# ---- design 1 ----
### Placement view, design 1

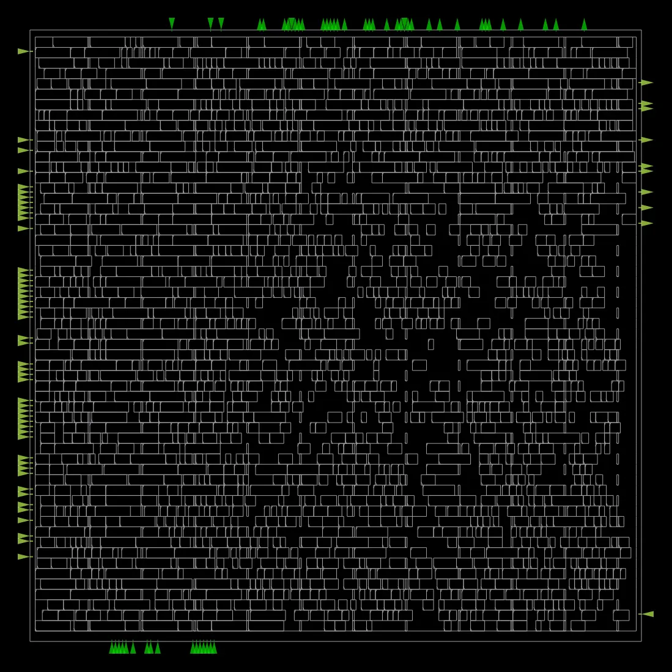

<file path="src/rtl/fp_pkg.sv">
// Shared constants for the FP back end: mode encoding, per-mode exponent
// limits, biases, fraction widths and default leading-one positions.
`define HALF_MODE 1'b1

package fp_pkg;

  localparam int SUM_W_DEF   = 52;
  localparam int EXP_W_DEF   = 8;
  localparam int LEAD_SP_DEF = 46;
  localparam int LEAD_HP_DEF = 20;
  localparam int TAG_W_DEF   = 4;

  localparam int FRAC_SP     = 23;
  localparam int FRAC_HP     = 10;
  localparam int EXP_W_HP    = 5;
  localparam int EXP_MAX_SP  = 255;
  localparam int EXP_MAX_HP  = 31;
  localparam int BIAS_SP     = 127;
  localparam int BIAS_HP     = 15;

  typedef enum logic {
    MODE_SINGLE = 1'b0,
    MODE_HALF   = 1'b1
  } fp_mode_e;

  // Position the normalized leading one must occupy for a given mode.
  function automatic int lead_pos(input logic mode, input int lead_sp, input int lead_hp);
    return (mode == `HALF_MODE) ? lead_hp : lead_sp;
  endfunction

endpackage

</file>
<file path="src/rtl/lod_enc.sv">
// Leading-one detector: index of the highest set bit plus an all-zero flag.
module lod_enc
  import fp_pkg::*;
#(
  parameter int W  = SUM_W_DEF,
  parameter int IW = $clog2(W)
) (
  input  logic [W-1:0]  vec,
  output logic [IW-1:0] idx,
  output logic          zero
);

  // Scan upward so the highest set bit wins.
  always_comb begin
    idx = {IW{1'b0}};
    for (int i = 0; i < W; i++) begin
      idx = vec[i] ? IW'(i) : idx;
    end
  end

  assign zero = ~|vec;

endmodule

</file>
<file path="src/rtl/fp_norm_round_pack_pipe.sv">
// Normalize / round-to-nearest-even / pack back end, three registered stages
// with a valid/ready handshake that stalls the whole pipe as one unit.
module fp_norm_round_pack_pipe
  import fp_pkg::*;
#(
  parameter int SUM_W   = SUM_W_DEF,
  parameter int EXP_W   = EXP_W_DEF,
  parameter int LEAD_SP = LEAD_SP_DEF,
  parameter int LEAD_HP = LEAD_HP_DEF,
  parameter int TAG_W   = TAG_W_DEF
) (
  input  logic             clk,
  input  logic             rst_n,
  input  logic             calculate_mode,
  input  logic             in_valid,
  output logic             in_ready,
  input  logic             sum_sign,
  input  logic [SUM_W-1:0] sum_mag,
  input  logic [EXP_W-1:0] exp_in,
  input  logic [TAG_W-1:0] tag_in,
  output logic             out_valid,
  input  logic             out_ready,
  output logic [31:0]      result,
  output logic [TAG_W-1:0] tag_out,
  output logic             flag_ovf,
  output logic             flag_unf,
  output logic             flag_zero
);

  localparam int LW = $clog2(SUM_W);
  localparam int EW = EXP_W + 2;

  // ---------------------------------------------------------------- handshake
  logic adv_s;
  logic v3_r;

  assign adv_s     = ~(v3_r & ~out_ready);
  assign in_ready  = adv_s;
  assign out_valid = v3_r;

  // ---------------------------------------------------------------- stage 1
  logic [LW-1:0] lead_s;
  logic          zero_s;
  logic [LW-1:0] lpos_in_s;
  logic [EW-1:0] e_in_s;

  lod_enc #(.W(SUM_W), .IW(LW)) u_lod (
    .vec  (sum_mag),
    .idx  (lead_s),
    .zero (zero_s)
  );

  // Exponent adjusted by the distance between the detected and target leading one.
  always_comb begin
    lpos_in_s = LW'(lead_pos(calculate_mode, LEAD_SP, LEAD_HP));
    e_in_s    = {2'b00, exp_in} + EW'(lead_s) - EW'(lpos_in_s);
  end

  logic             v1_r;
  logic             mode1_r;
  logic             sign1_r;
  logic             zero1_r;
  logic [SUM_W-1:0] mag1_r;
  logic [LW-1:0]    lead1_r;
  logic [EW-1:0]    e1_r;
  logic [TAG_W-1:0] tag1_r;

  // Stage 1 register: capture the beat with its leading-one index and exponent.
  always_ff @(posedge clk or negedge rst_n) begin
    if (!rst_n) begin
      v1_r    <= 1'b0;
      mode1_r <= 1'b0;
      sign1_r <= 1'b0;
      zero1_r <= 1'b0;
      mag1_r  <= {SUM_W{1'b0}};
      lead1_r <= {LW{1'b0}};
      e1_r    <= {EW{1'b0}};
      tag1_r  <= {TAG_W{1'b0}};
    end else if (adv_s) begin
      v1_r <= in_valid;
      if (in_valid) begin
        mode1_r <= calculate_mode;
        sign1_r <= sum_sign;
        zero1_r <= zero_s;
        mag1_r  <= sum_mag;
        lead1_r <= lead_s;
        e1_r    <= e_in_s;
        tag1_r  <= tag_in;
      end
    end
  end

  // ---------------------------------------------------------------- stage 2
  logic [LW-1:0]      lpos2_s;
  logic [LW-1:0]      sh_s;
  logic [SUM_W-1:0]   norm_s;
  logic               sticky_sh_s;
  logic [FRAC_SP-1:0] frac_s;
  logic               guard_s;
  logic               sticky_s;
  logic               unused_norm_s;

  // Barrel shift so the leading one sits at L, then slice fraction/guard/sticky.
  always_comb begin
    lpos2_s = LW'(lead_pos(mode1_r, LEAD_SP, LEAD_HP));
    if (lead1_r > lpos2_s) begin
      sh_s        = lead1_r - lpos2_s;
      norm_s      = mag1_r >> sh_s;
      sticky_sh_s = |(mag1_r & ~({SUM_W{1'b1}} << sh_s));
    end else begin
      sh_s        = lpos2_s - lead1_r;
      norm_s      = mag1_r << sh_s;
      sticky_sh_s = 1'b0;
    end
    if (mode1_r == `HALF_MODE) begin
      frac_s   = {{(FRAC_SP-FRAC_HP){1'b0}}, norm_s[LEAD_HP-1 -: FRAC_HP]};
      guard_s  = norm_s[LEAD_HP-FRAC_HP-1];
      sticky_s = (|norm_s[LEAD_HP-FRAC_HP-2:0]) | sticky_sh_s;
    end else begin
      frac_s   = norm_s[LEAD_SP-1 -: FRAC_SP];
      guard_s  = norm_s[LEAD_SP-FRAC_SP-1];
      sticky_s = (|norm_s[LEAD_SP-FRAC_SP-2:0]) | sticky_sh_s;
    end
  end

  // The hidden one and anything above it never reach the packed word.
  assign unused_norm_s = ^norm_s[SUM_W-1:LEAD_SP];

  logic               v2_r;
  logic               mode2_r;
  logic               sign2_r;
  logic               zero2_r;
  logic [EW-1:0]      e2_r;
  logic [TAG_W-1:0]   tag2_r;
  logic [FRAC_SP-1:0] frac2_r;
  logic               guard2_r;
  logic               sticky2_r;

  // Stage 2 register: normalized fields ready for rounding.
  always_ff @(posedge clk or negedge rst_n) begin
    if (!rst_n) begin
      v2_r      <= 1'b0;
      mode2_r   <= 1'b0;
      sign2_r   <= 1'b0;
      zero2_r   <= 1'b0;
      e2_r      <= {EW{1'b0}};
      tag2_r    <= {TAG_W{1'b0}};
      frac2_r   <= {FRAC_SP{1'b0}};
      guard2_r  <= 1'b0;
      sticky2_r <= 1'b0;
    end else if (adv_s) begin
      v2_r <= v1_r;
      if (v1_r) begin
        mode2_r   <= mode1_r;
        sign2_r   <= sign1_r;
        zero2_r   <= zero1_r;
        e2_r      <= e1_r;
        tag2_r    <= tag1_r;
        frac2_r   <= frac_s;
        guard2_r  <= guard_s;
        sticky2_r <= sticky_s;
      end
    end
  end

  // ---------------------------------------------------------------- stage 3
  logic               inc_s;
  logic [FRAC_SP:0]   frac_sum_s;
  logic               carry_s;
  logic [EW-1:0]      e_rnd_s;
  logic [EW-1:0]      emax_s;
  logic [31:0]        res_s;
  logic               ovf_s;
  logic               unf_s;

  // Round to nearest even, fold the fraction carry into the exponent, then
  // resolve zero / overflow / underflow before packing.
  always_comb begin
    inc_s      = guard2_r & (sticky2_r | frac2_r[0]);
    frac_sum_s = {1'b0, frac2_r} + {{FRAC_SP{1'b0}}, inc_s};
    carry_s    = (mode2_r == `HALF_MODE) ? frac_sum_s[FRAC_HP] : frac_sum_s[FRAC_SP];
    e_rnd_s    = e2_r + {{(EW-1){1'b0}}, carry_s};
    emax_s     = (mode2_r == `HALF_MODE) ? EW'(EXP_MAX_HP) : EW'(EXP_MAX_SP);
    res_s      = 32'h0000_0000;
    ovf_s      = 1'b0;
    unf_s      = 1'b0;
    if (zero2_r) begin
      res_s = 32'h0000_0000;
    end else if ((e_rnd_s[EW-1] == 1'b0) && (e_rnd_s >= emax_s)) begin
      ovf_s = 1'b1;
      if (mode2_r == `HALF_MODE) begin
        res_s = {16'h0000, sign2_r, {EXP_W_HP{1'b1}}, {FRAC_HP{1'b0}}};
      end else begin
        res_s = {sign2_r, {EXP_W{1'b1}}, {FRAC_SP{1'b0}}};
      end
    end else if ((e_rnd_s[EW-1] == 1'b1) || (e_rnd_s == {EW{1'b0}})) begin
      unf_s = 1'b1;
      if (mode2_r == `HALF_MODE) begin
        res_s = {16'h0000, sign2_r, 15'h0000};
      end else begin
        res_s = {sign2_r, 31'h0000_0000};
      end
    end else begin
      if (mode2_r == `HALF_MODE) begin
        res_s = {16'h0000, sign2_r, e_rnd_s[EXP_W_HP-1:0], frac_sum_s[FRAC_HP-1:0]};
      end else begin
        res_s = {sign2_r, e_rnd_s[EXP_W-1:0], frac_sum_s[FRAC_SP-1:0]};
      end
    end
  end

  logic [31:0]      result_r;
  logic [TAG_W-1:0] tag3_r;
  logic             ovf_r;
  logic             unf_r;
  logic             zero3_r;

  // Output register: holds its contents whenever downstream stalls.
  always_ff @(posedge clk or negedge rst_n) begin
    if (!rst_n) begin
      v3_r     <= 1'b0;
      result_r <= 32'h0000_0000;
      tag3_r   <= {TAG_W{1'b0}};
      ovf_r    <= 1'b0;
      unf_r    <= 1'b0;
      zero3_r  <= 1'b0;
    end else if (adv_s) begin
      v3_r <= v2_r;
      if (v2_r) begin
        result_r <= res_s;
        tag3_r   <= tag2_r;
        ovf_r    <= ovf_s;
        unf_r    <= unf_s;
        zero3_r  <= zero2_r;
      end
    end
  end

  assign result    = result_r;
  assign tag_out   = tag3_r;
  assign flag_ovf  = ovf_r;
  assign flag_unf  = unf_r;
  assign flag_zero = zero3_r;

endmodule

</file>
<file path="config.mk">
export PLATFORM = sky130hd
export DESIGN_NAME = fp_norm_round_pack_pipe
export DESIGN_NICKNAME = d
export VERILOG_FILES = /design/src/rtl/fp_pkg.sv /design/src/rtl/lod_enc.sv /design/src/rtl/fp_norm_round_pack_pipe.sv
export SDC_FILE = /design/constraint.sdc
export NUM_CORES = 1
export LEC_CHECK = 0
export ABC_AREA = 0
export ABC_CLOCK_PERIOD_IN_PS = 5700
export CAP_MARGIN = 20
export CORE_UTILIZATION = 60
export DETAILED_ROUTE_END_ITERATION = 10
export PLACE_DENSITY_LB_ADDON = 0.1
export SYNTH_ARGS = -nofsm -noshare
export SYNTH_HDL_FRONTEND = slang
export SYNTH_HIERARCHICAL = 1
export SYNTH_SLANG_ARGS = --single-unit
export TNS_END_PERCENT = 10
</file>
<file path="constraint.sdc">
create_clock -name clk -period 5.7 [get_ports clk]
set_clock_uncertainty 0.15 [all_clocks]
set_input_delay 1.14 -clock clk [delete_from_list [all_inputs] [get_ports clk]]
set_output_delay 1.14 -clock clk [all_outputs]
set_load 0.01 [all_outputs]
</file>
# ---- design 2 ----
### src/rtl/alu_pkg.sv
// -----------------------------------------------------------------------------
// alu_pkg
// Shared definitions for the EX-stage ALU issue arbiter.
//   - Operation codes that carry a multi-cycle occupancy.
//   - FSM state type for the issue/hold/response sequence.
//   - op_latency(): occupancy in cycles for a given op, taken from the
//     LAT_* values of the instantiating module.
// No ports (package).
// -----------------------------------------------------------------------------
package alu_pkg;

    localparam logic [4:0] OP_NOP     = 5'h00;
    localparam logic [4:0] OP_FPADD_S = 5'h0C;
    localparam logic [4:0] OP_FPADD_D = 5'h0D;
    localparam logic [4:0] OP_MUL     = 5'h0F;
    localparam logic [4:0] OP_DIV     = 5'h10;

    typedef enum logic [1:0] {
        ST_IDLE = 2'd0,
        ST_BUSY = 2'd1,
        ST_DONE = 2'd2
    } arb_state_e;

    // Any op outside the table, including NOP and the unused codes, is a
    // single-cycle op; unknown codes are not flagged.
    function automatic logic [3:0] op_latency(
        input logic [4:0] op,
        input logic [3:0] lat_fps,
        input logic [3:0] lat_fpd,
        input logic [3:0] lat_mul,
        input logic [3:0] lat_div
    );
        case (op)
            OP_FPADD_S: op_latency = lat_fps;
            OP_FPADD_D: op_latency = lat_fpd;
            OP_MUL:     op_latency = lat_mul;
            OP_DIV:     op_latency = lat_div;
            default:    op_latency = 4'd1;
        endcase
    endfunction

endpackage

### src/rtl/alu_rr_arbiter.sv
// -----------------------------------------------------------------------------
// alu_rr_arbiter
// Two-way grant logic for the shared ALU. No datapath.
// Configuration macro: ALU_ARB_FIXED_PRIO_EN
//   defined   -> requester 0 always wins a tie, no pointer state.
//   undefined -> round robin: a tie goes to the pointer side, and after every
//                accept the pointer moves to the side that was not served.
// Ports:
//   clk, rst_n  clock / asynchronous active-low reset
//   valid0_i    requester 0 has an op
//   valid1_i    requester 1 has an op
//   accept_i    an op was accepted this cycle (handshake completed)
//   grant0_o    requester 0 would be accepted if the window is open
//   grant1_o    requester 1 would be accepted if the window is open
// -----------------------------------------------------------------------------
module alu_rr_arbiter (
    input  logic clk,
    input  logic rst_n,
    input  logic valid0_i,
    input  logic valid1_i,
    input  logic accept_i,
    output logic grant0_o,
    output logic grant1_o
);

`ifdef ALU_ARB_FIXED_PRIO_EN

    logic unused_ok;
    assign unused_ok = ^{clk, rst_n, accept_i};

    assign grant0_o = valid0_i;
    assign grant1_o = valid1_i & ~valid0_i;

`else

    // ptr_q = 0 prefers requester 0, 1 prefers requester 1.
    logic ptr_q;
    logic ptr_d;

    assign grant0_o = valid0_i & (~valid1_i | ~ptr_q);
    assign grant1_o = valid1_i & (~valid0_i | ptr_q);

    // Serving requester 0 hands preference to 1, and vice versa.
    assign ptr_d = accept_i ? grant0_o : ptr_q;

    always_ff @(posedge clk or negedge rst_n) begin
        if (!rst_n) begin
            ptr_q <= 1'b0;
        end else begin
            ptr_q <= ptr_d;
        end
    end

`endif

endmodule

### src/rtl/alu_issue_arbiter.sv
// -----------------------------------------------------------------------------
// alu_issue_arbiter
// Shares the single 64-bit combinational ALU between the integer pipe (id 0)
// and the FP pipe (id 1). An accepted op is registered and held on the ALU
// for its occupancy, then the ALU result is captured and held until the
// consumer takes it.
// Configuration macro: ALU_ARB_FIXED_PRIO_EN (see alu_rr_arbiter).
// Ports:
//   clk, rst_n                     clock / asynchronous active-low reset
//   reqN_valid/_ready              issue handshake for requester N (0,1)
//   reqN_op/_a/_b/_shamt           op code, operands and shift amount
//   alu_op/_op1/_op2/_shamt        registered drive to the ALU
//   alu_result/_zero/_ovf          combinational ALU outputs
//   rsp_valid/_ready               response handshake
//   rsp_id/_result/_zero/_ovf      captured response and issuing requester
// -----------------------------------------------------------------------------
module alu_issue_arbiter
    import alu_pkg::*;
#(
    parameter int unsigned LAT_FPS = 2,
    parameter int unsigned LAT_FPD = 3,
    parameter int unsigned LAT_MUL = 4,
    parameter int unsigned LAT_DIV = 8
) (
    input  logic        clk,
    input  logic        rst_n,
    input  logic        req0_valid,
    output logic        req0_ready,
    input  logic [4:0]  req0_op,
    input  logic [63:0] req0_a,
    input  logic [63:0] req0_b,
    input  logic [4:0]  req0_shamt,
    input  logic        req1_valid,
    output logic        req1_ready,
    input  logic [4:0]  req1_op,
    input  logic [63:0] req1_a,
    input  logic [63:0] req1_b,
    input  logic [4:0]  req1_shamt,
    output logic [4:0]  alu_op,
    output logic [63:0] alu_op1,
    output logic [63:0] alu_op2,
    output logic [4:0]  alu_shamt,
    input  logic [63:0] alu_result,
    input  logic        alu_zero,
    input  logic        alu_ovf,
    output logic        rsp_valid,
    input  logic        rsp_ready,
    output logic        rsp_id,
    output logic [63:0] rsp_result,
    output logic        rsp_zero,
    output logic        rsp_ovf
);

    arb_state_e  state_q;
    logic [3:0]  cnt_q;
    logic        issue_id_q;
    logic [4:0]  alu_op_q;
    logic [63:0] alu_op1_q;
    logic [63:0] alu_op2_q;
    logic [4:0]  alu_shamt_q;
    logic        rsp_valid_q;
    logic        rsp_id_q;
    logic [63:0] rsp_result_q;
    logic        rsp_zero_q;
    logic        rsp_ovf_q;

    logic        grant0;
    logic        grant1;
    logic        window_open;
    logic        accept;
    logic [4:0]  sel_op_d;
    logic [63:0] sel_a_d;
    logic [63:0] sel_b_d;
    logic [4:0]  sel_shamt_d;
    logic [3:0]  sel_cnt_d;

    alu_rr_arbiter u_arb (
        .clk      (clk),
        .rst_n    (rst_n),
        .valid0_i (req0_valid),
        .valid1_i (req1_valid),
        .accept_i (accept),
        .grant0_o (grant0),
        .grant1_o (grant1)
    );

    // A new op can enter when idle, or in the same cycle the held response
    // retires. Ready depends only on valids and state, never on the op.
    assign window_open = (state_q == ST_IDLE) | ((state_q == ST_DONE) & rsp_ready);
    assign req0_ready  = grant0 & window_open;
    assign req1_ready  = grant1 & window_open;
    assign accept      = req0_ready | req1_ready;

    assign sel_op_d    = req1_ready ? req1_op    : req0_op;
    assign sel_a_d     = req1_ready ? req1_a     : req0_a;
    assign sel_b_d     = req1_ready ? req1_b     : req0_b;
    assign sel_shamt_d = req1_ready ? req1_shamt : req0_shamt;
    // The counter holds "cycles remaining after this one", so it starts at LAT-1.
    assign sel_cnt_d   = op_latency(sel_op_d, 4'(LAT_FPS), 4'(LAT_FPD),
                                    4'(LAT_MUL), 4'(LAT_DIV)) - 4'd1;

    // Issue/hold/response FSM with all outputs registered. The accept load
    // sits after the case so a back-to-back accept in DONE overrides the
    // return to IDLE.
    always_ff @(posedge clk or negedge rst_n) begin
        if (!rst_n) begin
            state_q      <= ST_IDLE;
            cnt_q        <= 4'd0;
            issue_id_q   <= 1'b0;
            alu_op_q     <= OP_NOP;
            alu_op1_q    <= 64'd0;
            alu_op2_q    <= 64'd0;
            alu_shamt_q  <= 5'd0;
            rsp_valid_q  <= 1'b0;
            rsp_id_q     <= 1'b0;
            rsp_result_q <= 64'd0;
            rsp_zero_q   <= 1'b0;
            rsp_ovf_q    <= 1'b0;
        end else begin
            case (state_q)
                ST_IDLE: begin
                end
                ST_BUSY: begin
                    if (cnt_q == 4'd0) begin
                        rsp_valid_q  <= 1'b1;
                        rsp_id_q     <= issue_id_q;
                        rsp_result_q <= alu_result;
                        rsp_zero_q   <= alu_zero;
                        rsp_ovf_q    <= alu_ovf;
                        alu_op_q     <= OP_NOP;
                        alu_op1_q    <= 64'd0;
                        alu_op2_q    <= 64'd0;
                        alu_shamt_q  <= 5'd0;
                        state_q      <= ST_DONE;
                    end else begin
                        cnt_q <= cnt_q - 4'd1;
                    end
                end
                ST_DONE: begin
                    if (rsp_ready) begin
                        rsp_valid_q <= 1'b0;
                        state_q     <= ST_IDLE;
                    end
                end
                default: begin
                    state_q <= ST_IDLE;
                end
            endcase

            if (accept) begin
                state_q     <= ST_BUSY;
                cnt_q       <= sel_cnt_d;
                issue_id_q  <= req1_ready;
                alu_op_q    <= sel_op_d;
                alu_op1_q   <= sel_a_d;
                alu_op2_q   <= sel_b_d;
                alu_shamt_q <= sel_shamt_d;
            end
        end
    end

    assign alu_op     = alu_op_q;
    assign alu_op1    = alu_op1_q;
    assign alu_op2    = alu_op2_q;
    assign alu_shamt  = alu_shamt_q;
    assign rsp_valid  = rsp_valid_q;
    assign rsp_id     = rsp_id_q;
    assign rsp_result = rsp_result_q;
    assign rsp_zero   = rsp_zero_q;
    assign rsp_ovf    = rsp_ovf_q;

endmodule

### config.mk
export PLATFORM = sky130hd
export DESIGN_NAME = alu_issue_arbiter
export DESIGN_NICKNAME = d
export VERILOG_FILES = /design/src/rtl/alu_pkg.sv /design/src/rtl/alu_rr_arbiter.sv /design/src/rtl/alu_issue_arbiter.sv
export SDC_FILE = /design/constraint.sdc
export NUM_CORES = 1
export LEC_CHECK = 0
export CORE_AREA = 10 10 207 209
export CTS_CLUSTER_SIZE = 28
export DETAILED_ROUTE_END_ITERATION = 6
export DIE_AREA = 0 0 217 219
export PLACE_DENSITY_LB_ADDON = 0.3
export SYNTH_ARGS = -nofsm -noshare
export SYNTH_HDL_FRONTEND = slang
export SYNTH_HIERARCHICAL = 1
export SYNTH_SLANG_ARGS = --single-unit
### constraint.sdc
create_clock -name clk -period 3.25 [get_ports clk]
set_input_delay 0.65 -clock clk [delete_from_list [all_inputs] [get_ports clk]]
set_output_delay 0.65 -clock clk [all_outputs]
set_load 0.05 [all_outputs]
### PDN straps and rails, design 1

The bar under the picture is 50 um long. Pins as bars on the die edge. Tap cells in grey.
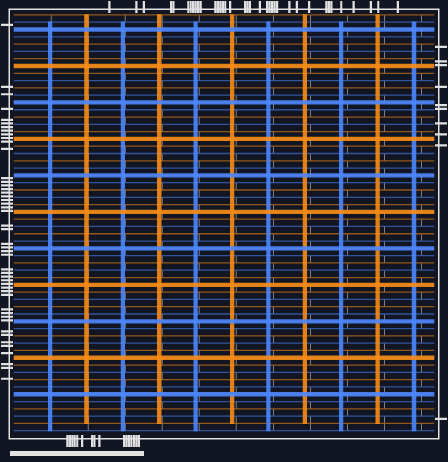
net	colour
VSS	blue
VDD	orange
signal pins	111
met4 straps	11
met5 straps	11
met1 rails	58
tap cells	324
IR drop worst, VDD: 0.000322 V
placeable core region: 24300 um2
overall die height: 160 um
die outline width: 160 um

### Clock network drawn from the DEF, design 1

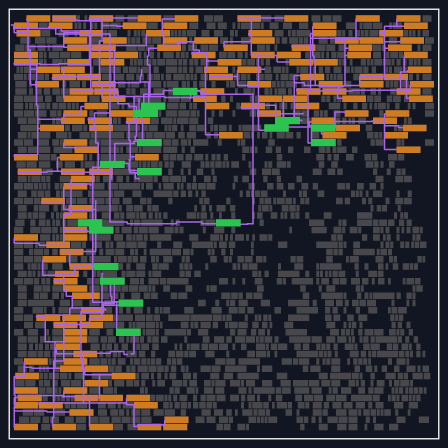
[clock wires] purple | length: 2470 um
[flip-flops] orange | count: 159
[cells driving clock nets] green | count: 17
flops lie	all over the die

## Picture notes: 'Placement view' of design 1
share of the final layout cell area in sequential cells: 23.2%
FFs & Latches: 159

==> reports/results.ini, design 1 <==
[yosys]
postSynthSeqShare_pct = 26.7
yosys.area_share.simple_pct = 17.4
synth_chip_area_um2 = 14900
post_synth_fa_ha_maj_area_fraction_pct = 3.17
top_cell_area_share_pct = 26.7
edf_count = 0

[clock_network]
cts_inserted_buffers = 17

[final_timing]
worst-slew-pin-transition_ns = 1.06
setup_ws_ns = 0.288

[status]
run_status = completed

[worst_setup_path]
timing.critical_path.mode_cell = and3_1

[placement]
place_congestion = 1.01

[routing]
ant_nets = 0
vias_per_cell = 7.13

[global_route]
grt_max_usage_layer = met2

[power_and_ir_drop]
share_seq_of_total_power_pct = 20.0

[floorplan]
fp_util_pct = 61.3

==> design 1: placed cells by master, fill, tap and decap left out, types with 15 or more instances in the layout <==
| cell type | instances |
|---|---|
| nand2_1 | 229 |
| dfrtp_1 | 158 |
| nor2_1 | 154 |
| a21oi_1 | 124 |
| o21ai_0 | 120 |
| mux2_2 | 118 |
| mux2i_1 | 116 |
| clkdlybuf4s50_1 | 109 |
| buf_4 | 71 |
| inv_1 | 40 |
| mux4_2 | 36 |
| nand3_1 | 35 |
| nor3_1 | 33 |
| a211oi_1 | 32 |
| o22ai_1 | 32 |
| ha_1 | 26 |
| a22oi_1 | 25 |
| o21ai_1 | 22 |
| xor2_1 | 19 |
| a31oi_1 | 17 |
| nor4_1 | 17 |
| clkbuf_16 | 17 |
| xnor2_1 | 15 |
| and3_1 | 15 |
==> design 1: metal layers <==
layer / share of wire [%] / wire length [um]
met4: 4.9 / 2670
met5: 0 / 0
met1: 40 / 22000
met3: 11 / 6260
met2: 44 / 24100
==> design 1: layout make-up <==
cell class	instances	area (um2)
tap	324	405
inverter	42	158
sequential	159	3980
fill	1880	7170
clock buffer	17	425
clock inverter	15	168
multi-input combinational	1440	10200
timing repair buffer	188	1780
### Clock network drawn from the DEF, design 2

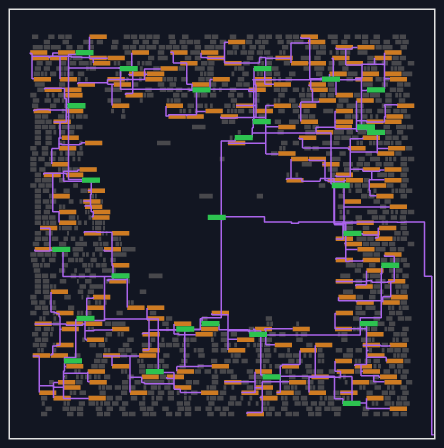
[cells driving clock nets] green | count: 27
[clock wires] purple | length: 3500 um
[flip-flops] orange | count: 214
flops lie	all over the die
routed clock nets	28

### Placement view, design 2

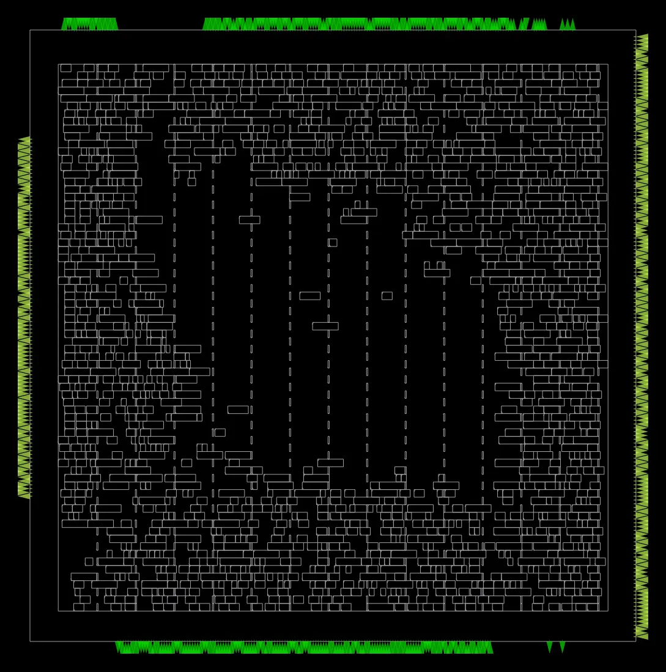
Tapcell Cnt: 518
fin cells: 1891

==> reports/results.ini, design 2 <==
[routing]
dr.max_layer_used = met4
wl_met2_um = 20000

[yosys]
synthDominantAreaCellType = dfrtp_1
ys_cells = 820
numSynthFlops = 214
synthesis.area_per_instance_um2 = 12.2
synth.area.top_cells = dfrtp_1 54%, mux2i_1 14%, mux2_4 10%, nand3_1 6.8%, o21ai_1 6.5%
top_cell_area_share_pct = 53.7

[clock_network]
cts_root_buf = clkbuf_16
clk-insertion-delay-late_ns = 0.54

[power_and_ir_drop]
power.leakage_nw = 7.83

[worst_setup_path]
critical_path.n_buffers_inverters = 5
crit-reg2reg-launch = cnt_q[2]
worst_path_max_delay_cell = clkdlybuf4s50_1
timing.critical_path.mode_cell = buf_4

[final_timing]
setup_ws_ns = 0.597
worst-slew-pin-transition_ns = 0.726

[status]
run_status = completed

[global_route]
grt_antenna_before_repair = 0
largest_net_degree_at_the_start_of_global_routing = 154
grtUsageTotal_pct = 16.1
first_global_vias = 9085

[placement]
place_congestion = 0.806
numPortBuffers = 554

[floorplan]
die_h_um = 219

[finish]
drive_above_1_share_pct = 10.6

design 2: power by group:
part	total [mW]	switching (mW)	internal [mW]
logic	11.3	7.15	4.16
clock network	2.91	1.21	1.71
registers	4.64	0.694	3.95
total	18.9	9.05	9.81
design 2: cell type report:
cell class | count | area [um2] | area share [%]
clock buffers | 37 | 753 | 4.47
well taps | 518 | 648 | 3.85
multi-input cells | 530 | 4140 | 24.6
inverters | 6 | 22.5 | 0.134
repair buffers | 574 | 5820 | 34.6
flip-flops and latches | 214 | 5360 | 31.8
clock inverters | 12 | 103 | 0.609
design 2: cell families after synthesis:
kind of cell               synth area share (%)
DFF                                        53.7
muxes                                      24.1
and+or+nand+nor                            8.78
AOI/OAI and AO/OA                          7.98
buffers and inverters                      5.13
xor gates and xnor gates                  0.176
adders and majority gates                 0.125
design 2: worst paths after layout:
path                                  end  slack, ns  depth (start not counted)
min in group clk                   rsp_id       0.50                          2
hold reg to reg                    rsp_id       0.50                          2
setup / recovery               req1_ready       0.60                          7
hold / removal                alu_op1[30]       0.09                          1
max in group asynchronous   rsp_result[8]       2.25                          2
setup reg to reg           rsp_result[31]       0.84                          4

## Gallery

Metal layers overlaid.
The bar under the picture is 50 um long. Two of the layers only.
picture 1
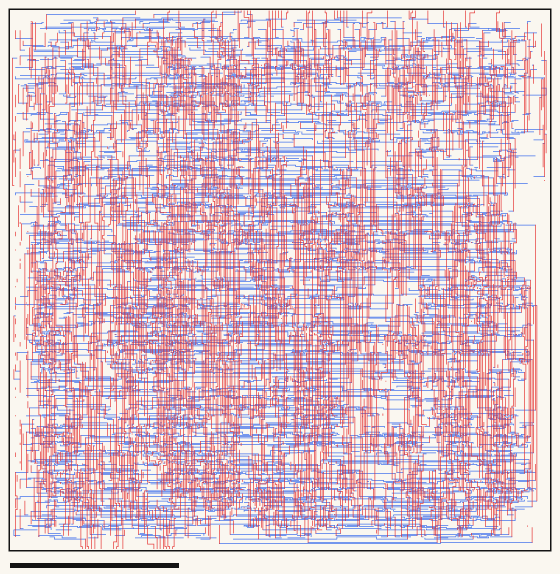
picture 2
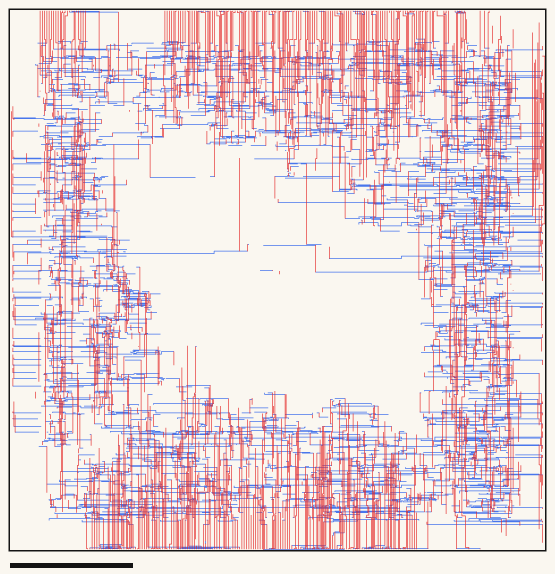
picture 1: design 1
picture 2: design 2


# ---- design 3 ----
### Metal layers overlaid, design 3

The bar under the picture is 20 um long. Two of the layers only.
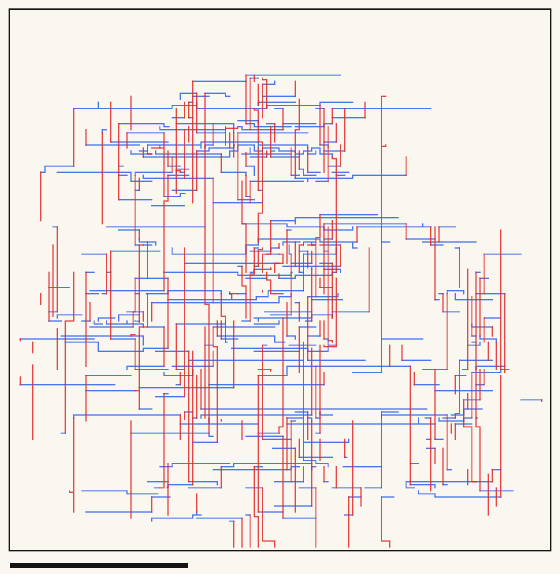

File: src/rtl/magnetron_pwm_ctrl.sv
// Magnetron controller: IDLE/RUN/PAUSED cook FSM with interlocks, slot-based
// duty-cycle power control and a minimum-off guard on the drive output.
module magnetron_pwm_ctrl #(
  parameter int LEVELS      = 10,
  parameter int SLOT_CYCLES = 100,
  parameter int MIN_OFF     = 16,
  parameter int LVL_W       = 4
) (
  input  logic             clk,
  input  logic             resetn,
  input  logic             startn,
  input  logic             stopn,
  input  logic             clearn,
  input  logic             door_closed,
  input  logic             timer_done,
  input  logic [LVL_W-1:0] power_level,
  output logic             mag_on,
  output logic [1:0]       state,
  output logic [LVL_W-1:0] active_lvl
);

  localparam int CNT_W = (SLOT_CYCLES > 1) ? $clog2(SLOT_CYCLES) : 1;
  localparam int IDX_W = (LEVELS > 1) ? $clog2(LEVELS) : 1;
  localparam int OFF_W = $clog2(MIN_OFF + 1);

  localparam logic [CNT_W-1:0] LAST_CNT = CNT_W'(SLOT_CYCLES - 1);
  localparam logic [IDX_W-1:0] LAST_IDX = IDX_W'(LEVELS - 1);
  localparam logic [OFF_W-1:0] OFF_SAT  = OFF_W'(MIN_OFF);
  localparam logic [LVL_W-1:0] LVL_MAX  = LVL_W'(LEVELS);

  typedef enum logic [1:0] {
    ST_IDLE   = 2'b00,
    ST_RUN    = 2'b01,
    ST_PAUSED = 2'b10,
    ST_BAD    = 2'b11
  } state_e;

  state_e           state_q, state_d;
  logic [CNT_W-1:0] slot_cnt_q, slot_cnt_d;
  logic [IDX_W-1:0] slot_idx_q, slot_idx_d;
  logic [LVL_W-1:0] active_lvl_q, active_lvl_d;
  logic [OFF_W-1:0] off_cnt_q, off_cnt_d;
  logic             mag_on_q, mag_on_d;

  logic start, kill, abort, guard_ok;

  assign start = !startn;
  assign abort = !clearn || timer_done;
  assign kill  = abort || !door_closed || !stopn;

  // NOTE: every _d defaults to its _q first, so no path through this block can infer a latch.
  always_comb begin
    state_d      = state_q;
    slot_cnt_d   = slot_cnt_q;
    slot_idx_d   = slot_idx_q;
    active_lvl_d = active_lvl_q;

    case (state_q)
      ST_IDLE: begin
        if (start && !kill) begin
          state_d      = ST_RUN;
          active_lvl_d = (power_level > LVL_MAX) ? LVL_MAX : power_level;
          slot_cnt_d   = '0;
          slot_idx_d   = '0;
        end
      end
      ST_RUN: begin
        // The cycle spent in RUN is consumed even if this edge leaves RUN.
        if (slot_cnt_q == LAST_CNT) begin
          slot_cnt_d = '0;
          slot_idx_d = (slot_idx_q == LAST_IDX) ? '0 : slot_idx_q + 1'b1;
        end else begin
          slot_cnt_d = slot_cnt_q + 1'b1;
        end
        if (abort) begin
          state_d = ST_IDLE;
        end else if (!door_closed || !stopn) begin
          state_d = ST_PAUSED;
        end
      end
      ST_PAUSED: begin
        if (abort) begin
          state_d = ST_IDLE;
        end else if (start && !kill) begin
          state_d = ST_RUN;
        end
      end
      default: state_d = ST_IDLE;
    endcase
  end

  // The guard only blocks a rising edge; an output already on stays on.
  always_comb begin
    off_cnt_d = mag_on_q ? '0 : ((off_cnt_q == OFF_SAT) ? off_cnt_q : off_cnt_q + 1'b1);
    guard_ok  = mag_on_q || (off_cnt_d >= OFF_SAT);
    mag_on_d  = (state_d == ST_RUN) && (LVL_W'(slot_idx_d) < active_lvl_d) && guard_ok;
  end

  // NOTE: sequential state uses non-blocking assignments so all flops sample pre-edge values.
  always_ff @(posedge clk or negedge resetn) begin
    if (!resetn) begin
      state_q      <= ST_IDLE;
      slot_cnt_q   <= '0;
      slot_idx_q   <= '0;
      active_lvl_q <= '0;
      off_cnt_q    <= OFF_SAT;
      mag_on_q     <= 1'b0;
    end else begin
      state_q      <= state_d;
      slot_cnt_q   <= slot_cnt_d;
      slot_idx_q   <= slot_idx_d;
      active_lvl_q <= active_lvl_d;
      off_cnt_q    <= off_cnt_d;
      mag_on_q     <= mag_on_d;
    end
  end

  assign mag_on     = mag_on_q;
  assign state      = state_q;
  assign active_lvl = active_lvl_q;

endmodule

File: config.mk
export PLATFORM = sky130hd
export DESIGN_NAME = magnetron_pwm_ctrl
export DESIGN_NICKNAME = d
export VERILOG_FILES = /design/src/rtl/magnetron_pwm_ctrl.sv
export SDC_FILE = /design/constraint.sdc
export NUM_CORES = 1
export LEC_CHECK = 0
export CAP_MARGIN = 20
export CORE_MARGIN = 2
export CORE_UTILIZATION = 40
export CTS_BUF_LIST = sky130_fd_sc_hd__clkbuf_4 sky130_fd_sc_hd__clkbuf_8 sky130_fd_sc_hd__clkbuf_16
export CTS_CLUSTER_DIAMETER = 60
export CTS_CLUSTER_SIZE = 10
export DETAILED_ROUTE_END_ITERATION = 16
export HOLD_SLACK_MARGIN = 0.06
export SLEW_MARGIN = 30
export SYNTH_ARGS = -nofsm -noshare
export SYNTH_HDL_FRONTEND = slang
export SYNTH_SLANG_ARGS = --single-unit
File: constraint.sdc
create_clock -name clk -period 6.7 [get_ports clk]
set_input_delay 0.67 -clock clk [delete_from_list [all_inputs] [get_ports clk]]
set_output_delay 0.67 -clock clk [all_outputs]
set_load 0.005 [all_outputs]
# ---- design 4 ----
`src/rtl/intr_controller.sv`:
```
// Prioritised interrupt controller: edge-latched pending bits, mask, in-service tracking.
// Optional build macro INTR_NESTING_EN enables preemption by strictly higher-priority sources.
module intr_controller #(
  parameter int         NSRC       = 4,
  parameter logic [9:0] VEC_BASE   = 10'h3C0,
  parameter logic [9:0] VEC_STRIDE = 10'd16
) (
  input  logic            clk,
  input  logic            reset,
  input  logic [NSRC-1:0] irq_in,
  input  logic            mask_we,
  input  logic [NSRC-1:0] mask_d,
  input  logic            cpu_take,
  input  logic            reti,
  output logic            intr_req,
  output logic [9:0]      intr_vec,
  output logic [2:0]      intr_id,
  output logic            in_service,
  output logic            err
);

  logic [NSRC-1:0] irq_q, irq_d;
  logic [NSRC-1:0] pending_q, pending_d;
  logic [NSRC-1:0] mask_q, mask_d_int;
  logic [NSRC-1:0] isr_q, isr_d;
  logic            err_q, err_d;

  logic [NSRC-1:0] rise;
  logic [NSRC-1:0] elig_now;
  logic [NSRC-1:0] isr_post;
  logic [NSRC-1:0] elig_post;
  logic [NSRC-1:0] take_onehot;
  logic [2:0]      sel_now;
  logic [2:0]      sel_post;
  logic            take_ok;

  function automatic logic [NSRC-1:0] allowed_f(input logic [NSRC-1:0] isr);
    logic [NSRC-1:0] res;
    logic            seen;
    res  = '0;
    seen = 1'b0;
`ifdef INTR_NESTING_EN
    for (int i = 0; i < NSRC; i++) begin
      seen   = seen | isr[i];
      res[i] = ~seen;
    end
`else
    seen = |isr;
    res  = seen ? '0 : '1;
`endif
    return res;
  endfunction

  function automatic logic [NSRC-1:0] lowest_f(input logic [NSRC-1:0] v);
    logic [NSRC-1:0] res;
    res = '0;
    for (int i = NSRC - 1; i >= 0; i--) begin
      if (v[i]) res = NSRC'(1) << i;
    end
    return res;
  endfunction

  function automatic logic [2:0] index_f(input logic [NSRC-1:0] v);
    logic [2:0] res;
    res = 3'd0;
    for (int i = NSRC - 1; i >= 0; i--) begin
      if (v[i]) res = 3'(i);
    end
    return res;
  endfunction

  // reti is resolved first, then the take uses the selection seen by the post-reti isr.
  always_comb begin
    rise        = irq_in & ~irq_q;
    irq_d       = irq_in;
    elig_now    = pending_q & mask_q & allowed_f(isr_q);
    sel_now     = index_f(elig_now);
    isr_post    = reti ? (isr_q & ~lowest_f(isr_q)) : isr_q;
    elig_post   = pending_q & mask_q & allowed_f(isr_post);
    sel_post    = index_f(elig_post);
    take_ok     = cpu_take & (|elig_post);
    take_onehot = take_ok ? lowest_f(elig_post) : '0;
    pending_d   = (pending_q & ~take_onehot) | rise;
    isr_d       = isr_post | take_onehot;
    mask_d_int  = mask_we ? mask_d : mask_q;
    err_d       = err_q | (reti & ~(|isr_q)) | (cpu_take & ~(|elig_post));
  end

  always_ff @(posedge clk or posedge reset) begin
    if (reset) begin
      irq_q     <= '0;
      pending_q <= '0;
      mask_q    <= '0;
      isr_q     <= '0;
      err_q     <= 1'b0;
    end else begin
      irq_q     <= irq_d;
      pending_q <= pending_d;
      mask_q    <= mask_d_int;
      isr_q     <= isr_d;
      err_q     <= err_d;
    end
  end

  always_comb begin
    intr_req   = |elig_now;
    intr_id    = intr_req ? sel_now : 3'd0;
    intr_vec   = VEC_BASE + 10'(intr_id) * VEC_STRIDE;
    in_service = |isr_q;
    err        = err_q;
  end

  logic unused_sel_post;
  assign unused_sel_post = ^sel_post;

endmodule

```
`config.mk`:
```
export PLATFORM = sky130hd
export DESIGN_NAME = intr_controller
export DESIGN_NICKNAME = d
export VERILOG_FILES = /design/src/rtl/intr_controller.sv
export SDC_FILE = /design/constraint.sdc
export NUM_CORES = 1
export LEC_CHECK = 0
export CORE_UTILIZATION = 48
export DETAILED_ROUTE_END_ITERATION = 10
export PLACE_DENSITY = 0.95
export SLEW_MARGIN = 15
export SYNTH_ARGS = -nofsm -noshare
export SYNTH_HDL_FRONTEND = slang
export SYNTH_SLANG_ARGS = --single-unit
```
`constraint.sdc`:
```
create_clock -name clk -period 5.6 [get_ports clk]
set_clock_uncertainty 0.2 [all_clocks]
set_input_delay 1.12 -clock clk [delete_from_list [all_inputs] [get_ports clk]]
set_output_delay 1.12 -clock clk [all_outputs]
set_load 0.02 [all_outputs]
```
### Metal layers overlaid, design 4

The bar under the picture is 10 um long. Two of the layers only.
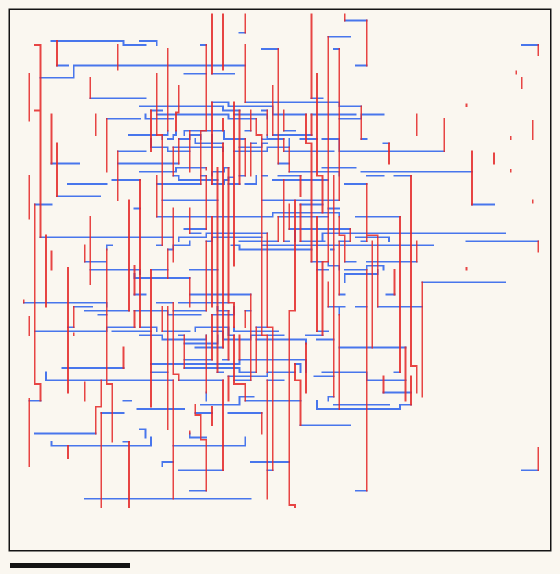
layer	colour	wire length
met1	blue	658 um
met2	red	799 um

### Cell classes on the final placement, design 4

The bar under the picture is 10 um long.
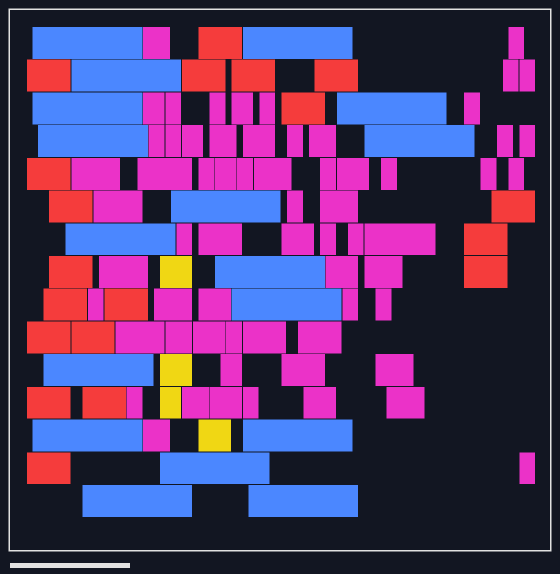
class	colour	cells
clock drivers and dummy loads	yellow	4
other buffers and delay cells	red	19
flip-flops	blue	17
all other logic	magenta	64
final core occ: 62.1%
final design area excluding fillers: 1070 um2

==> reports/results.ini, design 4 <==
[clock_network]
postCtsHoldBufs = 0
cts_tree = built
htreeDepth = 1
cts_num_sinks = 17
clk-insertion-delay-late_ns = 0.28

[hold_path]
min-delay-path-class = reg -> reg
hp-start = err

[finish]
clk_share_pct = 2.57
non_clock_buffer_area_share_pct = 17.7
logic_area_um2 = 379
final_common_cell = clkdlybuf4s50_1
layout.filler_cells = 147
buffers = 19
mostFrequentLayoutCells = 19 x clkdlybuf4s50_1, 17 x dfrtp_1, 9 x conb_1
final.signal_inverter_count = 5
area_delta_synth_final_pct = 21.4

[final_timing]
slew_violations = 0
worst_slew_margin_rel_pct = 59.0
report.final.hold_viol_count = 0
finalSetupTns_ns = 0
grt_setup_unrepaired = false
finalCritPeriodShare_pct = 67.2
finalSetupViolCount = 0

[floorplan]
die_h_um = 44.9
floorplan.die.width_um = 44.9

[worst_setup_path]
worst_r2r_path_depth = 4
r2r-end = pending_q[1]
crit_chain = or4_1 -> nor3b_1 -> clkdlybuf4s50_1
worst_path_max_delay_cell = clkdlybuf4s50_1
worstSetupStartpointType = register
timing_worst_setup_path_type = reg -> out

[yosys]
synth_chip_area_um2 = 883
numSynthFlops = 17
synth_instances = 86
ys_dominant_reg_cell = dfrtp_1
syn_area_um2 = 883
post_synth_num_cell_types = 32

[power_and_ir_drop]
comb_cell_power_mw = 0.238
power_per_cell_area_nw_per_um2 = 455
power.group.top = combinational logic
swShare_pct = 40.8
power_frac_clock_pct = 12.9
p_comb_share_pct = 48.9

[placement]
detailedPlacementHpwl_um = 1220

[status]
run_status = completed

[routing]
drt_iter0_markers = 19
drcViolationCount = 0

[global_route]
grtUsageTotal_pct = 19.0
first_global_vias = 664

## design 4: sequential cells by signal (all words and copies together), names as in the netlist
name / cells
err: 1
isr_q: 4
pending_q: 4
mask_q: 4
irq_q: 4
## design 4: logic make-up (layout without fill, tap and decap cells)
kind of cell	Yosys count	count (layout)	synth area share, %
AOI/OAI and AO/OA	19	19	18.0
adders and majority gates	1	1	1.13
buffers and inverters	17	28	11.9
DFF	17	17	48.2
muxes	4	4	5.10
other	2	9	0.850
and+or+nand+nor	26	26	14.9
## design 4: cell usage after synthesis, drive strengths merged, types with 2 or more instances
library cell / number / share of area (%)
a32o: 2 / 2.3
buf: 11 / 9.3
nor3b: 2 / 1.7
dfrtp: 17 / 48
conb: 2 / 0.85
a21oi: 4 / 2.3
a211oi: 2 / 2.3
mux2: 4 / 5.1
nand2: 8 / 3.4
nor2b: 3 / 2.1
inv: 5 / 2.1
nor2: 7 / 3.0
## design 4: per-layer routing
metal / routed length, um / track usage (%)
met4: 27 / 13.3
met5: 0 / 0
met3: 87 / 3.60
met1: 658 / 21.7
met2: 798 / 32.1
### Cell classes on the final placement, design 3

The bar under the picture is 20 um long.
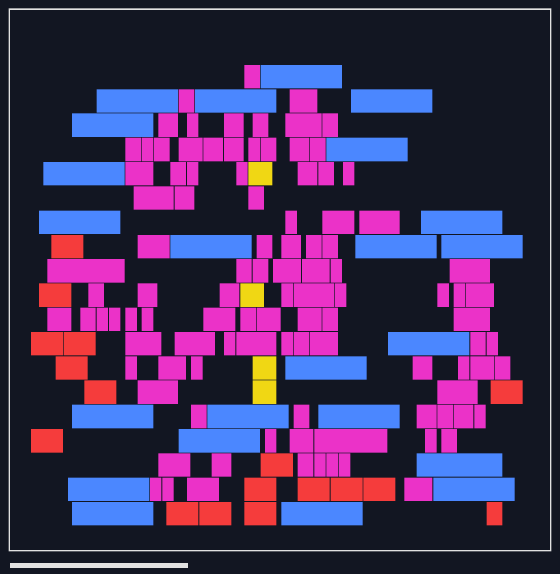
class	colour	cells
other buffers and delay cells	red	17
clock drivers and dummy loads	yellow	4
all other logic	magenta	104
flip-flops	blue	23

About 'Metal layers overlaid' of design 3:
layer	colour	wire length
met2	red	1220 um
met1	blue	1200 um
final WL: 2530 um
routed via count: 1025
routed length per placed instance: 13.2 um

==> reports/results.ini, design 3 <==
[status]
run_status = completed

[finish]
largest_cell_class = logic gates
final_core_util_pct = 49.5
final_design_area_no_fill_um2 = 1510
final.signal_inverter_count = 9
n_multi_input_combinational_cell = 95
comb_area_share_pct = 43.1
final_net_count = 168

[worst_setup_path]
critical-path-max-stage-delay_ns = 0.52
rrSetupSlack_ns = 4.09
timing_worst_setup_path_type = in -> reg
worst-path-stages = 8
critical_path.n_buffers_inverters = 1

[yosys]
synthMostInstantiatedCell = dfrtp_1
edf_count = 0
synth_instances = 129
synth_chip_area_um2 = 1280
common_cells = 22 x dfrtp_1, 15 x o21ai_0, 11 x nor2_1
ys_cells = 129
synth.area.top_cells = dfrtp_1 43%, ha_1 7.8%, o21ai_0 5.9%, nor2_1 3.2%, nand2_1 2.9%
synth_compound_gate_area_share_pct = 15.8
synthesis.area_per_instance_um2 = 9.90
post_synth_num_cell_types = 37

[routing]
drcViolationCount = 0
wl_met2_um = 1220

[final_timing]
finalSetupTns_ns = 0
crit_path_time_final_ns = 2.77
report.final.hold_viol_count = 0
setup_ws_ns = 3.93

[clock_network]
clock_path_buffers = 2
cts_root_buf = clkbuf_4
cts_tree = built
postCtsSetupRepairBufs = 0
cts_num_sinks = 23
postCtsHoldBufs = 0

[hold_path]
min-delay-path-class = in -> async

[placement]
detailedPlacementHpwl_um = 1910

[global_route]
grtUsageTotal_pct = 16.2
wire_length_of_the_first_global_routing_pass_um = 4390
largest_net_degree_at_the_start_of_global_routing = 24

[floorplan]
floorplan.die_area_um2 = 3660

[power_and_ir_drop]
ir_drop_worst_vdd_v = 0.000109
power.leakage_nw = 0.693

[run]
warning_count = 28

## design 3: through the flow
step	std cells	power (mW)
6_report	192	0.398
5_1_grt	192	0.435
4_1_cts	192	0.403
3_5_place_dp	188	0.334
3_3_place_gp	188	0.329
2_1_floorplan	129	0.286
## design 3: power breakdown
group	total, mW	internal [mW]	switching [mW]
Combinational	0.121	0.0632	0.0574
Sequential	0.208	0.175	0.0328
Clock	0.0691	0.0273	0.0417
Total	0.398	0.266	0.132
## design 3: sequential cells by signal, indices dropped and copies added, names as in the netlist
name / count
mag_on: 1
off_cnt_q: 5
slot_cnt_q: 7
slot_idx_q: 4
state: 2
active_lvl: 4
## design 3: routing by layer
layer | global-route usage (%) | vias up
met3 | 2.99 | 5
met4 | 6.83 | 0
met2 | 27.5 | 23
li1 | - | 496
met1 | 20.5 | 501
met5 | 0 | -
## design 3: worst reg2reg max path, delay by kind of cell (launching register included)
kind | cells | cell delay (ns)
AND-OR/OR-AND | 3 | 0.92
adder cells (fa/ha/maj) | 2 | 0.53
flip-flops | 1 | 0.42
AND/OR/NAND/NOR | 4 | 0.66

# ---- design 5 ----
### PDN straps and rails, design 5

The bar under the picture is 20 um long. Pins as bars on the die edge. Tap cells in grey.
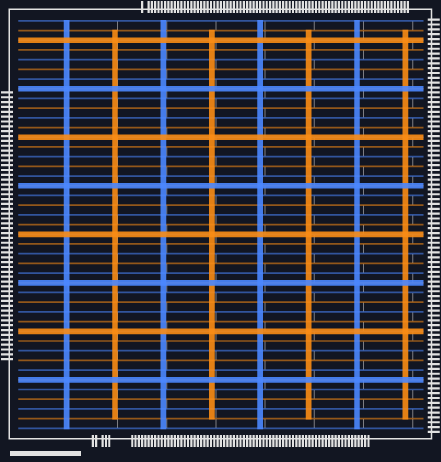

File: src/rtl/dmem_arbiter_pkg.sv
`default_nettype none
// ============================================================================
// Module   : dmem_arbiter_pkg
// Brief    : Shared types and constants for the data-memory arbiter.
// Revision : 1.0 - initial release
// ============================================================================
package dmem_arbiter_pkg;

    localparam int DMEM_ADDR_W = 32;
    localparam int DMEM_DATA_W = 32;

    localparam logic c_PORT0 = 1'b0;
    localparam logic c_PORT1 = 1'b1;

    typedef enum logic [1:0] {
        ST_IDLE = 2'd0,
        ST_OWN0 = 2'd1,
        ST_OWN1 = 2'd2
    } arb_state_t;

endpackage : dmem_arbiter_pkg
`default_nettype wire

File: src/rtl/dmem_arbiter_rr_pick2.sv
`default_nettype none
// ============================================================================
// Module   : rr_pick2
// Brief    : Combinational two-way round-robin picker; a tie goes to the port
//            that did not win last.
// Revision : 1.0 - initial release
// ============================================================================
module rr_pick2 (
    input  logic i_req0,
    input  logic i_req1,
    input  logic i_last_winner,
    output logic o_gnt0,
    output logic o_gnt1
);

    assign o_gnt0 = i_req0 & (~i_req1 |  i_last_winner);
    assign o_gnt1 = i_req1 & (~i_req0 | ~i_last_winner);

endmodule : rr_pick2
`default_nettype wire

File: src/rtl/dmem_arbiter.sv
`default_nettype none
// ============================================================================
// Module   : dmem_arbiter
// Brief    : Shares single-port data memory between the MEM stage (port 0)
//            and the debug loader (port 1) with round-robin plus locking.
// Revision : 1.0 - initial release
// ============================================================================
module dmem_arbiter
    import dmem_arbiter_pkg::*;
#(
    parameter int ADDR_W = DMEM_ADDR_W,
    parameter int DATA_W = DMEM_DATA_W
) (
    input  logic              clk,
    input  logic              rst_n,

    input  logic              m0_req,
    input  logic              m0_we,
    input  logic              m0_lock,
    input  logic [ADDR_W-1:0] m0_addr,
    input  logic [DATA_W-1:0] m0_wdata,
    output logic              m0_gnt,
    output logic              m0_rvalid,
    output logic [DATA_W-1:0] m0_rdata,

    input  logic              m1_req,
    input  logic              m1_we,
    input  logic              m1_lock,
    input  logic [ADDR_W-1:0] m1_addr,
    input  logic [DATA_W-1:0] m1_wdata,
    output logic              m1_gnt,
    output logic              m1_rvalid,
    output logic [DATA_W-1:0] m1_rdata,

    output logic [ADDR_W-1:0] mem_address,
    output logic [DATA_W-1:0] mem_write_data,
    output logic              mem_write_enable,
    input  logic [DATA_W-1:0] mem_read_data
);

    arb_state_t        r_state;
    logic              r_last_winner;
    logic              r_rvalid0;
    logic              r_rvalid1;
    logic [DATA_W-1:0] r_rdata0;
    logic [DATA_W-1:0] r_rdata1;

    logic              w_pick0;
    logic              w_pick1;
    logic              w_gnt0;
    logic              w_gnt1;
    logic              w_win_lock;
    logic              w_win_we;
    logic [ADDR_W-1:0] w_addr;
    logic [DATA_W-1:0] w_wdata;

    rr_pick2 u_pick (
        .i_req0        (m0_req),
        .i_req1        (m1_req),
        .i_last_winner (r_last_winner),
        .o_gnt0        (w_pick0),
        .o_gnt1        (w_pick1)
    );

    // A locked owner excludes the other port; grants are killed during reset.
    always_comb begin
        w_gnt0 = 1'b0;
        w_gnt1 = 1'b0;
        case (r_state)
            ST_IDLE: begin
                w_gnt0 = w_pick0;
                w_gnt1 = w_pick1;
            end
            ST_OWN0: w_gnt0 = m0_req;
            ST_OWN1: w_gnt1 = m1_req;
            default: ;
        endcase
        if (!rst_n) begin
            w_gnt0 = 1'b0;
            w_gnt1 = 1'b0;
        end
    end

    always_comb begin
        w_addr     = '0;
        w_wdata    = '0;
        w_win_we   = 1'b0;
        w_win_lock = 1'b0;
        if (w_gnt0) begin
            w_addr     = m0_addr;
            w_wdata    = m0_wdata;
            w_win_we   = m0_we;
            w_win_lock = m0_lock;
        end else if (w_gnt1) begin
            w_addr     = m1_addr;
            w_wdata    = m1_wdata;
            w_win_we   = m1_we;
            w_win_lock = m1_lock;
        end
    end

    always_ff @(posedge clk or negedge rst_n) begin
        if (!rst_n) begin
            r_state       <= ST_IDLE;
            r_last_winner <= c_PORT1;
            r_rvalid0     <= 1'b0;
            r_rvalid1     <= 1'b0;
            r_rdata0      <= '0;
            r_rdata1      <= '0;
        end else begin
            // No grant means either idle or the owner dropped req: both release.
            if (w_gnt0 || w_gnt1) begin
                r_last_winner <= w_gnt1 ? c_PORT1 : c_PORT0;
                if (w_win_lock) begin
                    r_state <= w_gnt1 ? ST_OWN1 : ST_OWN0;
                end else begin
                    r_state <= ST_IDLE;
                end
            end else begin
                r_state <= ST_IDLE;
            end

            r_rvalid0 <= w_gnt0 & ~m0_we;
            r_rvalid1 <= w_gnt1 & ~m1_we;
            if (w_gnt0 && !m0_we) begin
                r_rdata0 <= mem_read_data;
            end
            if (w_gnt1 && !m1_we) begin
                r_rdata1 <= mem_read_data;
            end
        end
    end

    assign m0_gnt           = w_gnt0;
    assign m1_gnt           = w_gnt1;
    assign m0_rvalid        = r_rvalid0;
    assign m1_rvalid        = r_rvalid1;
    assign m0_rdata         = r_rdata0;
    assign m1_rdata         = r_rdata1;
    assign mem_address      = w_addr;
    assign mem_write_data   = w_wdata;
    assign mem_write_enable = w_win_we & (w_gnt0 | w_gnt1);

endmodule : dmem_arbiter
`default_nettype wire
File: config.mk
export PLATFORM = sky130hd
export DESIGN_NAME = dmem_arbiter
export DESIGN_NICKNAME = d
export VERILOG_FILES = /design/src/rtl/dmem_arbiter_pkg.sv /design/src/rtl/dmem_arbiter_rr_pick2.sv /design/src/rtl/dmem_arbiter.sv
export SDC_FILE = /design/constraint.sdc
export NUM_CORES = 1
export LEC_CHECK = 0
export CORE_AREA = 2 2 116 118
export CTS_CLUSTER_DIAMETER = 30
export CTS_CLUSTER_SIZE = 16
export DETAILED_ROUTE_END_ITERATION = 12
export DIE_AREA = 0 0 118 120
export PLACE_DENSITY = 0.69
export SLEW_MARGIN = 20
export SYNTH_ARGS = -nofsm -noshare
export SYNTH_HDL_FRONTEND = slang
export SYNTH_SLANG_ARGS = --single-unit
File: constraint.sdc
create_clock -name clk -period 2 [get_ports clk]
set_clock_uncertainty 0.15 [all_clocks]
set_input_delay 0.3 -clock clk [delete_from_list [all_inputs] [get_ports clk]]
set_output_delay 0.3 -clock clk [all_outputs]
set_load 0.05 [all_outputs]
# ---- design 6 ----
**src/rtl/mdu_pkg.sv**
```systemverilog
// Shared encodings for the multiply/divide controller: op codes, FSM states, ALU controls.
// Define MDU_SIGNED_EN to compile in the FIX state used by signed MULT/DIV.
package mdu_pkg;

    localparam logic [2:0] MDU_MULTU = 3'b000;
    localparam logic [2:0] MDU_DIVU  = 3'b001;
    localparam logic [2:0] MDU_MULT  = 3'b010;
    localparam logic [2:0] MDU_DIV   = 3'b011;
    localparam logic [2:0] MDU_MTHI  = 3'b100;
    localparam logic [2:0] MDU_MTLO  = 3'b101;

    // Must match the core's ALU control encoding.
    localparam logic [3:0] ALU_ADD = 4'b0000;
    localparam logic [3:0] ALU_SUB = 4'b0001;
    localparam logic [3:0] ALU_OR  = 4'b0010;

`ifdef MDU_SIGNED_EN
    typedef enum logic [1:0] {
        ST_IDLE = 2'd0,
        ST_RUN  = 2'd1,
        ST_FIX  = 2'd2
    } mdu_state_e;
`else
    typedef enum logic [1:0] {
        ST_IDLE = 2'd0,
        ST_RUN  = 2'd1
    } mdu_state_e;
`endif

    function automatic logic mdu_is_iter(input logic [2:0] op);
        return op[2] == 1'b0;
    endfunction

endpackage

```
**src/rtl/mdu_addsub.sv**
```systemverilog
// Shared DW-bit adder/subtractor for the MDU; cy is carry-out on add, borrow on subtract.
module mdu_addsub
    import mdu_pkg::*;
#(
    parameter int unsigned DW = 33
) (
    input  logic [3:0]    alu_op,
    input  logic [DW-1:0] a,
    input  logic [DW-1:0] b,
    output logic [DW-1:0] y,
    output logic          cy
);

    logic [DW:0] ext;

    always_comb begin
        ext = '0;
        y   = '0;
        cy  = 1'b0;
        case (alu_op)
            ALU_SUB: begin
                ext = {1'b0, a} + {1'b0, ~b} + (DW + 1)'(1);
                y   = ext[DW-1:0];
                cy  = ~ext[DW];
            end
            ALU_OR: begin
                y = a | b;
            end
            default: begin
                ext = {1'b0, a} + {1'b0, b};
                y   = ext[DW-1:0];
                cy  = ext[DW];
            end
        endcase
    end

endmodule

```
**src/rtl/mdu_ctrl.sv**
```systemverilog
// Iterative multiply/divide controller owning HI/LO; one shared add/sub unit, WIDTH iterations.
// Signed MULT/DIV (with a trailing FIX cycle) are compiled in only when MDU_SIGNED_EN is defined.
module mdu_ctrl
    import mdu_pkg::*;
#(
    parameter int unsigned WIDTH = 32
) (
    input  logic             clk,
    input  logic             reset,
    input  logic             start,
    input  logic [2:0]       op,
    input  logic [WIDTH-1:0] A,
    input  logic [WIDTH-1:0] B,
    output logic             busy,
    output logic             done,
    output logic [WIDTH-1:0] hi,
    output logic [WIDTH-1:0] lo
);

    localparam int unsigned     CNT_W = (WIDTH > 1) ? $clog2(WIDTH) : 1;
    localparam logic [CNT_W-1:0] LAST = CNT_W'(WIDTH - 1);

    mdu_state_e       state_q, state_d;
    logic [CNT_W-1:0] count_q, count_d;
    logic [WIDTH-1:0] acc_hi_q, acc_hi_d;
    logic [WIDTH-1:0] acc_lo_q, acc_lo_d;
    logic [WIDTH-1:0] b_q, b_d;
    logic [WIDTH-1:0] hi_q, hi_d;
    logic [WIDTH-1:0] lo_q, lo_d;
    logic             is_div_q, is_div_d;
    logic             busy_q, busy_d;
    logic             done_q, done_d;

`ifdef MDU_SIGNED_EN
    logic             fix_q, fix_d;
    logic             neg_lo_q, neg_lo_d;
    logic             neg_hi_q, neg_hi_d;
    logic             a_neg, b_neg;
    logic [WIDTH-1:0] a_mag, b_mag;
`endif

    logic [3:0]       alu_op;
    logic [WIDTH:0]   alu_a, alu_b, alu_y;
    logic             alu_cy;
    logic [WIDTH:0]   div_rs;
    logic [WIDTH:0]   mul_t;

    mdu_addsub #(.DW(WIDTH + 1)) u_addsub (
        .alu_op (alu_op),
        .a      (alu_a),
        .b      (alu_b),
        .y      (alu_y),
        .cy     (alu_cy)
    );

`ifdef MDU_SIGNED_EN
    always_comb begin
        a_neg = A[WIDTH-1];
        b_neg = B[WIDTH-1];
        a_mag = a_neg ? ('0 - A) : A;
        b_mag = b_neg ? ('0 - B) : B;
    end
`endif

    // Operand steering for the shared unit: P+B for MUL, shifted R-B for DIV, 0-Q in FIX.
    always_comb begin
        div_rs = {acc_hi_q, acc_lo_q[WIDTH-1]};
        alu_op = ALU_ADD;
        alu_a  = {1'b0, acc_hi_q};
        alu_b  = {1'b0, b_q};
        if (is_div_q) begin
            alu_op = ALU_SUB;
            alu_a  = div_rs;
        end
`ifdef MDU_SIGNED_EN
        if (state_q == ST_FIX) begin
            alu_op = ALU_SUB;
            alu_a  = '0;
            alu_b  = {1'b0, acc_lo_q};
        end
`endif
    end

    always_comb begin
        state_d  = state_q;
        count_d  = count_q;
        acc_hi_d = acc_hi_q;
        acc_lo_d = acc_lo_q;
        b_d      = b_q;
        hi_d     = hi_q;
        lo_d     = lo_q;
        is_div_d = is_div_q;
        busy_d   = busy_q;
        done_d   = 1'b0;
`ifdef MDU_SIGNED_EN
        fix_d    = fix_q;
        neg_lo_d = neg_lo_q;
        neg_hi_d = neg_hi_q;
`endif
        mul_t    = acc_lo_q[0] ? alu_y : {1'b0, acc_hi_q};

        case (state_q)
            ST_IDLE: begin
                if (start) begin
                    if (op == MDU_MTHI) begin
                        hi_d = A;
                    end else if (op == MDU_MTLO) begin
                        lo_d = A;
                    end else if (mdu_is_iter(op)) begin
                        state_d  = ST_RUN;
                        busy_d   = 1'b1;
                        count_d  = '0;
                        acc_hi_d = '0;
                        acc_lo_d = A;
                        b_d      = B;
                        is_div_d = op[0];
`ifdef MDU_SIGNED_EN
                        fix_d    = op[1];
                        neg_lo_d = 1'b0;
                        neg_hi_d = 1'b0;
                        if (op[1]) begin
                            acc_lo_d = a_mag;
                            b_d      = b_mag;
                            // Divide by zero keeps the natural quotient; only R regains A's sign.
                            neg_lo_d = (a_neg ^ b_neg) && (B != '0);
                            neg_hi_d = op[0] ? a_neg : (a_neg ^ b_neg);
                        end
`endif
                    end
                end
            end

            ST_RUN: begin
                count_d = count_q + CNT_W'(1);
                if (is_div_q) begin
                    acc_hi_d = alu_cy ? div_rs[WIDTH-1:0] : alu_y[WIDTH-1:0];
                    acc_lo_d = {acc_lo_q[WIDTH-2:0], ~alu_cy};
                end else begin
                    acc_hi_d = mul_t[WIDTH:1];
                    acc_lo_d = {mul_t[0], acc_lo_q[WIDTH-1:1]};
                end
                if (count_q == LAST) begin
                    count_d = '0;
`ifdef MDU_SIGNED_EN
                    if (fix_q) begin
                        state_d = ST_FIX;
                    end else
`endif
                    begin
                        state_d = ST_IDLE;
                        busy_d  = 1'b0;
                        done_d  = 1'b1;
                        hi_d    = acc_hi_d;
                        lo_d    = acc_lo_d;
                    end
                end
            end

`ifdef MDU_SIGNED_EN
            ST_FIX: begin
                state_d = ST_IDLE;
                busy_d  = 1'b0;
                done_d  = 1'b1;
                lo_d    = neg_lo_q ? alu_y[WIDTH-1:0] : acc_lo_q;
                // 2W-bit product negation: HI absorbs the +1 only when LO was zero (no borrow).
                if (!neg_hi_q) begin
                    hi_d = acc_hi_q;
                end else if (is_div_q) begin
                    hi_d = '0 - acc_hi_q;
                end else begin
                    hi_d = ~acc_hi_q + WIDTH'(~alu_cy);
                end
            end
`endif

            default: begin
                state_d = ST_IDLE;
                busy_d  = 1'b0;
            end
        endcase
    end

    always_ff @(posedge clk) begin
        if (reset) begin
            state_q  <= ST_IDLE;
            count_q  <= '0;
            acc_hi_q <= '0;
            acc_lo_q <= '0;
            b_q      <= '0;
            hi_q     <= '0;
            lo_q     <= '0;
            is_div_q <= 1'b0;
            busy_q   <= 1'b0;
            done_q   <= 1'b0;
`ifdef MDU_SIGNED_EN
            fix_q    <= 1'b0;
            neg_lo_q <= 1'b0;
            neg_hi_q <= 1'b0;
`endif
        end else begin
            state_q  <= state_d;
            count_q  <= count_d;
            acc_hi_q <= acc_hi_d;
            acc_lo_q <= acc_lo_d;
            b_q      <= b_d;
            hi_q     <= hi_d;
            lo_q     <= lo_d;
            is_div_q <= is_div_d;
            busy_q   <= busy_d;
            done_q   <= done_d;
`ifdef MDU_SIGNED_EN
            fix_q    <= fix_d;
            neg_lo_q <= neg_lo_d;
            neg_hi_q <= neg_hi_d;
`endif
        end
    end

    assign busy = busy_q;
    assign done = done_q;
    assign hi   = hi_q;
    assign lo   = lo_q;

endmodule

```
**config.mk**
```make
export PLATFORM = sky130hd
export DESIGN_NAME = mdu_ctrl
export DESIGN_NICKNAME = d
export VERILOG_FILES = /design/src/rtl/mdu_pkg.sv /design/src/rtl/mdu_addsub.sv /design/src/rtl/mdu_ctrl.sv
export SDC_FILE = /design/constraint.sdc
export NUM_CORES = 1
export LEC_CHECK = 0
export CORE_MARGIN = 2
export CORE_UTILIZATION = 55
export CTS_CLUSTER_SIZE = 12
export DETAILED_ROUTE_END_ITERATION = 8
export DONT_BUFFER_PORTS = 1
export GPL_TIMING_DRIVEN = 0
export PLACE_DENSITY = 0.68
export SLEW_MARGIN = 20
export SYNTH_ARGS = -nofsm -noshare
export SYNTH_HDL_FRONTEND = slang
export SYNTH_SLANG_ARGS = --single-unit
```
**constraint.sdc**
```tcl
create_clock -name clk -period 5.15 [get_ports clk]
set_input_delay 1.545 -clock clk [delete_from_list [all_inputs] [get_ports clk]]
set_output_delay 1.545 -clock clk [all_outputs]
set_load 0.05 [all_outputs]
```
# ---- design 7 ----
**src/rtl/div_control_pkg.sv**
```systemverilog
// Shared definitions for the multi-cycle divide sequencer: state encodings, width and handshake levels.
package div_control_pkg;

    localparam int DIV_WIDTH = 32;

    typedef enum logic [1:0] {
        DIV_IDLE = 2'd0,
        DIV_ZERO = 2'd1,
        DIV_BUSY = 2'd2,
        DIV_DONE = 2'd3
    } div_state_e;

    localparam logic DivResultReady    = 1'b1;
    localparam logic DivResultNotReady = 1'b0;
    localparam logic DivStart          = 1'b1;
    localparam logic DivStop           = 1'b0;

endpackage

```
**src/rtl/div_control_step.sv**
```systemverilog
// One combinational restoring-division iteration on {partial remainder, quotient}.
module div_step
    import div_control_pkg::*;
#(
    parameter int WIDTH = DIV_WIDTH
) (
    input  logic [2*WIDTH-1:0] rem_quo_in,
    input  logic [WIDTH-1:0]   divisor,
    output logic [2*WIDTH-1:0] rem_quo_out
);

    logic [WIDTH:0] shifted;
    logic [WIDTH:0] trial;

    always_comb begin
        // The remainder is always below the divisor, so one extra bit holds the shifted value exactly.
        shifted = rem_quo_in[2*WIDTH-1:WIDTH-1];
        trial   = shifted - {1'b0, divisor};
        if (!trial[WIDTH]) begin
            rem_quo_out = {trial[WIDTH-1:0], rem_quo_in[WIDTH-2:0], 1'b1};
        end else begin
            rem_quo_out = {shifted[WIDTH-1:0], rem_quo_in[WIDTH-2:0], 1'b0};
        end
    end

endmodule

```
**src/rtl/div_control.sv**
```systemverilog
// DIV/DIVU sequencer: 32-step restoring divide, stalls the pipe, presents {HI=rem, LO=quo} in DONE.
// Define DIV_ZERO_TRAP_EN to raise div_zero alongside the result of a divide by zero.
module div_control
    import div_control_pkg::*;
#(
    parameter int WIDTH       = DIV_WIDTH,
    parameter int COUNT_WIDTH = 6
) (
    input  logic               clock,
    input  logic               reset,
    input  logic               start,
    input  logic               signed_op,
    input  logic [WIDTH-1:0]   dividend,
    input  logic [WIDTH-1:0]   divisor,
    input  logic               annul,
    output logic               stall,
    output logic               result_valid,
    output logic [2*WIDTH-1:0] result,
    output logic               div_zero
);

    localparam logic [COUNT_WIDTH-1:0] LAST_STEP = COUNT_WIDTH'(WIDTH - 1);
`ifdef DIV_ZERO_TRAP_EN
    localparam logic ZERO_TRAP = 1'b1;
`else
    localparam logic ZERO_TRAP = 1'b0;
`endif

    div_state_e             state_q, state_d;
    logic [COUNT_WIDTH-1:0] count_q, count_d;
    logic [WIDTH-1:0]       rem_q, rem_d;
    logic [WIDTH-1:0]       quo_q, quo_d;
    logic [WIDTH-1:0]       dvsr_q, dvsr_d;
    logic                   quo_neg_q, quo_neg_d;
    logic                   rem_neg_q, rem_neg_d;
    logic [2*WIDTH-1:0]     result_q, result_d;
    logic                   result_valid_q, result_valid_d;
    logic                   div_zero_q, div_zero_d;

    logic [2*WIDTH-1:0]     step_out;
    logic [WIDTH-1:0]       abs_dividend, abs_divisor;
    logic [WIDTH-1:0]       fix_quo, fix_rem;

    div_step #(.WIDTH(WIDTH)) u_step (
        .rem_quo_in  ({rem_q, quo_q}),
        .divisor     (dvsr_q),
        .rem_quo_out (step_out)
    );

    always_comb begin
        abs_dividend = (signed_op && dividend[WIDTH-1]) ? -dividend : dividend;
        abs_divisor  = (signed_op && divisor[WIDTH-1])  ? -divisor  : divisor;
        fix_quo      = quo_neg_q ? -step_out[WIDTH-1:0] : step_out[WIDTH-1:0];
        fix_rem      = rem_neg_q ? -step_out[2*WIDTH-1:WIDTH] : step_out[2*WIDTH-1:WIDTH];

        state_d        = state_q;
        count_d        = count_q;
        rem_d          = rem_q;
        quo_d          = quo_q;
        dvsr_d         = dvsr_q;
        quo_neg_d      = quo_neg_q;
        rem_neg_d      = rem_neg_q;
        result_d       = result_q;
        result_valid_d = result_valid_q;
        div_zero_d     = div_zero_q;

        if (annul) begin
            state_d        = DIV_IDLE;
            count_d        = '0;
            result_d       = '0;
            result_valid_d = DivResultNotReady;
            div_zero_d     = 1'b0;
        end else begin
            case (state_q)
                DIV_IDLE: begin
                    if (start == DivStart) begin
                        rem_d     = '0;
                        quo_d     = abs_dividend;
                        dvsr_d    = abs_divisor;
                        quo_neg_d = signed_op && (dividend[WIDTH-1] ^ divisor[WIDTH-1]);
                        rem_neg_d = signed_op && dividend[WIDTH-1];
                        count_d   = '0;
                        state_d   = (divisor == '0) ? DIV_ZERO : DIV_BUSY;
                    end
                end
                DIV_ZERO: begin
                    state_d        = DIV_DONE;
                    result_d       = '0;
                    result_valid_d = DivResultReady;
                    div_zero_d     = ZERO_TRAP;
                end
                DIV_BUSY: begin
                    // Losing start mid-divide means the execute stage moved on; abandon like annul.
                    if (start == DivStop) begin
                        state_d = DIV_IDLE;
                        count_d = '0;
                    end else begin
                        rem_d   = step_out[2*WIDTH-1:WIDTH];
                        quo_d   = step_out[WIDTH-1:0];
                        count_d = count_q + COUNT_WIDTH'(1);
                        if (count_q == LAST_STEP) begin
                            state_d        = DIV_DONE;
                            result_d       = {fix_rem, fix_quo};
                            result_valid_d = DivResultReady;
                        end
                    end
                end
                DIV_DONE: begin
                    if (start == DivStop) begin
                        state_d        = DIV_IDLE;
                        result_d       = '0;
                        result_valid_d = DivResultNotReady;
                        div_zero_d     = 1'b0;
                    end
                end
                default: state_d = DIV_IDLE;
            endcase
        end
    end

    always_ff @(posedge clock) begin
        if (!reset) begin
            state_q        <= DIV_IDLE;
            count_q        <= '0;
            rem_q          <= '0;
            quo_q          <= '0;
            dvsr_q         <= '0;
            quo_neg_q      <= 1'b0;
            rem_neg_q      <= 1'b0;
            result_q       <= '0;
            result_valid_q <= DivResultNotReady;
            div_zero_q     <= 1'b0;
        end else begin
            state_q        <= state_d;
            count_q        <= count_d;
            rem_q          <= rem_d;
            quo_q          <= quo_d;
            dvsr_q         <= dvsr_d;
            quo_neg_q      <= quo_neg_d;
            rem_neg_q      <= rem_neg_d;
            result_q       <= result_d;
            result_valid_q <= result_valid_d;
            div_zero_q     <= div_zero_d;
        end
    end

    always_comb begin
        stall = 1'b0;
        if (reset && !annul) begin
            stall = (state_q == DIV_BUSY) || (state_q == DIV_ZERO) ||
                    (state_q == DIV_IDLE && start == DivStart);
        end
    end

    assign result_valid = result_valid_q;
    assign result       = result_q;
    assign div_zero     = div_zero_q;

endmodule

```
**config.mk**
```make
export PLATFORM = sky130hd
export DESIGN_NAME = div_control
export DESIGN_NICKNAME = d
export VERILOG_FILES = /design/src/rtl/div_control_pkg.sv /design/src/rtl/div_control_step.sv /design/src/rtl/div_control.sv
export SDC_FILE = /design/constraint.sdc
export NUM_CORES = 1
export LEC_CHECK = 0
export CAP_MARGIN = 10
export CORE_MARGIN = 1.5
export CORE_UTILIZATION = 40
export CTS_CLUSTER_DIAMETER = 50
export DETAILED_ROUTE_END_ITERATION = 10
export GPL_TIMING_DRIVEN = 0
export SLEW_MARGIN = 10
export SYNTH_ARGS = -nofsm -noshare
export SYNTH_HDL_FRONTEND = slang
export SYNTH_SLANG_ARGS = --single-unit
```
**constraint.sdc**
```tcl
create_clock -name clock -period 11.7 [get_ports clock]
set_clock_uncertainty 0.1 [all_clocks]
set_input_delay 1.755 -clock clock [delete_from_list [all_inputs] [get_ports clock]]
set_output_delay 1.755 -clock clock [all_outputs]
set_load 0.01 [all_outputs]
```
# ---- design 8 ----
File: src/rtl/multi_debounce.sv
// N-channel push-button conditioner: two-flop synchroniser, stability filter
// and registered level/strobe outputs per channel, plus a shared LED stage.
//
// state   | meaning
// IDLE_LO | accepted level 0, waiting for a high sample
// WAIT_HI | counting consecutive high samples
// IDLE_HI | accepted level 1, waiting for a low sample
// WAIT_LO | counting consecutive low samples
module multi_debounce #(
  parameter int N_CH          = 4,
  parameter int STABLE_CYCLES = 250000,
  parameter int CNT_W         = $clog2(STABLE_CYCLES),
  parameter int LED_W         = 4,
  parameter int MODE          = 0,
  parameter int CNT_SEL       = 0
) (
  input  logic              clk,
  input  logic              rst_n,
  input  logic [N_CH-1:0]   btn,
  input  logic              clr,
  output logic [N_CH-1:0]   debounce,
  output logic [N_CH-1:0]   rise,
  output logic [N_CH-1:0]   fall,
  output logic [LED_W-1:0]  led_driver
);

  typedef enum logic [1:0] {
    IDLE_LO = 2'd0,
    WAIT_HI = 2'd1,
    IDLE_HI = 2'd2,
    WAIT_LO = 2'd3
  } state_t;

  localparam logic [CNT_W-1:0] CNT_TC  = CNT_W'(STABLE_CYCLES - 1);
  localparam logic [CNT_W-1:0] CNT_ONE = CNT_W'(1);

  logic [N_CH-1:0] sync1_q, sync2_q;
  logic [N_CH-1:0] rise_all;

  always_ff @(posedge clk or negedge rst_n) begin
    if (!rst_n) begin
      sync1_q <= '0;
      sync2_q <= '0;
    end else begin
      sync1_q <= btn;
      sync2_q <= sync1_q;
    end
  end

  for (genvar g = 0; g < N_CH; g++) begin : g_ch
    state_t           state_q, state_d;
    logic [CNT_W-1:0] cnt_q, cnt_d;
    logic             deb_q, deb_d;
    logic             rise_q, rise_d;
    logic             fall_q, fall_d;
    logic             s;

    assign s = sync2_q[g];

    always_comb begin
      state_d = state_q;
      cnt_d   = cnt_q;
      deb_d   = deb_q;
      rise_d  = 1'b0;
      fall_d  = 1'b0;
      case (state_q)
        IDLE_LO: begin
          if (s) begin
            state_d = WAIT_HI;
            cnt_d   = CNT_ONE;
          end
        end
        WAIT_HI: begin
          // any opposite sample restarts the filter from scratch
          if (!s) begin
            state_d = IDLE_LO;
            cnt_d   = '0;
          end else if (cnt_q == CNT_TC) begin
            state_d = IDLE_HI;
            cnt_d   = '0;
            deb_d   = 1'b1;
            rise_d  = 1'b1;
          end else begin
            cnt_d = cnt_q + CNT_ONE;
          end
        end
        IDLE_HI: begin
          if (!s) begin
            state_d = WAIT_LO;
            cnt_d   = CNT_ONE;
          end
        end
        WAIT_LO: begin
          if (s) begin
            state_d = IDLE_HI;
            cnt_d   = '0;
          end else if (cnt_q == CNT_TC) begin
            state_d = IDLE_LO;
            cnt_d   = '0;
            deb_d   = 1'b0;
            fall_d  = 1'b1;
          end else begin
            cnt_d = cnt_q + CNT_ONE;
          end
        end
        default: begin
          state_d = IDLE_LO;
          cnt_d   = '0;
        end
      endcase
    end

    always_ff @(posedge clk or negedge rst_n) begin
      if (!rst_n) begin
        state_q <= IDLE_LO;
        cnt_q   <= '0;
        deb_q   <= 1'b0;
        rise_q  <= 1'b0;
        fall_q  <= 1'b0;
      end else begin
        state_q <= state_d;
        cnt_q   <= cnt_d;
        deb_q   <= deb_d;
        rise_q  <= rise_d;
        fall_q  <= fall_d;
      end
    end

    assign debounce[g] = deb_q;
    assign rise_all[g] = rise_q;
    assign fall[g]     = fall_q;
  end

  assign rise = rise_all;

  // LED bits beyond the channel count see no rise and stay at 0
  logic [LED_W-1:0] rise_led;
  if (N_CH >= LED_W) begin : g_led_trunc
    assign rise_led = rise_all[LED_W-1:0];
  end else begin : g_led_pad
    assign rise_led = {{(LED_W-N_CH){1'b0}}, rise_all};
  end

  logic [LED_W-1:0] led_q, led_d;

  always_comb begin
    led_d = led_q;
    if (clr) begin
      led_d = '0;
    end else if (MODE == 0) begin
      if (rise_all[CNT_SEL]) led_d = led_q + LED_W'(1);
    end else begin
      led_d = led_q ^ rise_led;
    end
  end

  always_ff @(posedge clk or negedge rst_n) begin
    if (!rst_n) led_q <= '0;
    else        led_q <= led_d;
  end

  assign led_driver = led_q;

endmodule

File: config.mk
export PLATFORM = sky130hd
export DESIGN_NAME = multi_debounce
export DESIGN_NICKNAME = d
export VERILOG_FILES = /design/src/rtl/multi_debounce.sv
export SDC_FILE = /design/constraint.sdc
export NUM_CORES = 1
export LEC_CHECK = 0
export ABC_AREA = 1
export CORE_MARGIN = 2
export CORE_UTILIZATION = 38
export DETAILED_ROUTE_END_ITERATION = 6
export SLEW_MARGIN = 20
export SYNTH_ARGS = -nofsm -noshare
export SYNTH_HDL_FRONTEND = slang
export SYNTH_SLANG_ARGS = --single-unit
export TNS_END_PERCENT = 5
File: constraint.sdc
create_clock -name clk -period 2.5 [get_ports clk]
set_input_delay 0.75 -clock clk [delete_from_list [all_inputs] [get_ports clk]]
set_output_delay 0.75 -clock clk [all_outputs]
set_load 0.02 [all_outputs]
### Metal layers overlaid, design 5

The bar under the picture is 20 um long. Two of the layers only.
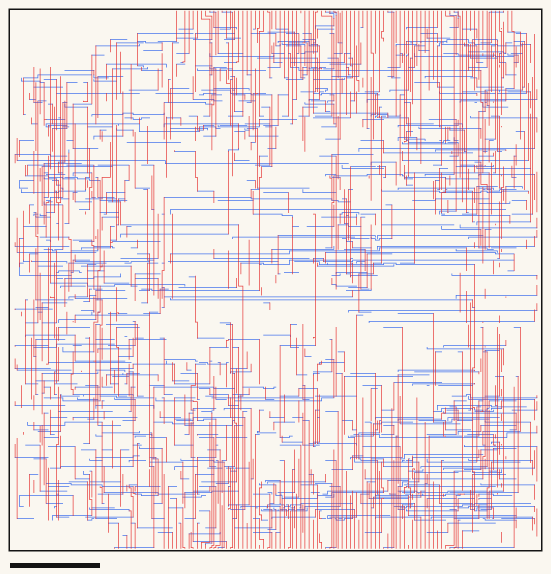
layer	colour	wire length
met2	red	7570 um
met1	blue	5960 um

## Picture notes: 'PDN straps and rails' of design 5
net	colour
VDD	orange
VSS	blue
met1 rails	43
tap cells	176
signal pins	301

==> reports/results.ini, design 5 <==
[status]
run_status = finished, violations left
failed_checks = setup timing

[placement]
detailedPlacementHpwl_um = 11700
place_congestion = 0.916

[worst_setup_path]
critical-path-max-stage-delay_ns = 0.52
worstSetupStartpointType = register
critical_path.endpoint_type = primary output
worst-path-stages = 5

[global_route]
wire_length_of_the_first_global_routing_pass_um = 22800
grtUsageTotal_pct = 21.2
grt_max_usage_layer = met2

[routing]
drt_pre_antenna_iters = 5
ant_nets = 0
post_drt_wl_per_cell_um = 21.1
wl_met2_um = 7570

[floorplan]
floorplan.die_area_um2 = 14200
floorplan.core_area_um2 = 13000
fp_util_pct = 25.5

[power_and_ir_drop]
pwr.group.sequential_mw = 1.94
power.leakage_nw = 3.27
power_frac_clock_pct = 22.5
power_per_cell_area_nw_per_um2 = 982

[yosys]
synth_compound_gate_area_share_pct = 17.5
common_cells = 68 x dfrtp_1, 65 x a22o_1, 51 x mux2_2

[final_timing]
setup_ws_ns = -0.259
report.final.hold_viol_count = 0
grt_setup_unrepaired = true
finalSetupViolCount = 69
worst-slew-pin-transition_ns = 0.851

[finish]
drive_above_1_share_pct = 42.4
area_delta_synth_final_pct = 136

[clock_network]
postCtsHoldBufs = 0

[design 5: worst reg2reg max path: stages (launching register included)]
cell and delay [ns]:
dfstp_2 0.52, buf_4 0.12, nor3b_4 0.05, buf_4 0.13, buf_4 0.13, nor3_4 0.15
buf_12 0.24, mux2_2 0.41
[design 5: stage by stage]
step	TNS, ns	total power [mW]	utilization [%]	hold WS [ns]	instances
final	-15.49	7.64	60.0	0.144	722
after global routing	-20.37	7.91	60.0	0.226	722
after CTS	-16.72	7.72	59.8	0.174	720
after detailed placement	-25.07	5.90	56.1	0.328	701
after global placement	-21.92	5.85	56.1	0.321	701
after floorplan	-0.0889	4.13	-	-0.146	230
[design 5: registers in the layout (all words and copies together), names as in the netlist]
signal	flops
r_state	2
m0_rvalid	1
r_last_winner	1
m1_rvalid	1
m0_rdata	32
m1_rdata	32
[design 5: layout make-up]
class,instances,area (um2),share of cell area [%]
Timing Repair Buffer,319,3900,50.1
Sequential cell,69,1730,22.2
Multi-Input combinational cell,140,1600,20.5
Clock buffer,12,256,3.30
Tap cell,176,220,2.83
Clock inverter,4,70.1,0.900
Inverter,1,6.26,0.0804
Antenna cell,1,2.50,0.0321
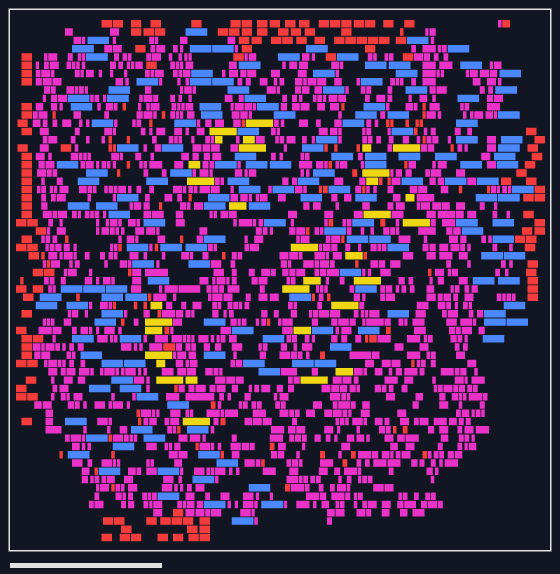
*Cell classes on the final placement, design 7*
The bar under the picture is 50 um long.
class	colour	cells
flip-flops	blue	171
other buffers and delay cells	red	226
clock drivers and dummy loads	yellow	32
all other logic	magenta	1345
final core occ: 48.9%
placeable core region: 29800 um2
final design area excluding fillers: 14600 um2
share of the final layout cell area in sequential cells: 23.5%

### Clock network drawn from the DEF, design 7

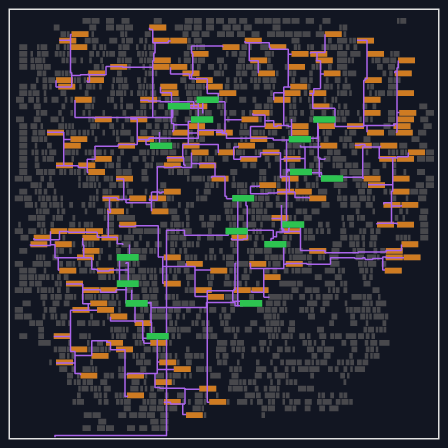
[clock wires] purple | length: 2550 um
[cells driving clock nets] green | count: 17
[flip-flops] orange | count: 171
flops lie	all over the die
Clock group: 0.599 mW
Clk network pwr share: 38.1%
clock latency on the worst-skew pair: 0.45 ns

==> reports/results.ini, design 7 <==
[final_timing]
report.final.hold_viol_count = 0

[global_route]
grtUsageTotal_pct = 27.1
grt_antenna_before_repair = 0
wire_length_of_the_first_global_routing_pass_um = 65500
grt_overflow_total = 0

[clock_network]
cts.repair.resized = 0
clock_transition_time_at_the_flip_flop_clock_pins_of_the_worst_setup_and_hold_paths_ns = 0.08
cts_root_buf = clkbuf_16
postCtsSetupRepairBufs = 0

[finish]
layout.filler_cells = 3012
final.signal_inverter_count = 62
finish.cell_count_without_fillers = 2164
antennaDiodeCount = 0

[placement]
dpl_worst_slack_ns = 5.75
detailedPlacementHpwl_um = 33900

[run]
warning_count = 30

[floorplan]
taps = 390

[routing]
detailroute.via_count = 12400
drcViolationCount = 0
vias_per_cell = 5.74

[worst_setup_path]
required_ns = 11.94
critical_path.endpoint_type = register
critical_path.n_buffers_inverters = 5
critical-path-max-stage-delay_ns = 0.44
timing.critical_path.max_delay_family = AND-OR/OR-AND gates

[yosys]
yosys.area_share.simple_pct = 23.1
synth_chip_area_um2 = 12100
postSynthSeqShare_pct = 28.2
synthesis.yosys.warnings = 0
syn_area_um2 = 12100

[status]
run_status = completed

[power_and_ir_drop]
comb_cell_power_mw = 0.359

==> design 7: worst paths after layout <==
| check | start | slack (ns) | to |
|---|---|---|---|
| setup / recovery | quo_q[31] | 5.95 | result[60] |
| setup reg to reg | quo_q[31] | 5.95 | result[60] |
| hold / removal | result[54] | 0.35 | result[54] |
| hold reg to reg | result[54] | 0.35 | result[54] |
==> design 7: sequential cells by signal, indices dropped and copies added, names as in the netlist <==
signal and count:
quo_neg_q 1, result_valid 1, dvsr_q 32, rem_q 32, count_q 6, rem_neg_q 1
quo_q 32, state_q 2, result 64
==> design 7: placed cells by master, fill, tap and decap left out, types with 15 or more instances in the layout <==
cell	instances
mux2i_1	22
ha_1	42
and3_1	18
o31ai_1	17
nand3_1	30
o21ai_0	126
o21a_1	15
o211a_1	24
dfxtp_1	171
buf_2	15
clkdlybuf4s50_1	132
or3_1	19
xor2_1	55
xnor2_1	77
clkbuf_1	74
clkbuf_16	17
nor3_1	52
inv_1	61
nor2_1	105
a21boi_0	33
and2_1	35
nand2_1	262
a22oi_1	38
o21ai_1	16
a21oi_1	84
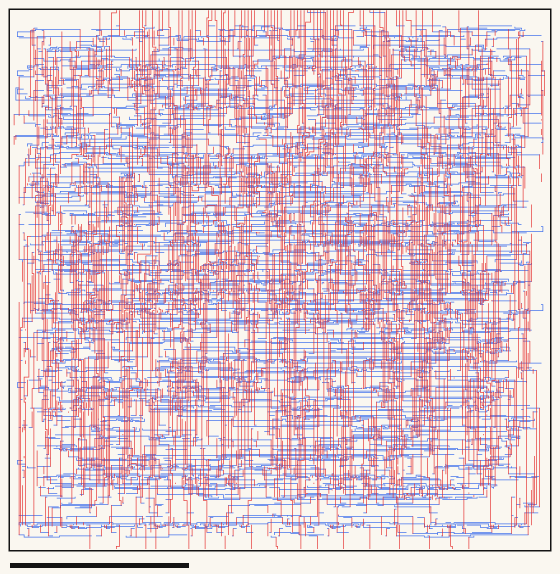
*Metal layers overlaid, design 6*
The bar under the picture is 50 um long. Two of the layers only.
layer	colour	wire length
met1	blue	17800 um
met2	red	18900 um
final WL: 41900 um
routed length per placed instance: 21.9 um
routed via count: 12000
total track usage: 36.7%

==> reports/results.ini, design 6 <==
[finish]
area_delta_synth_final_pct = 9.39
mostFrequentLayoutCells = 223 x nor2_1, 210 x a21oi_1, 189 x nand2_1
final_core_util_pct = 61.5

[final_timing]
report.final.hold_viol_count = 0

[worst_setup_path]
timing.critical_path.arrival_ns = 5.40
critical-path-max-stage-delay_ns = 0.58
worst_path_max_delay_cell = a311oi_1

[routing]
drcViolationCount = 0

[power_and_ir_drop]
power.internal_mw = 2.35
swShare_pct = 36.9

[global_route]
wire_length_of_the_first_global_routing_pass_um = 63800

[yosys]
synthesis.yosys.warnings = 0
synthesis.area_per_instance_um2 = 7.38
yosys-mux-area-fraction_pct = 6.01

[hold_path]
min-delay-path-class = reg -> reg

[status]
run_status = completed

[clock_network]
htreeDepth = 4

[design 6: what timing repair did]
item,4_1_cts,5_1_grt
endpoints found under the setup margin,66,49
resized,15,16
pin swaps,2,1
setup buffers,2,1
[design 6: worst paths after layout]
path / cells after the start / endpoint / startpoint
max reg2reg: 16 / hi[23] / is_div_q
min reg2reg: 2 / b_q[29] / b_q[29]
max: 16 / hi[23] / is_div_q
min: 2 / b_q[29] / b_q[29]
[design 6: worst max-delay path, delay by kind of cell, from the launching register on]
kind | cells | cell delay, ns
buffers and inverters | 4 | 1.06
xor gates and xnor gates | 1 | 0.20
muxes | 1 | 0.42
DFF | 1 | 0.47
AOI/OAI and AO/OA | 8 | 2.36
and+or+nand+nor | 1 | 0.15
adders and majority gates | 1 | 0.29
[design 6: area by class of cell]
class,instances,area (um2),area share (%)
well taps,275,344,2.65
multi-input cells,1258,7840,60.5
flip-flops and latches,168,3370,26.0
clock inverters,15,201,1.55
inverters,68,255,1.97
clock buffers,17,425,3.28
plain buffers,111,509,3.93
repair buffers,3,22.5,0.174
[design 6: metal layers]
layer  GRT usage, %  vias up
li1               -     5700
met1           49.4     5655
met2           58.5      588
met3           6.93      102
met4           13.9        0
met5              0        -
### Placement view, design 8

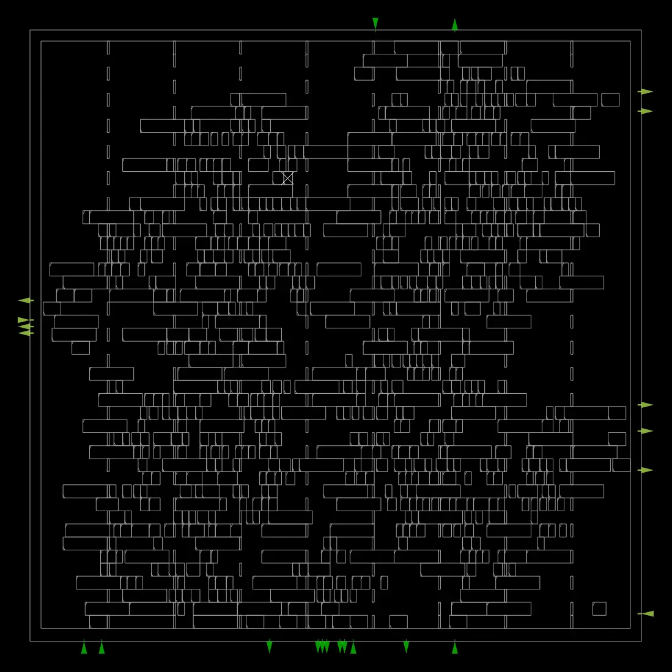
number of rows in the core area: 45
fin cells: 973
final core occ: 42.8%
Tapcell Cnt: 188
Filler Cell Count: 1485

==> reports/results.ini, design 8 <==
[status]
run_status = finished, violations left
failed_checks = DRC

[clock_network]
htreeDepth = 3
cts.repair.resized = 0

[worst_setup_path]
timing_worst_setup_path_type = reg -> out
crit_fanout = 6
crit-reg2reg-launch = g_ch[1].cnt_q[0]
critical_path.endpoint_type = primary output
timing.critical_path.max_delay_family = buffers and inverters
rrSetupSlack_ns = 0.76

[routing]
drcViolationCount = 1
drt_iter0_markers = 382
ant_nets = 0
drt_pre_antenna_iters = 7

[power_and_ir_drop]
power.group.top = sequential cells
power_frac_clock_pct = 38.4

[yosys]
edf_count = 0
top_cell_area_share_pct = 45.0
yosys-mux-area-fraction_pct = 0

[final_timing]
worst_slew_margin_rel_pct = 68.5
skew_ns = 0.00876
worst-slew-pin-transition_ns = 0.472
slew_violations = 0
finalSetupViolCount = 0
finalSetupTns_ns = 0

[floorplan]
floorplan.core_area_um2 = 15000
io_pins = 23
fp_util_pct = 38.5

[placement]
place_congestion = 0.859

[global_route]
grt_overflow_total = 0
wire_length_of_the_first_global_routing_pass_um = 21000

-- design 8: per-stage QoR --
| stage | cell area (um2) | worst slack, ns | cells | total power, mW | utilization, % |
|---|---|---|---|---|---|
| floorplan | 5790 | 1.01 | 760 | 2.07 | - |
| global placement | 6160 | 0.673 | 957 | 2.21 | 40.9 |
| detailed placement | 6160 | 0.657 | 957 | 2.22 | 40.9 |
| CTS | 6440 | 0.306 | 973 | 3.60 | 42.8 |
| global route | 6440 | 0.267 | 973 | 3.74 | 42.8 |
| finish | 6440 | 0.325 | 973 | 3.53 | 42.8 |
-- design 8: layer usage --
metal / vias up / part of all wire (%) / track usage (%)
met2: 83 / 45 / 24.5
met3: 13 / 3.3 / 2.60
met1: 2224 / 50 / 22.1
met4: 0 / 1.7 / 5.69
li1: 2512 / - / -
met5: - / 0 / 0
-- design 8: area by class of cell --
cell class	count	area, um2	area share, %
tap	188	235	3.65
multi-input combinational	528	2640	41.0
inverter	110	413	6.41
clock inverter	6	42.5	0.661
sequential	104	2600	40.4
timing repair buffer	27	268	4.16
clock buffer	10	239	3.71

==> gallery <==
PDN straps and rails.
The bar under the picture is 50 um long. Pins as bars on the die edge. Tap cells in grey.
image #1
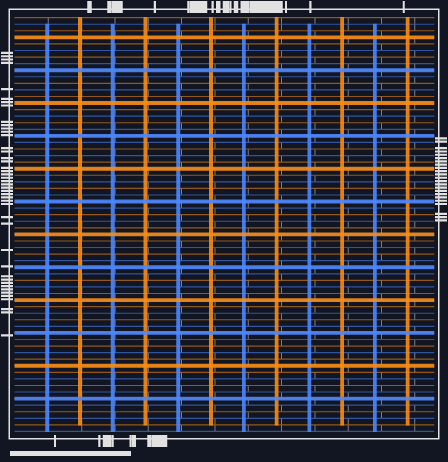
image #2
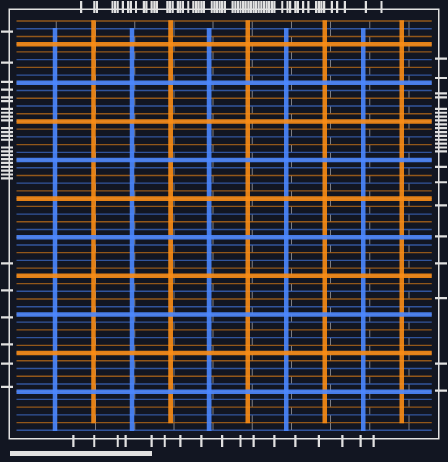
image #3
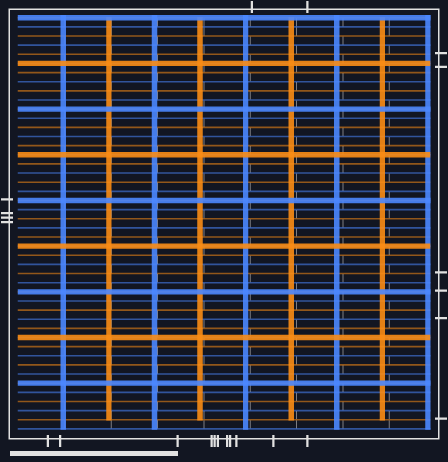
Of these, largest die: image #1
Of these, fewest pins: image #3
image #3 -> design 8
image #1 -> design 7
image #2 -> design 6



==> notes/layouts.md <==
Pictures saved along the way, in no particular order.

Clock network drawn from the DEF.
shot_01.png
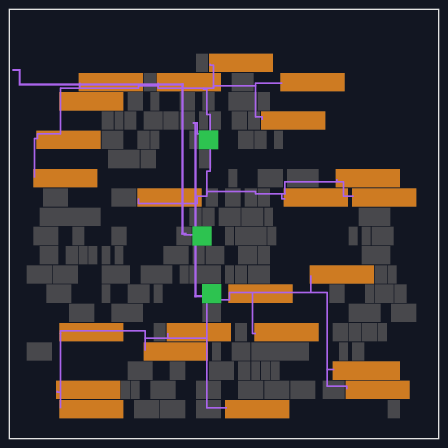
shot_02.png
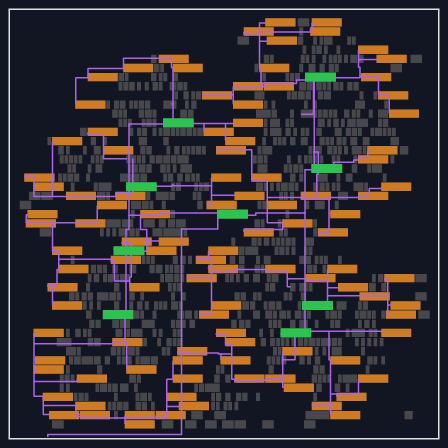
shot_03.png
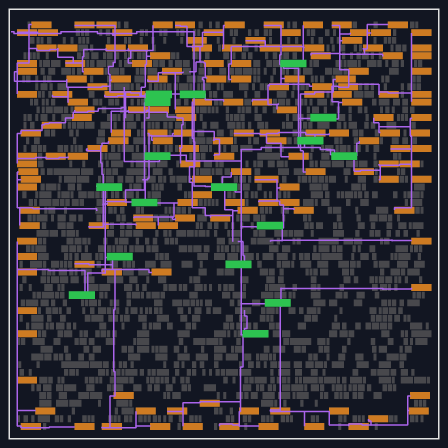
shot_04.png
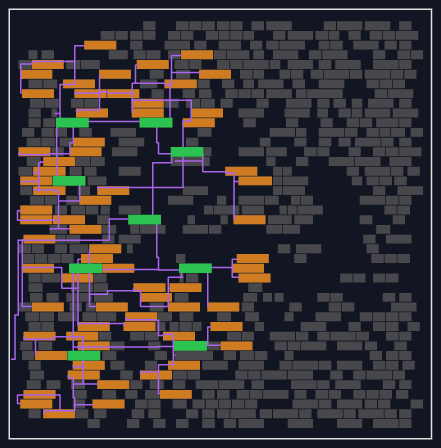
shot_05.png
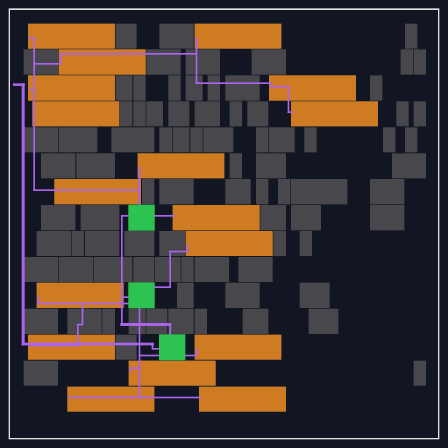
The one with the most sequential cells is shot_03.png.
The one with the fewest sequential cells is shot_05.png.
shot_04.png: design 5
shot_03.png: design 6
shot_01.png: design 3
shot_02.png: design 8
shot_05.png: design 4


==> layout pictures side by side <==
PDN straps and rails.
Plate I
The bar under the picture is 20 um long. Pins as bars on the die edge. Tap cells in grey.
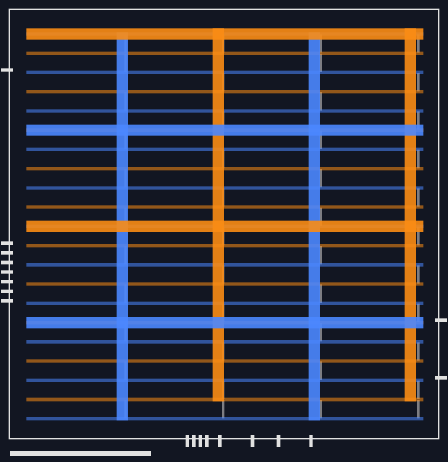
Plate II
The bar under the picture is 10 um long. Pins as bars on the die edge. Tap cells in grey.
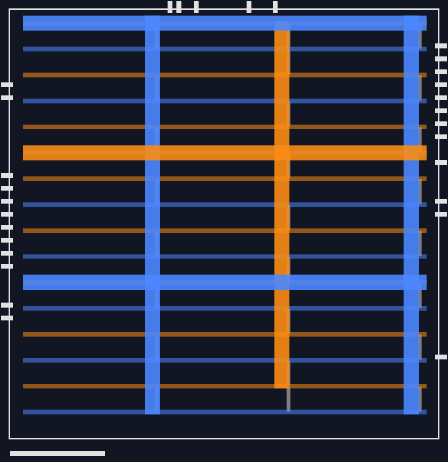
Plate III
The bar under the picture is 50 um long. Pins as bars on the die edge. Tap cells in grey.
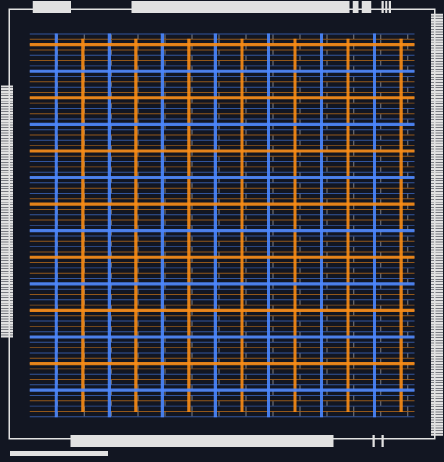
Plate I is design 3.
Plate III is design 2.
Plate II is design 4.
Of these, largest die: Plate III

Key to Plate I:
net	colour
VDD	orange
VSS	blue
signal pins	18
met4 straps	4
met1 rails	21
tap cells	44
rows	20

Power is estimated from default activity; no workload was simulated.
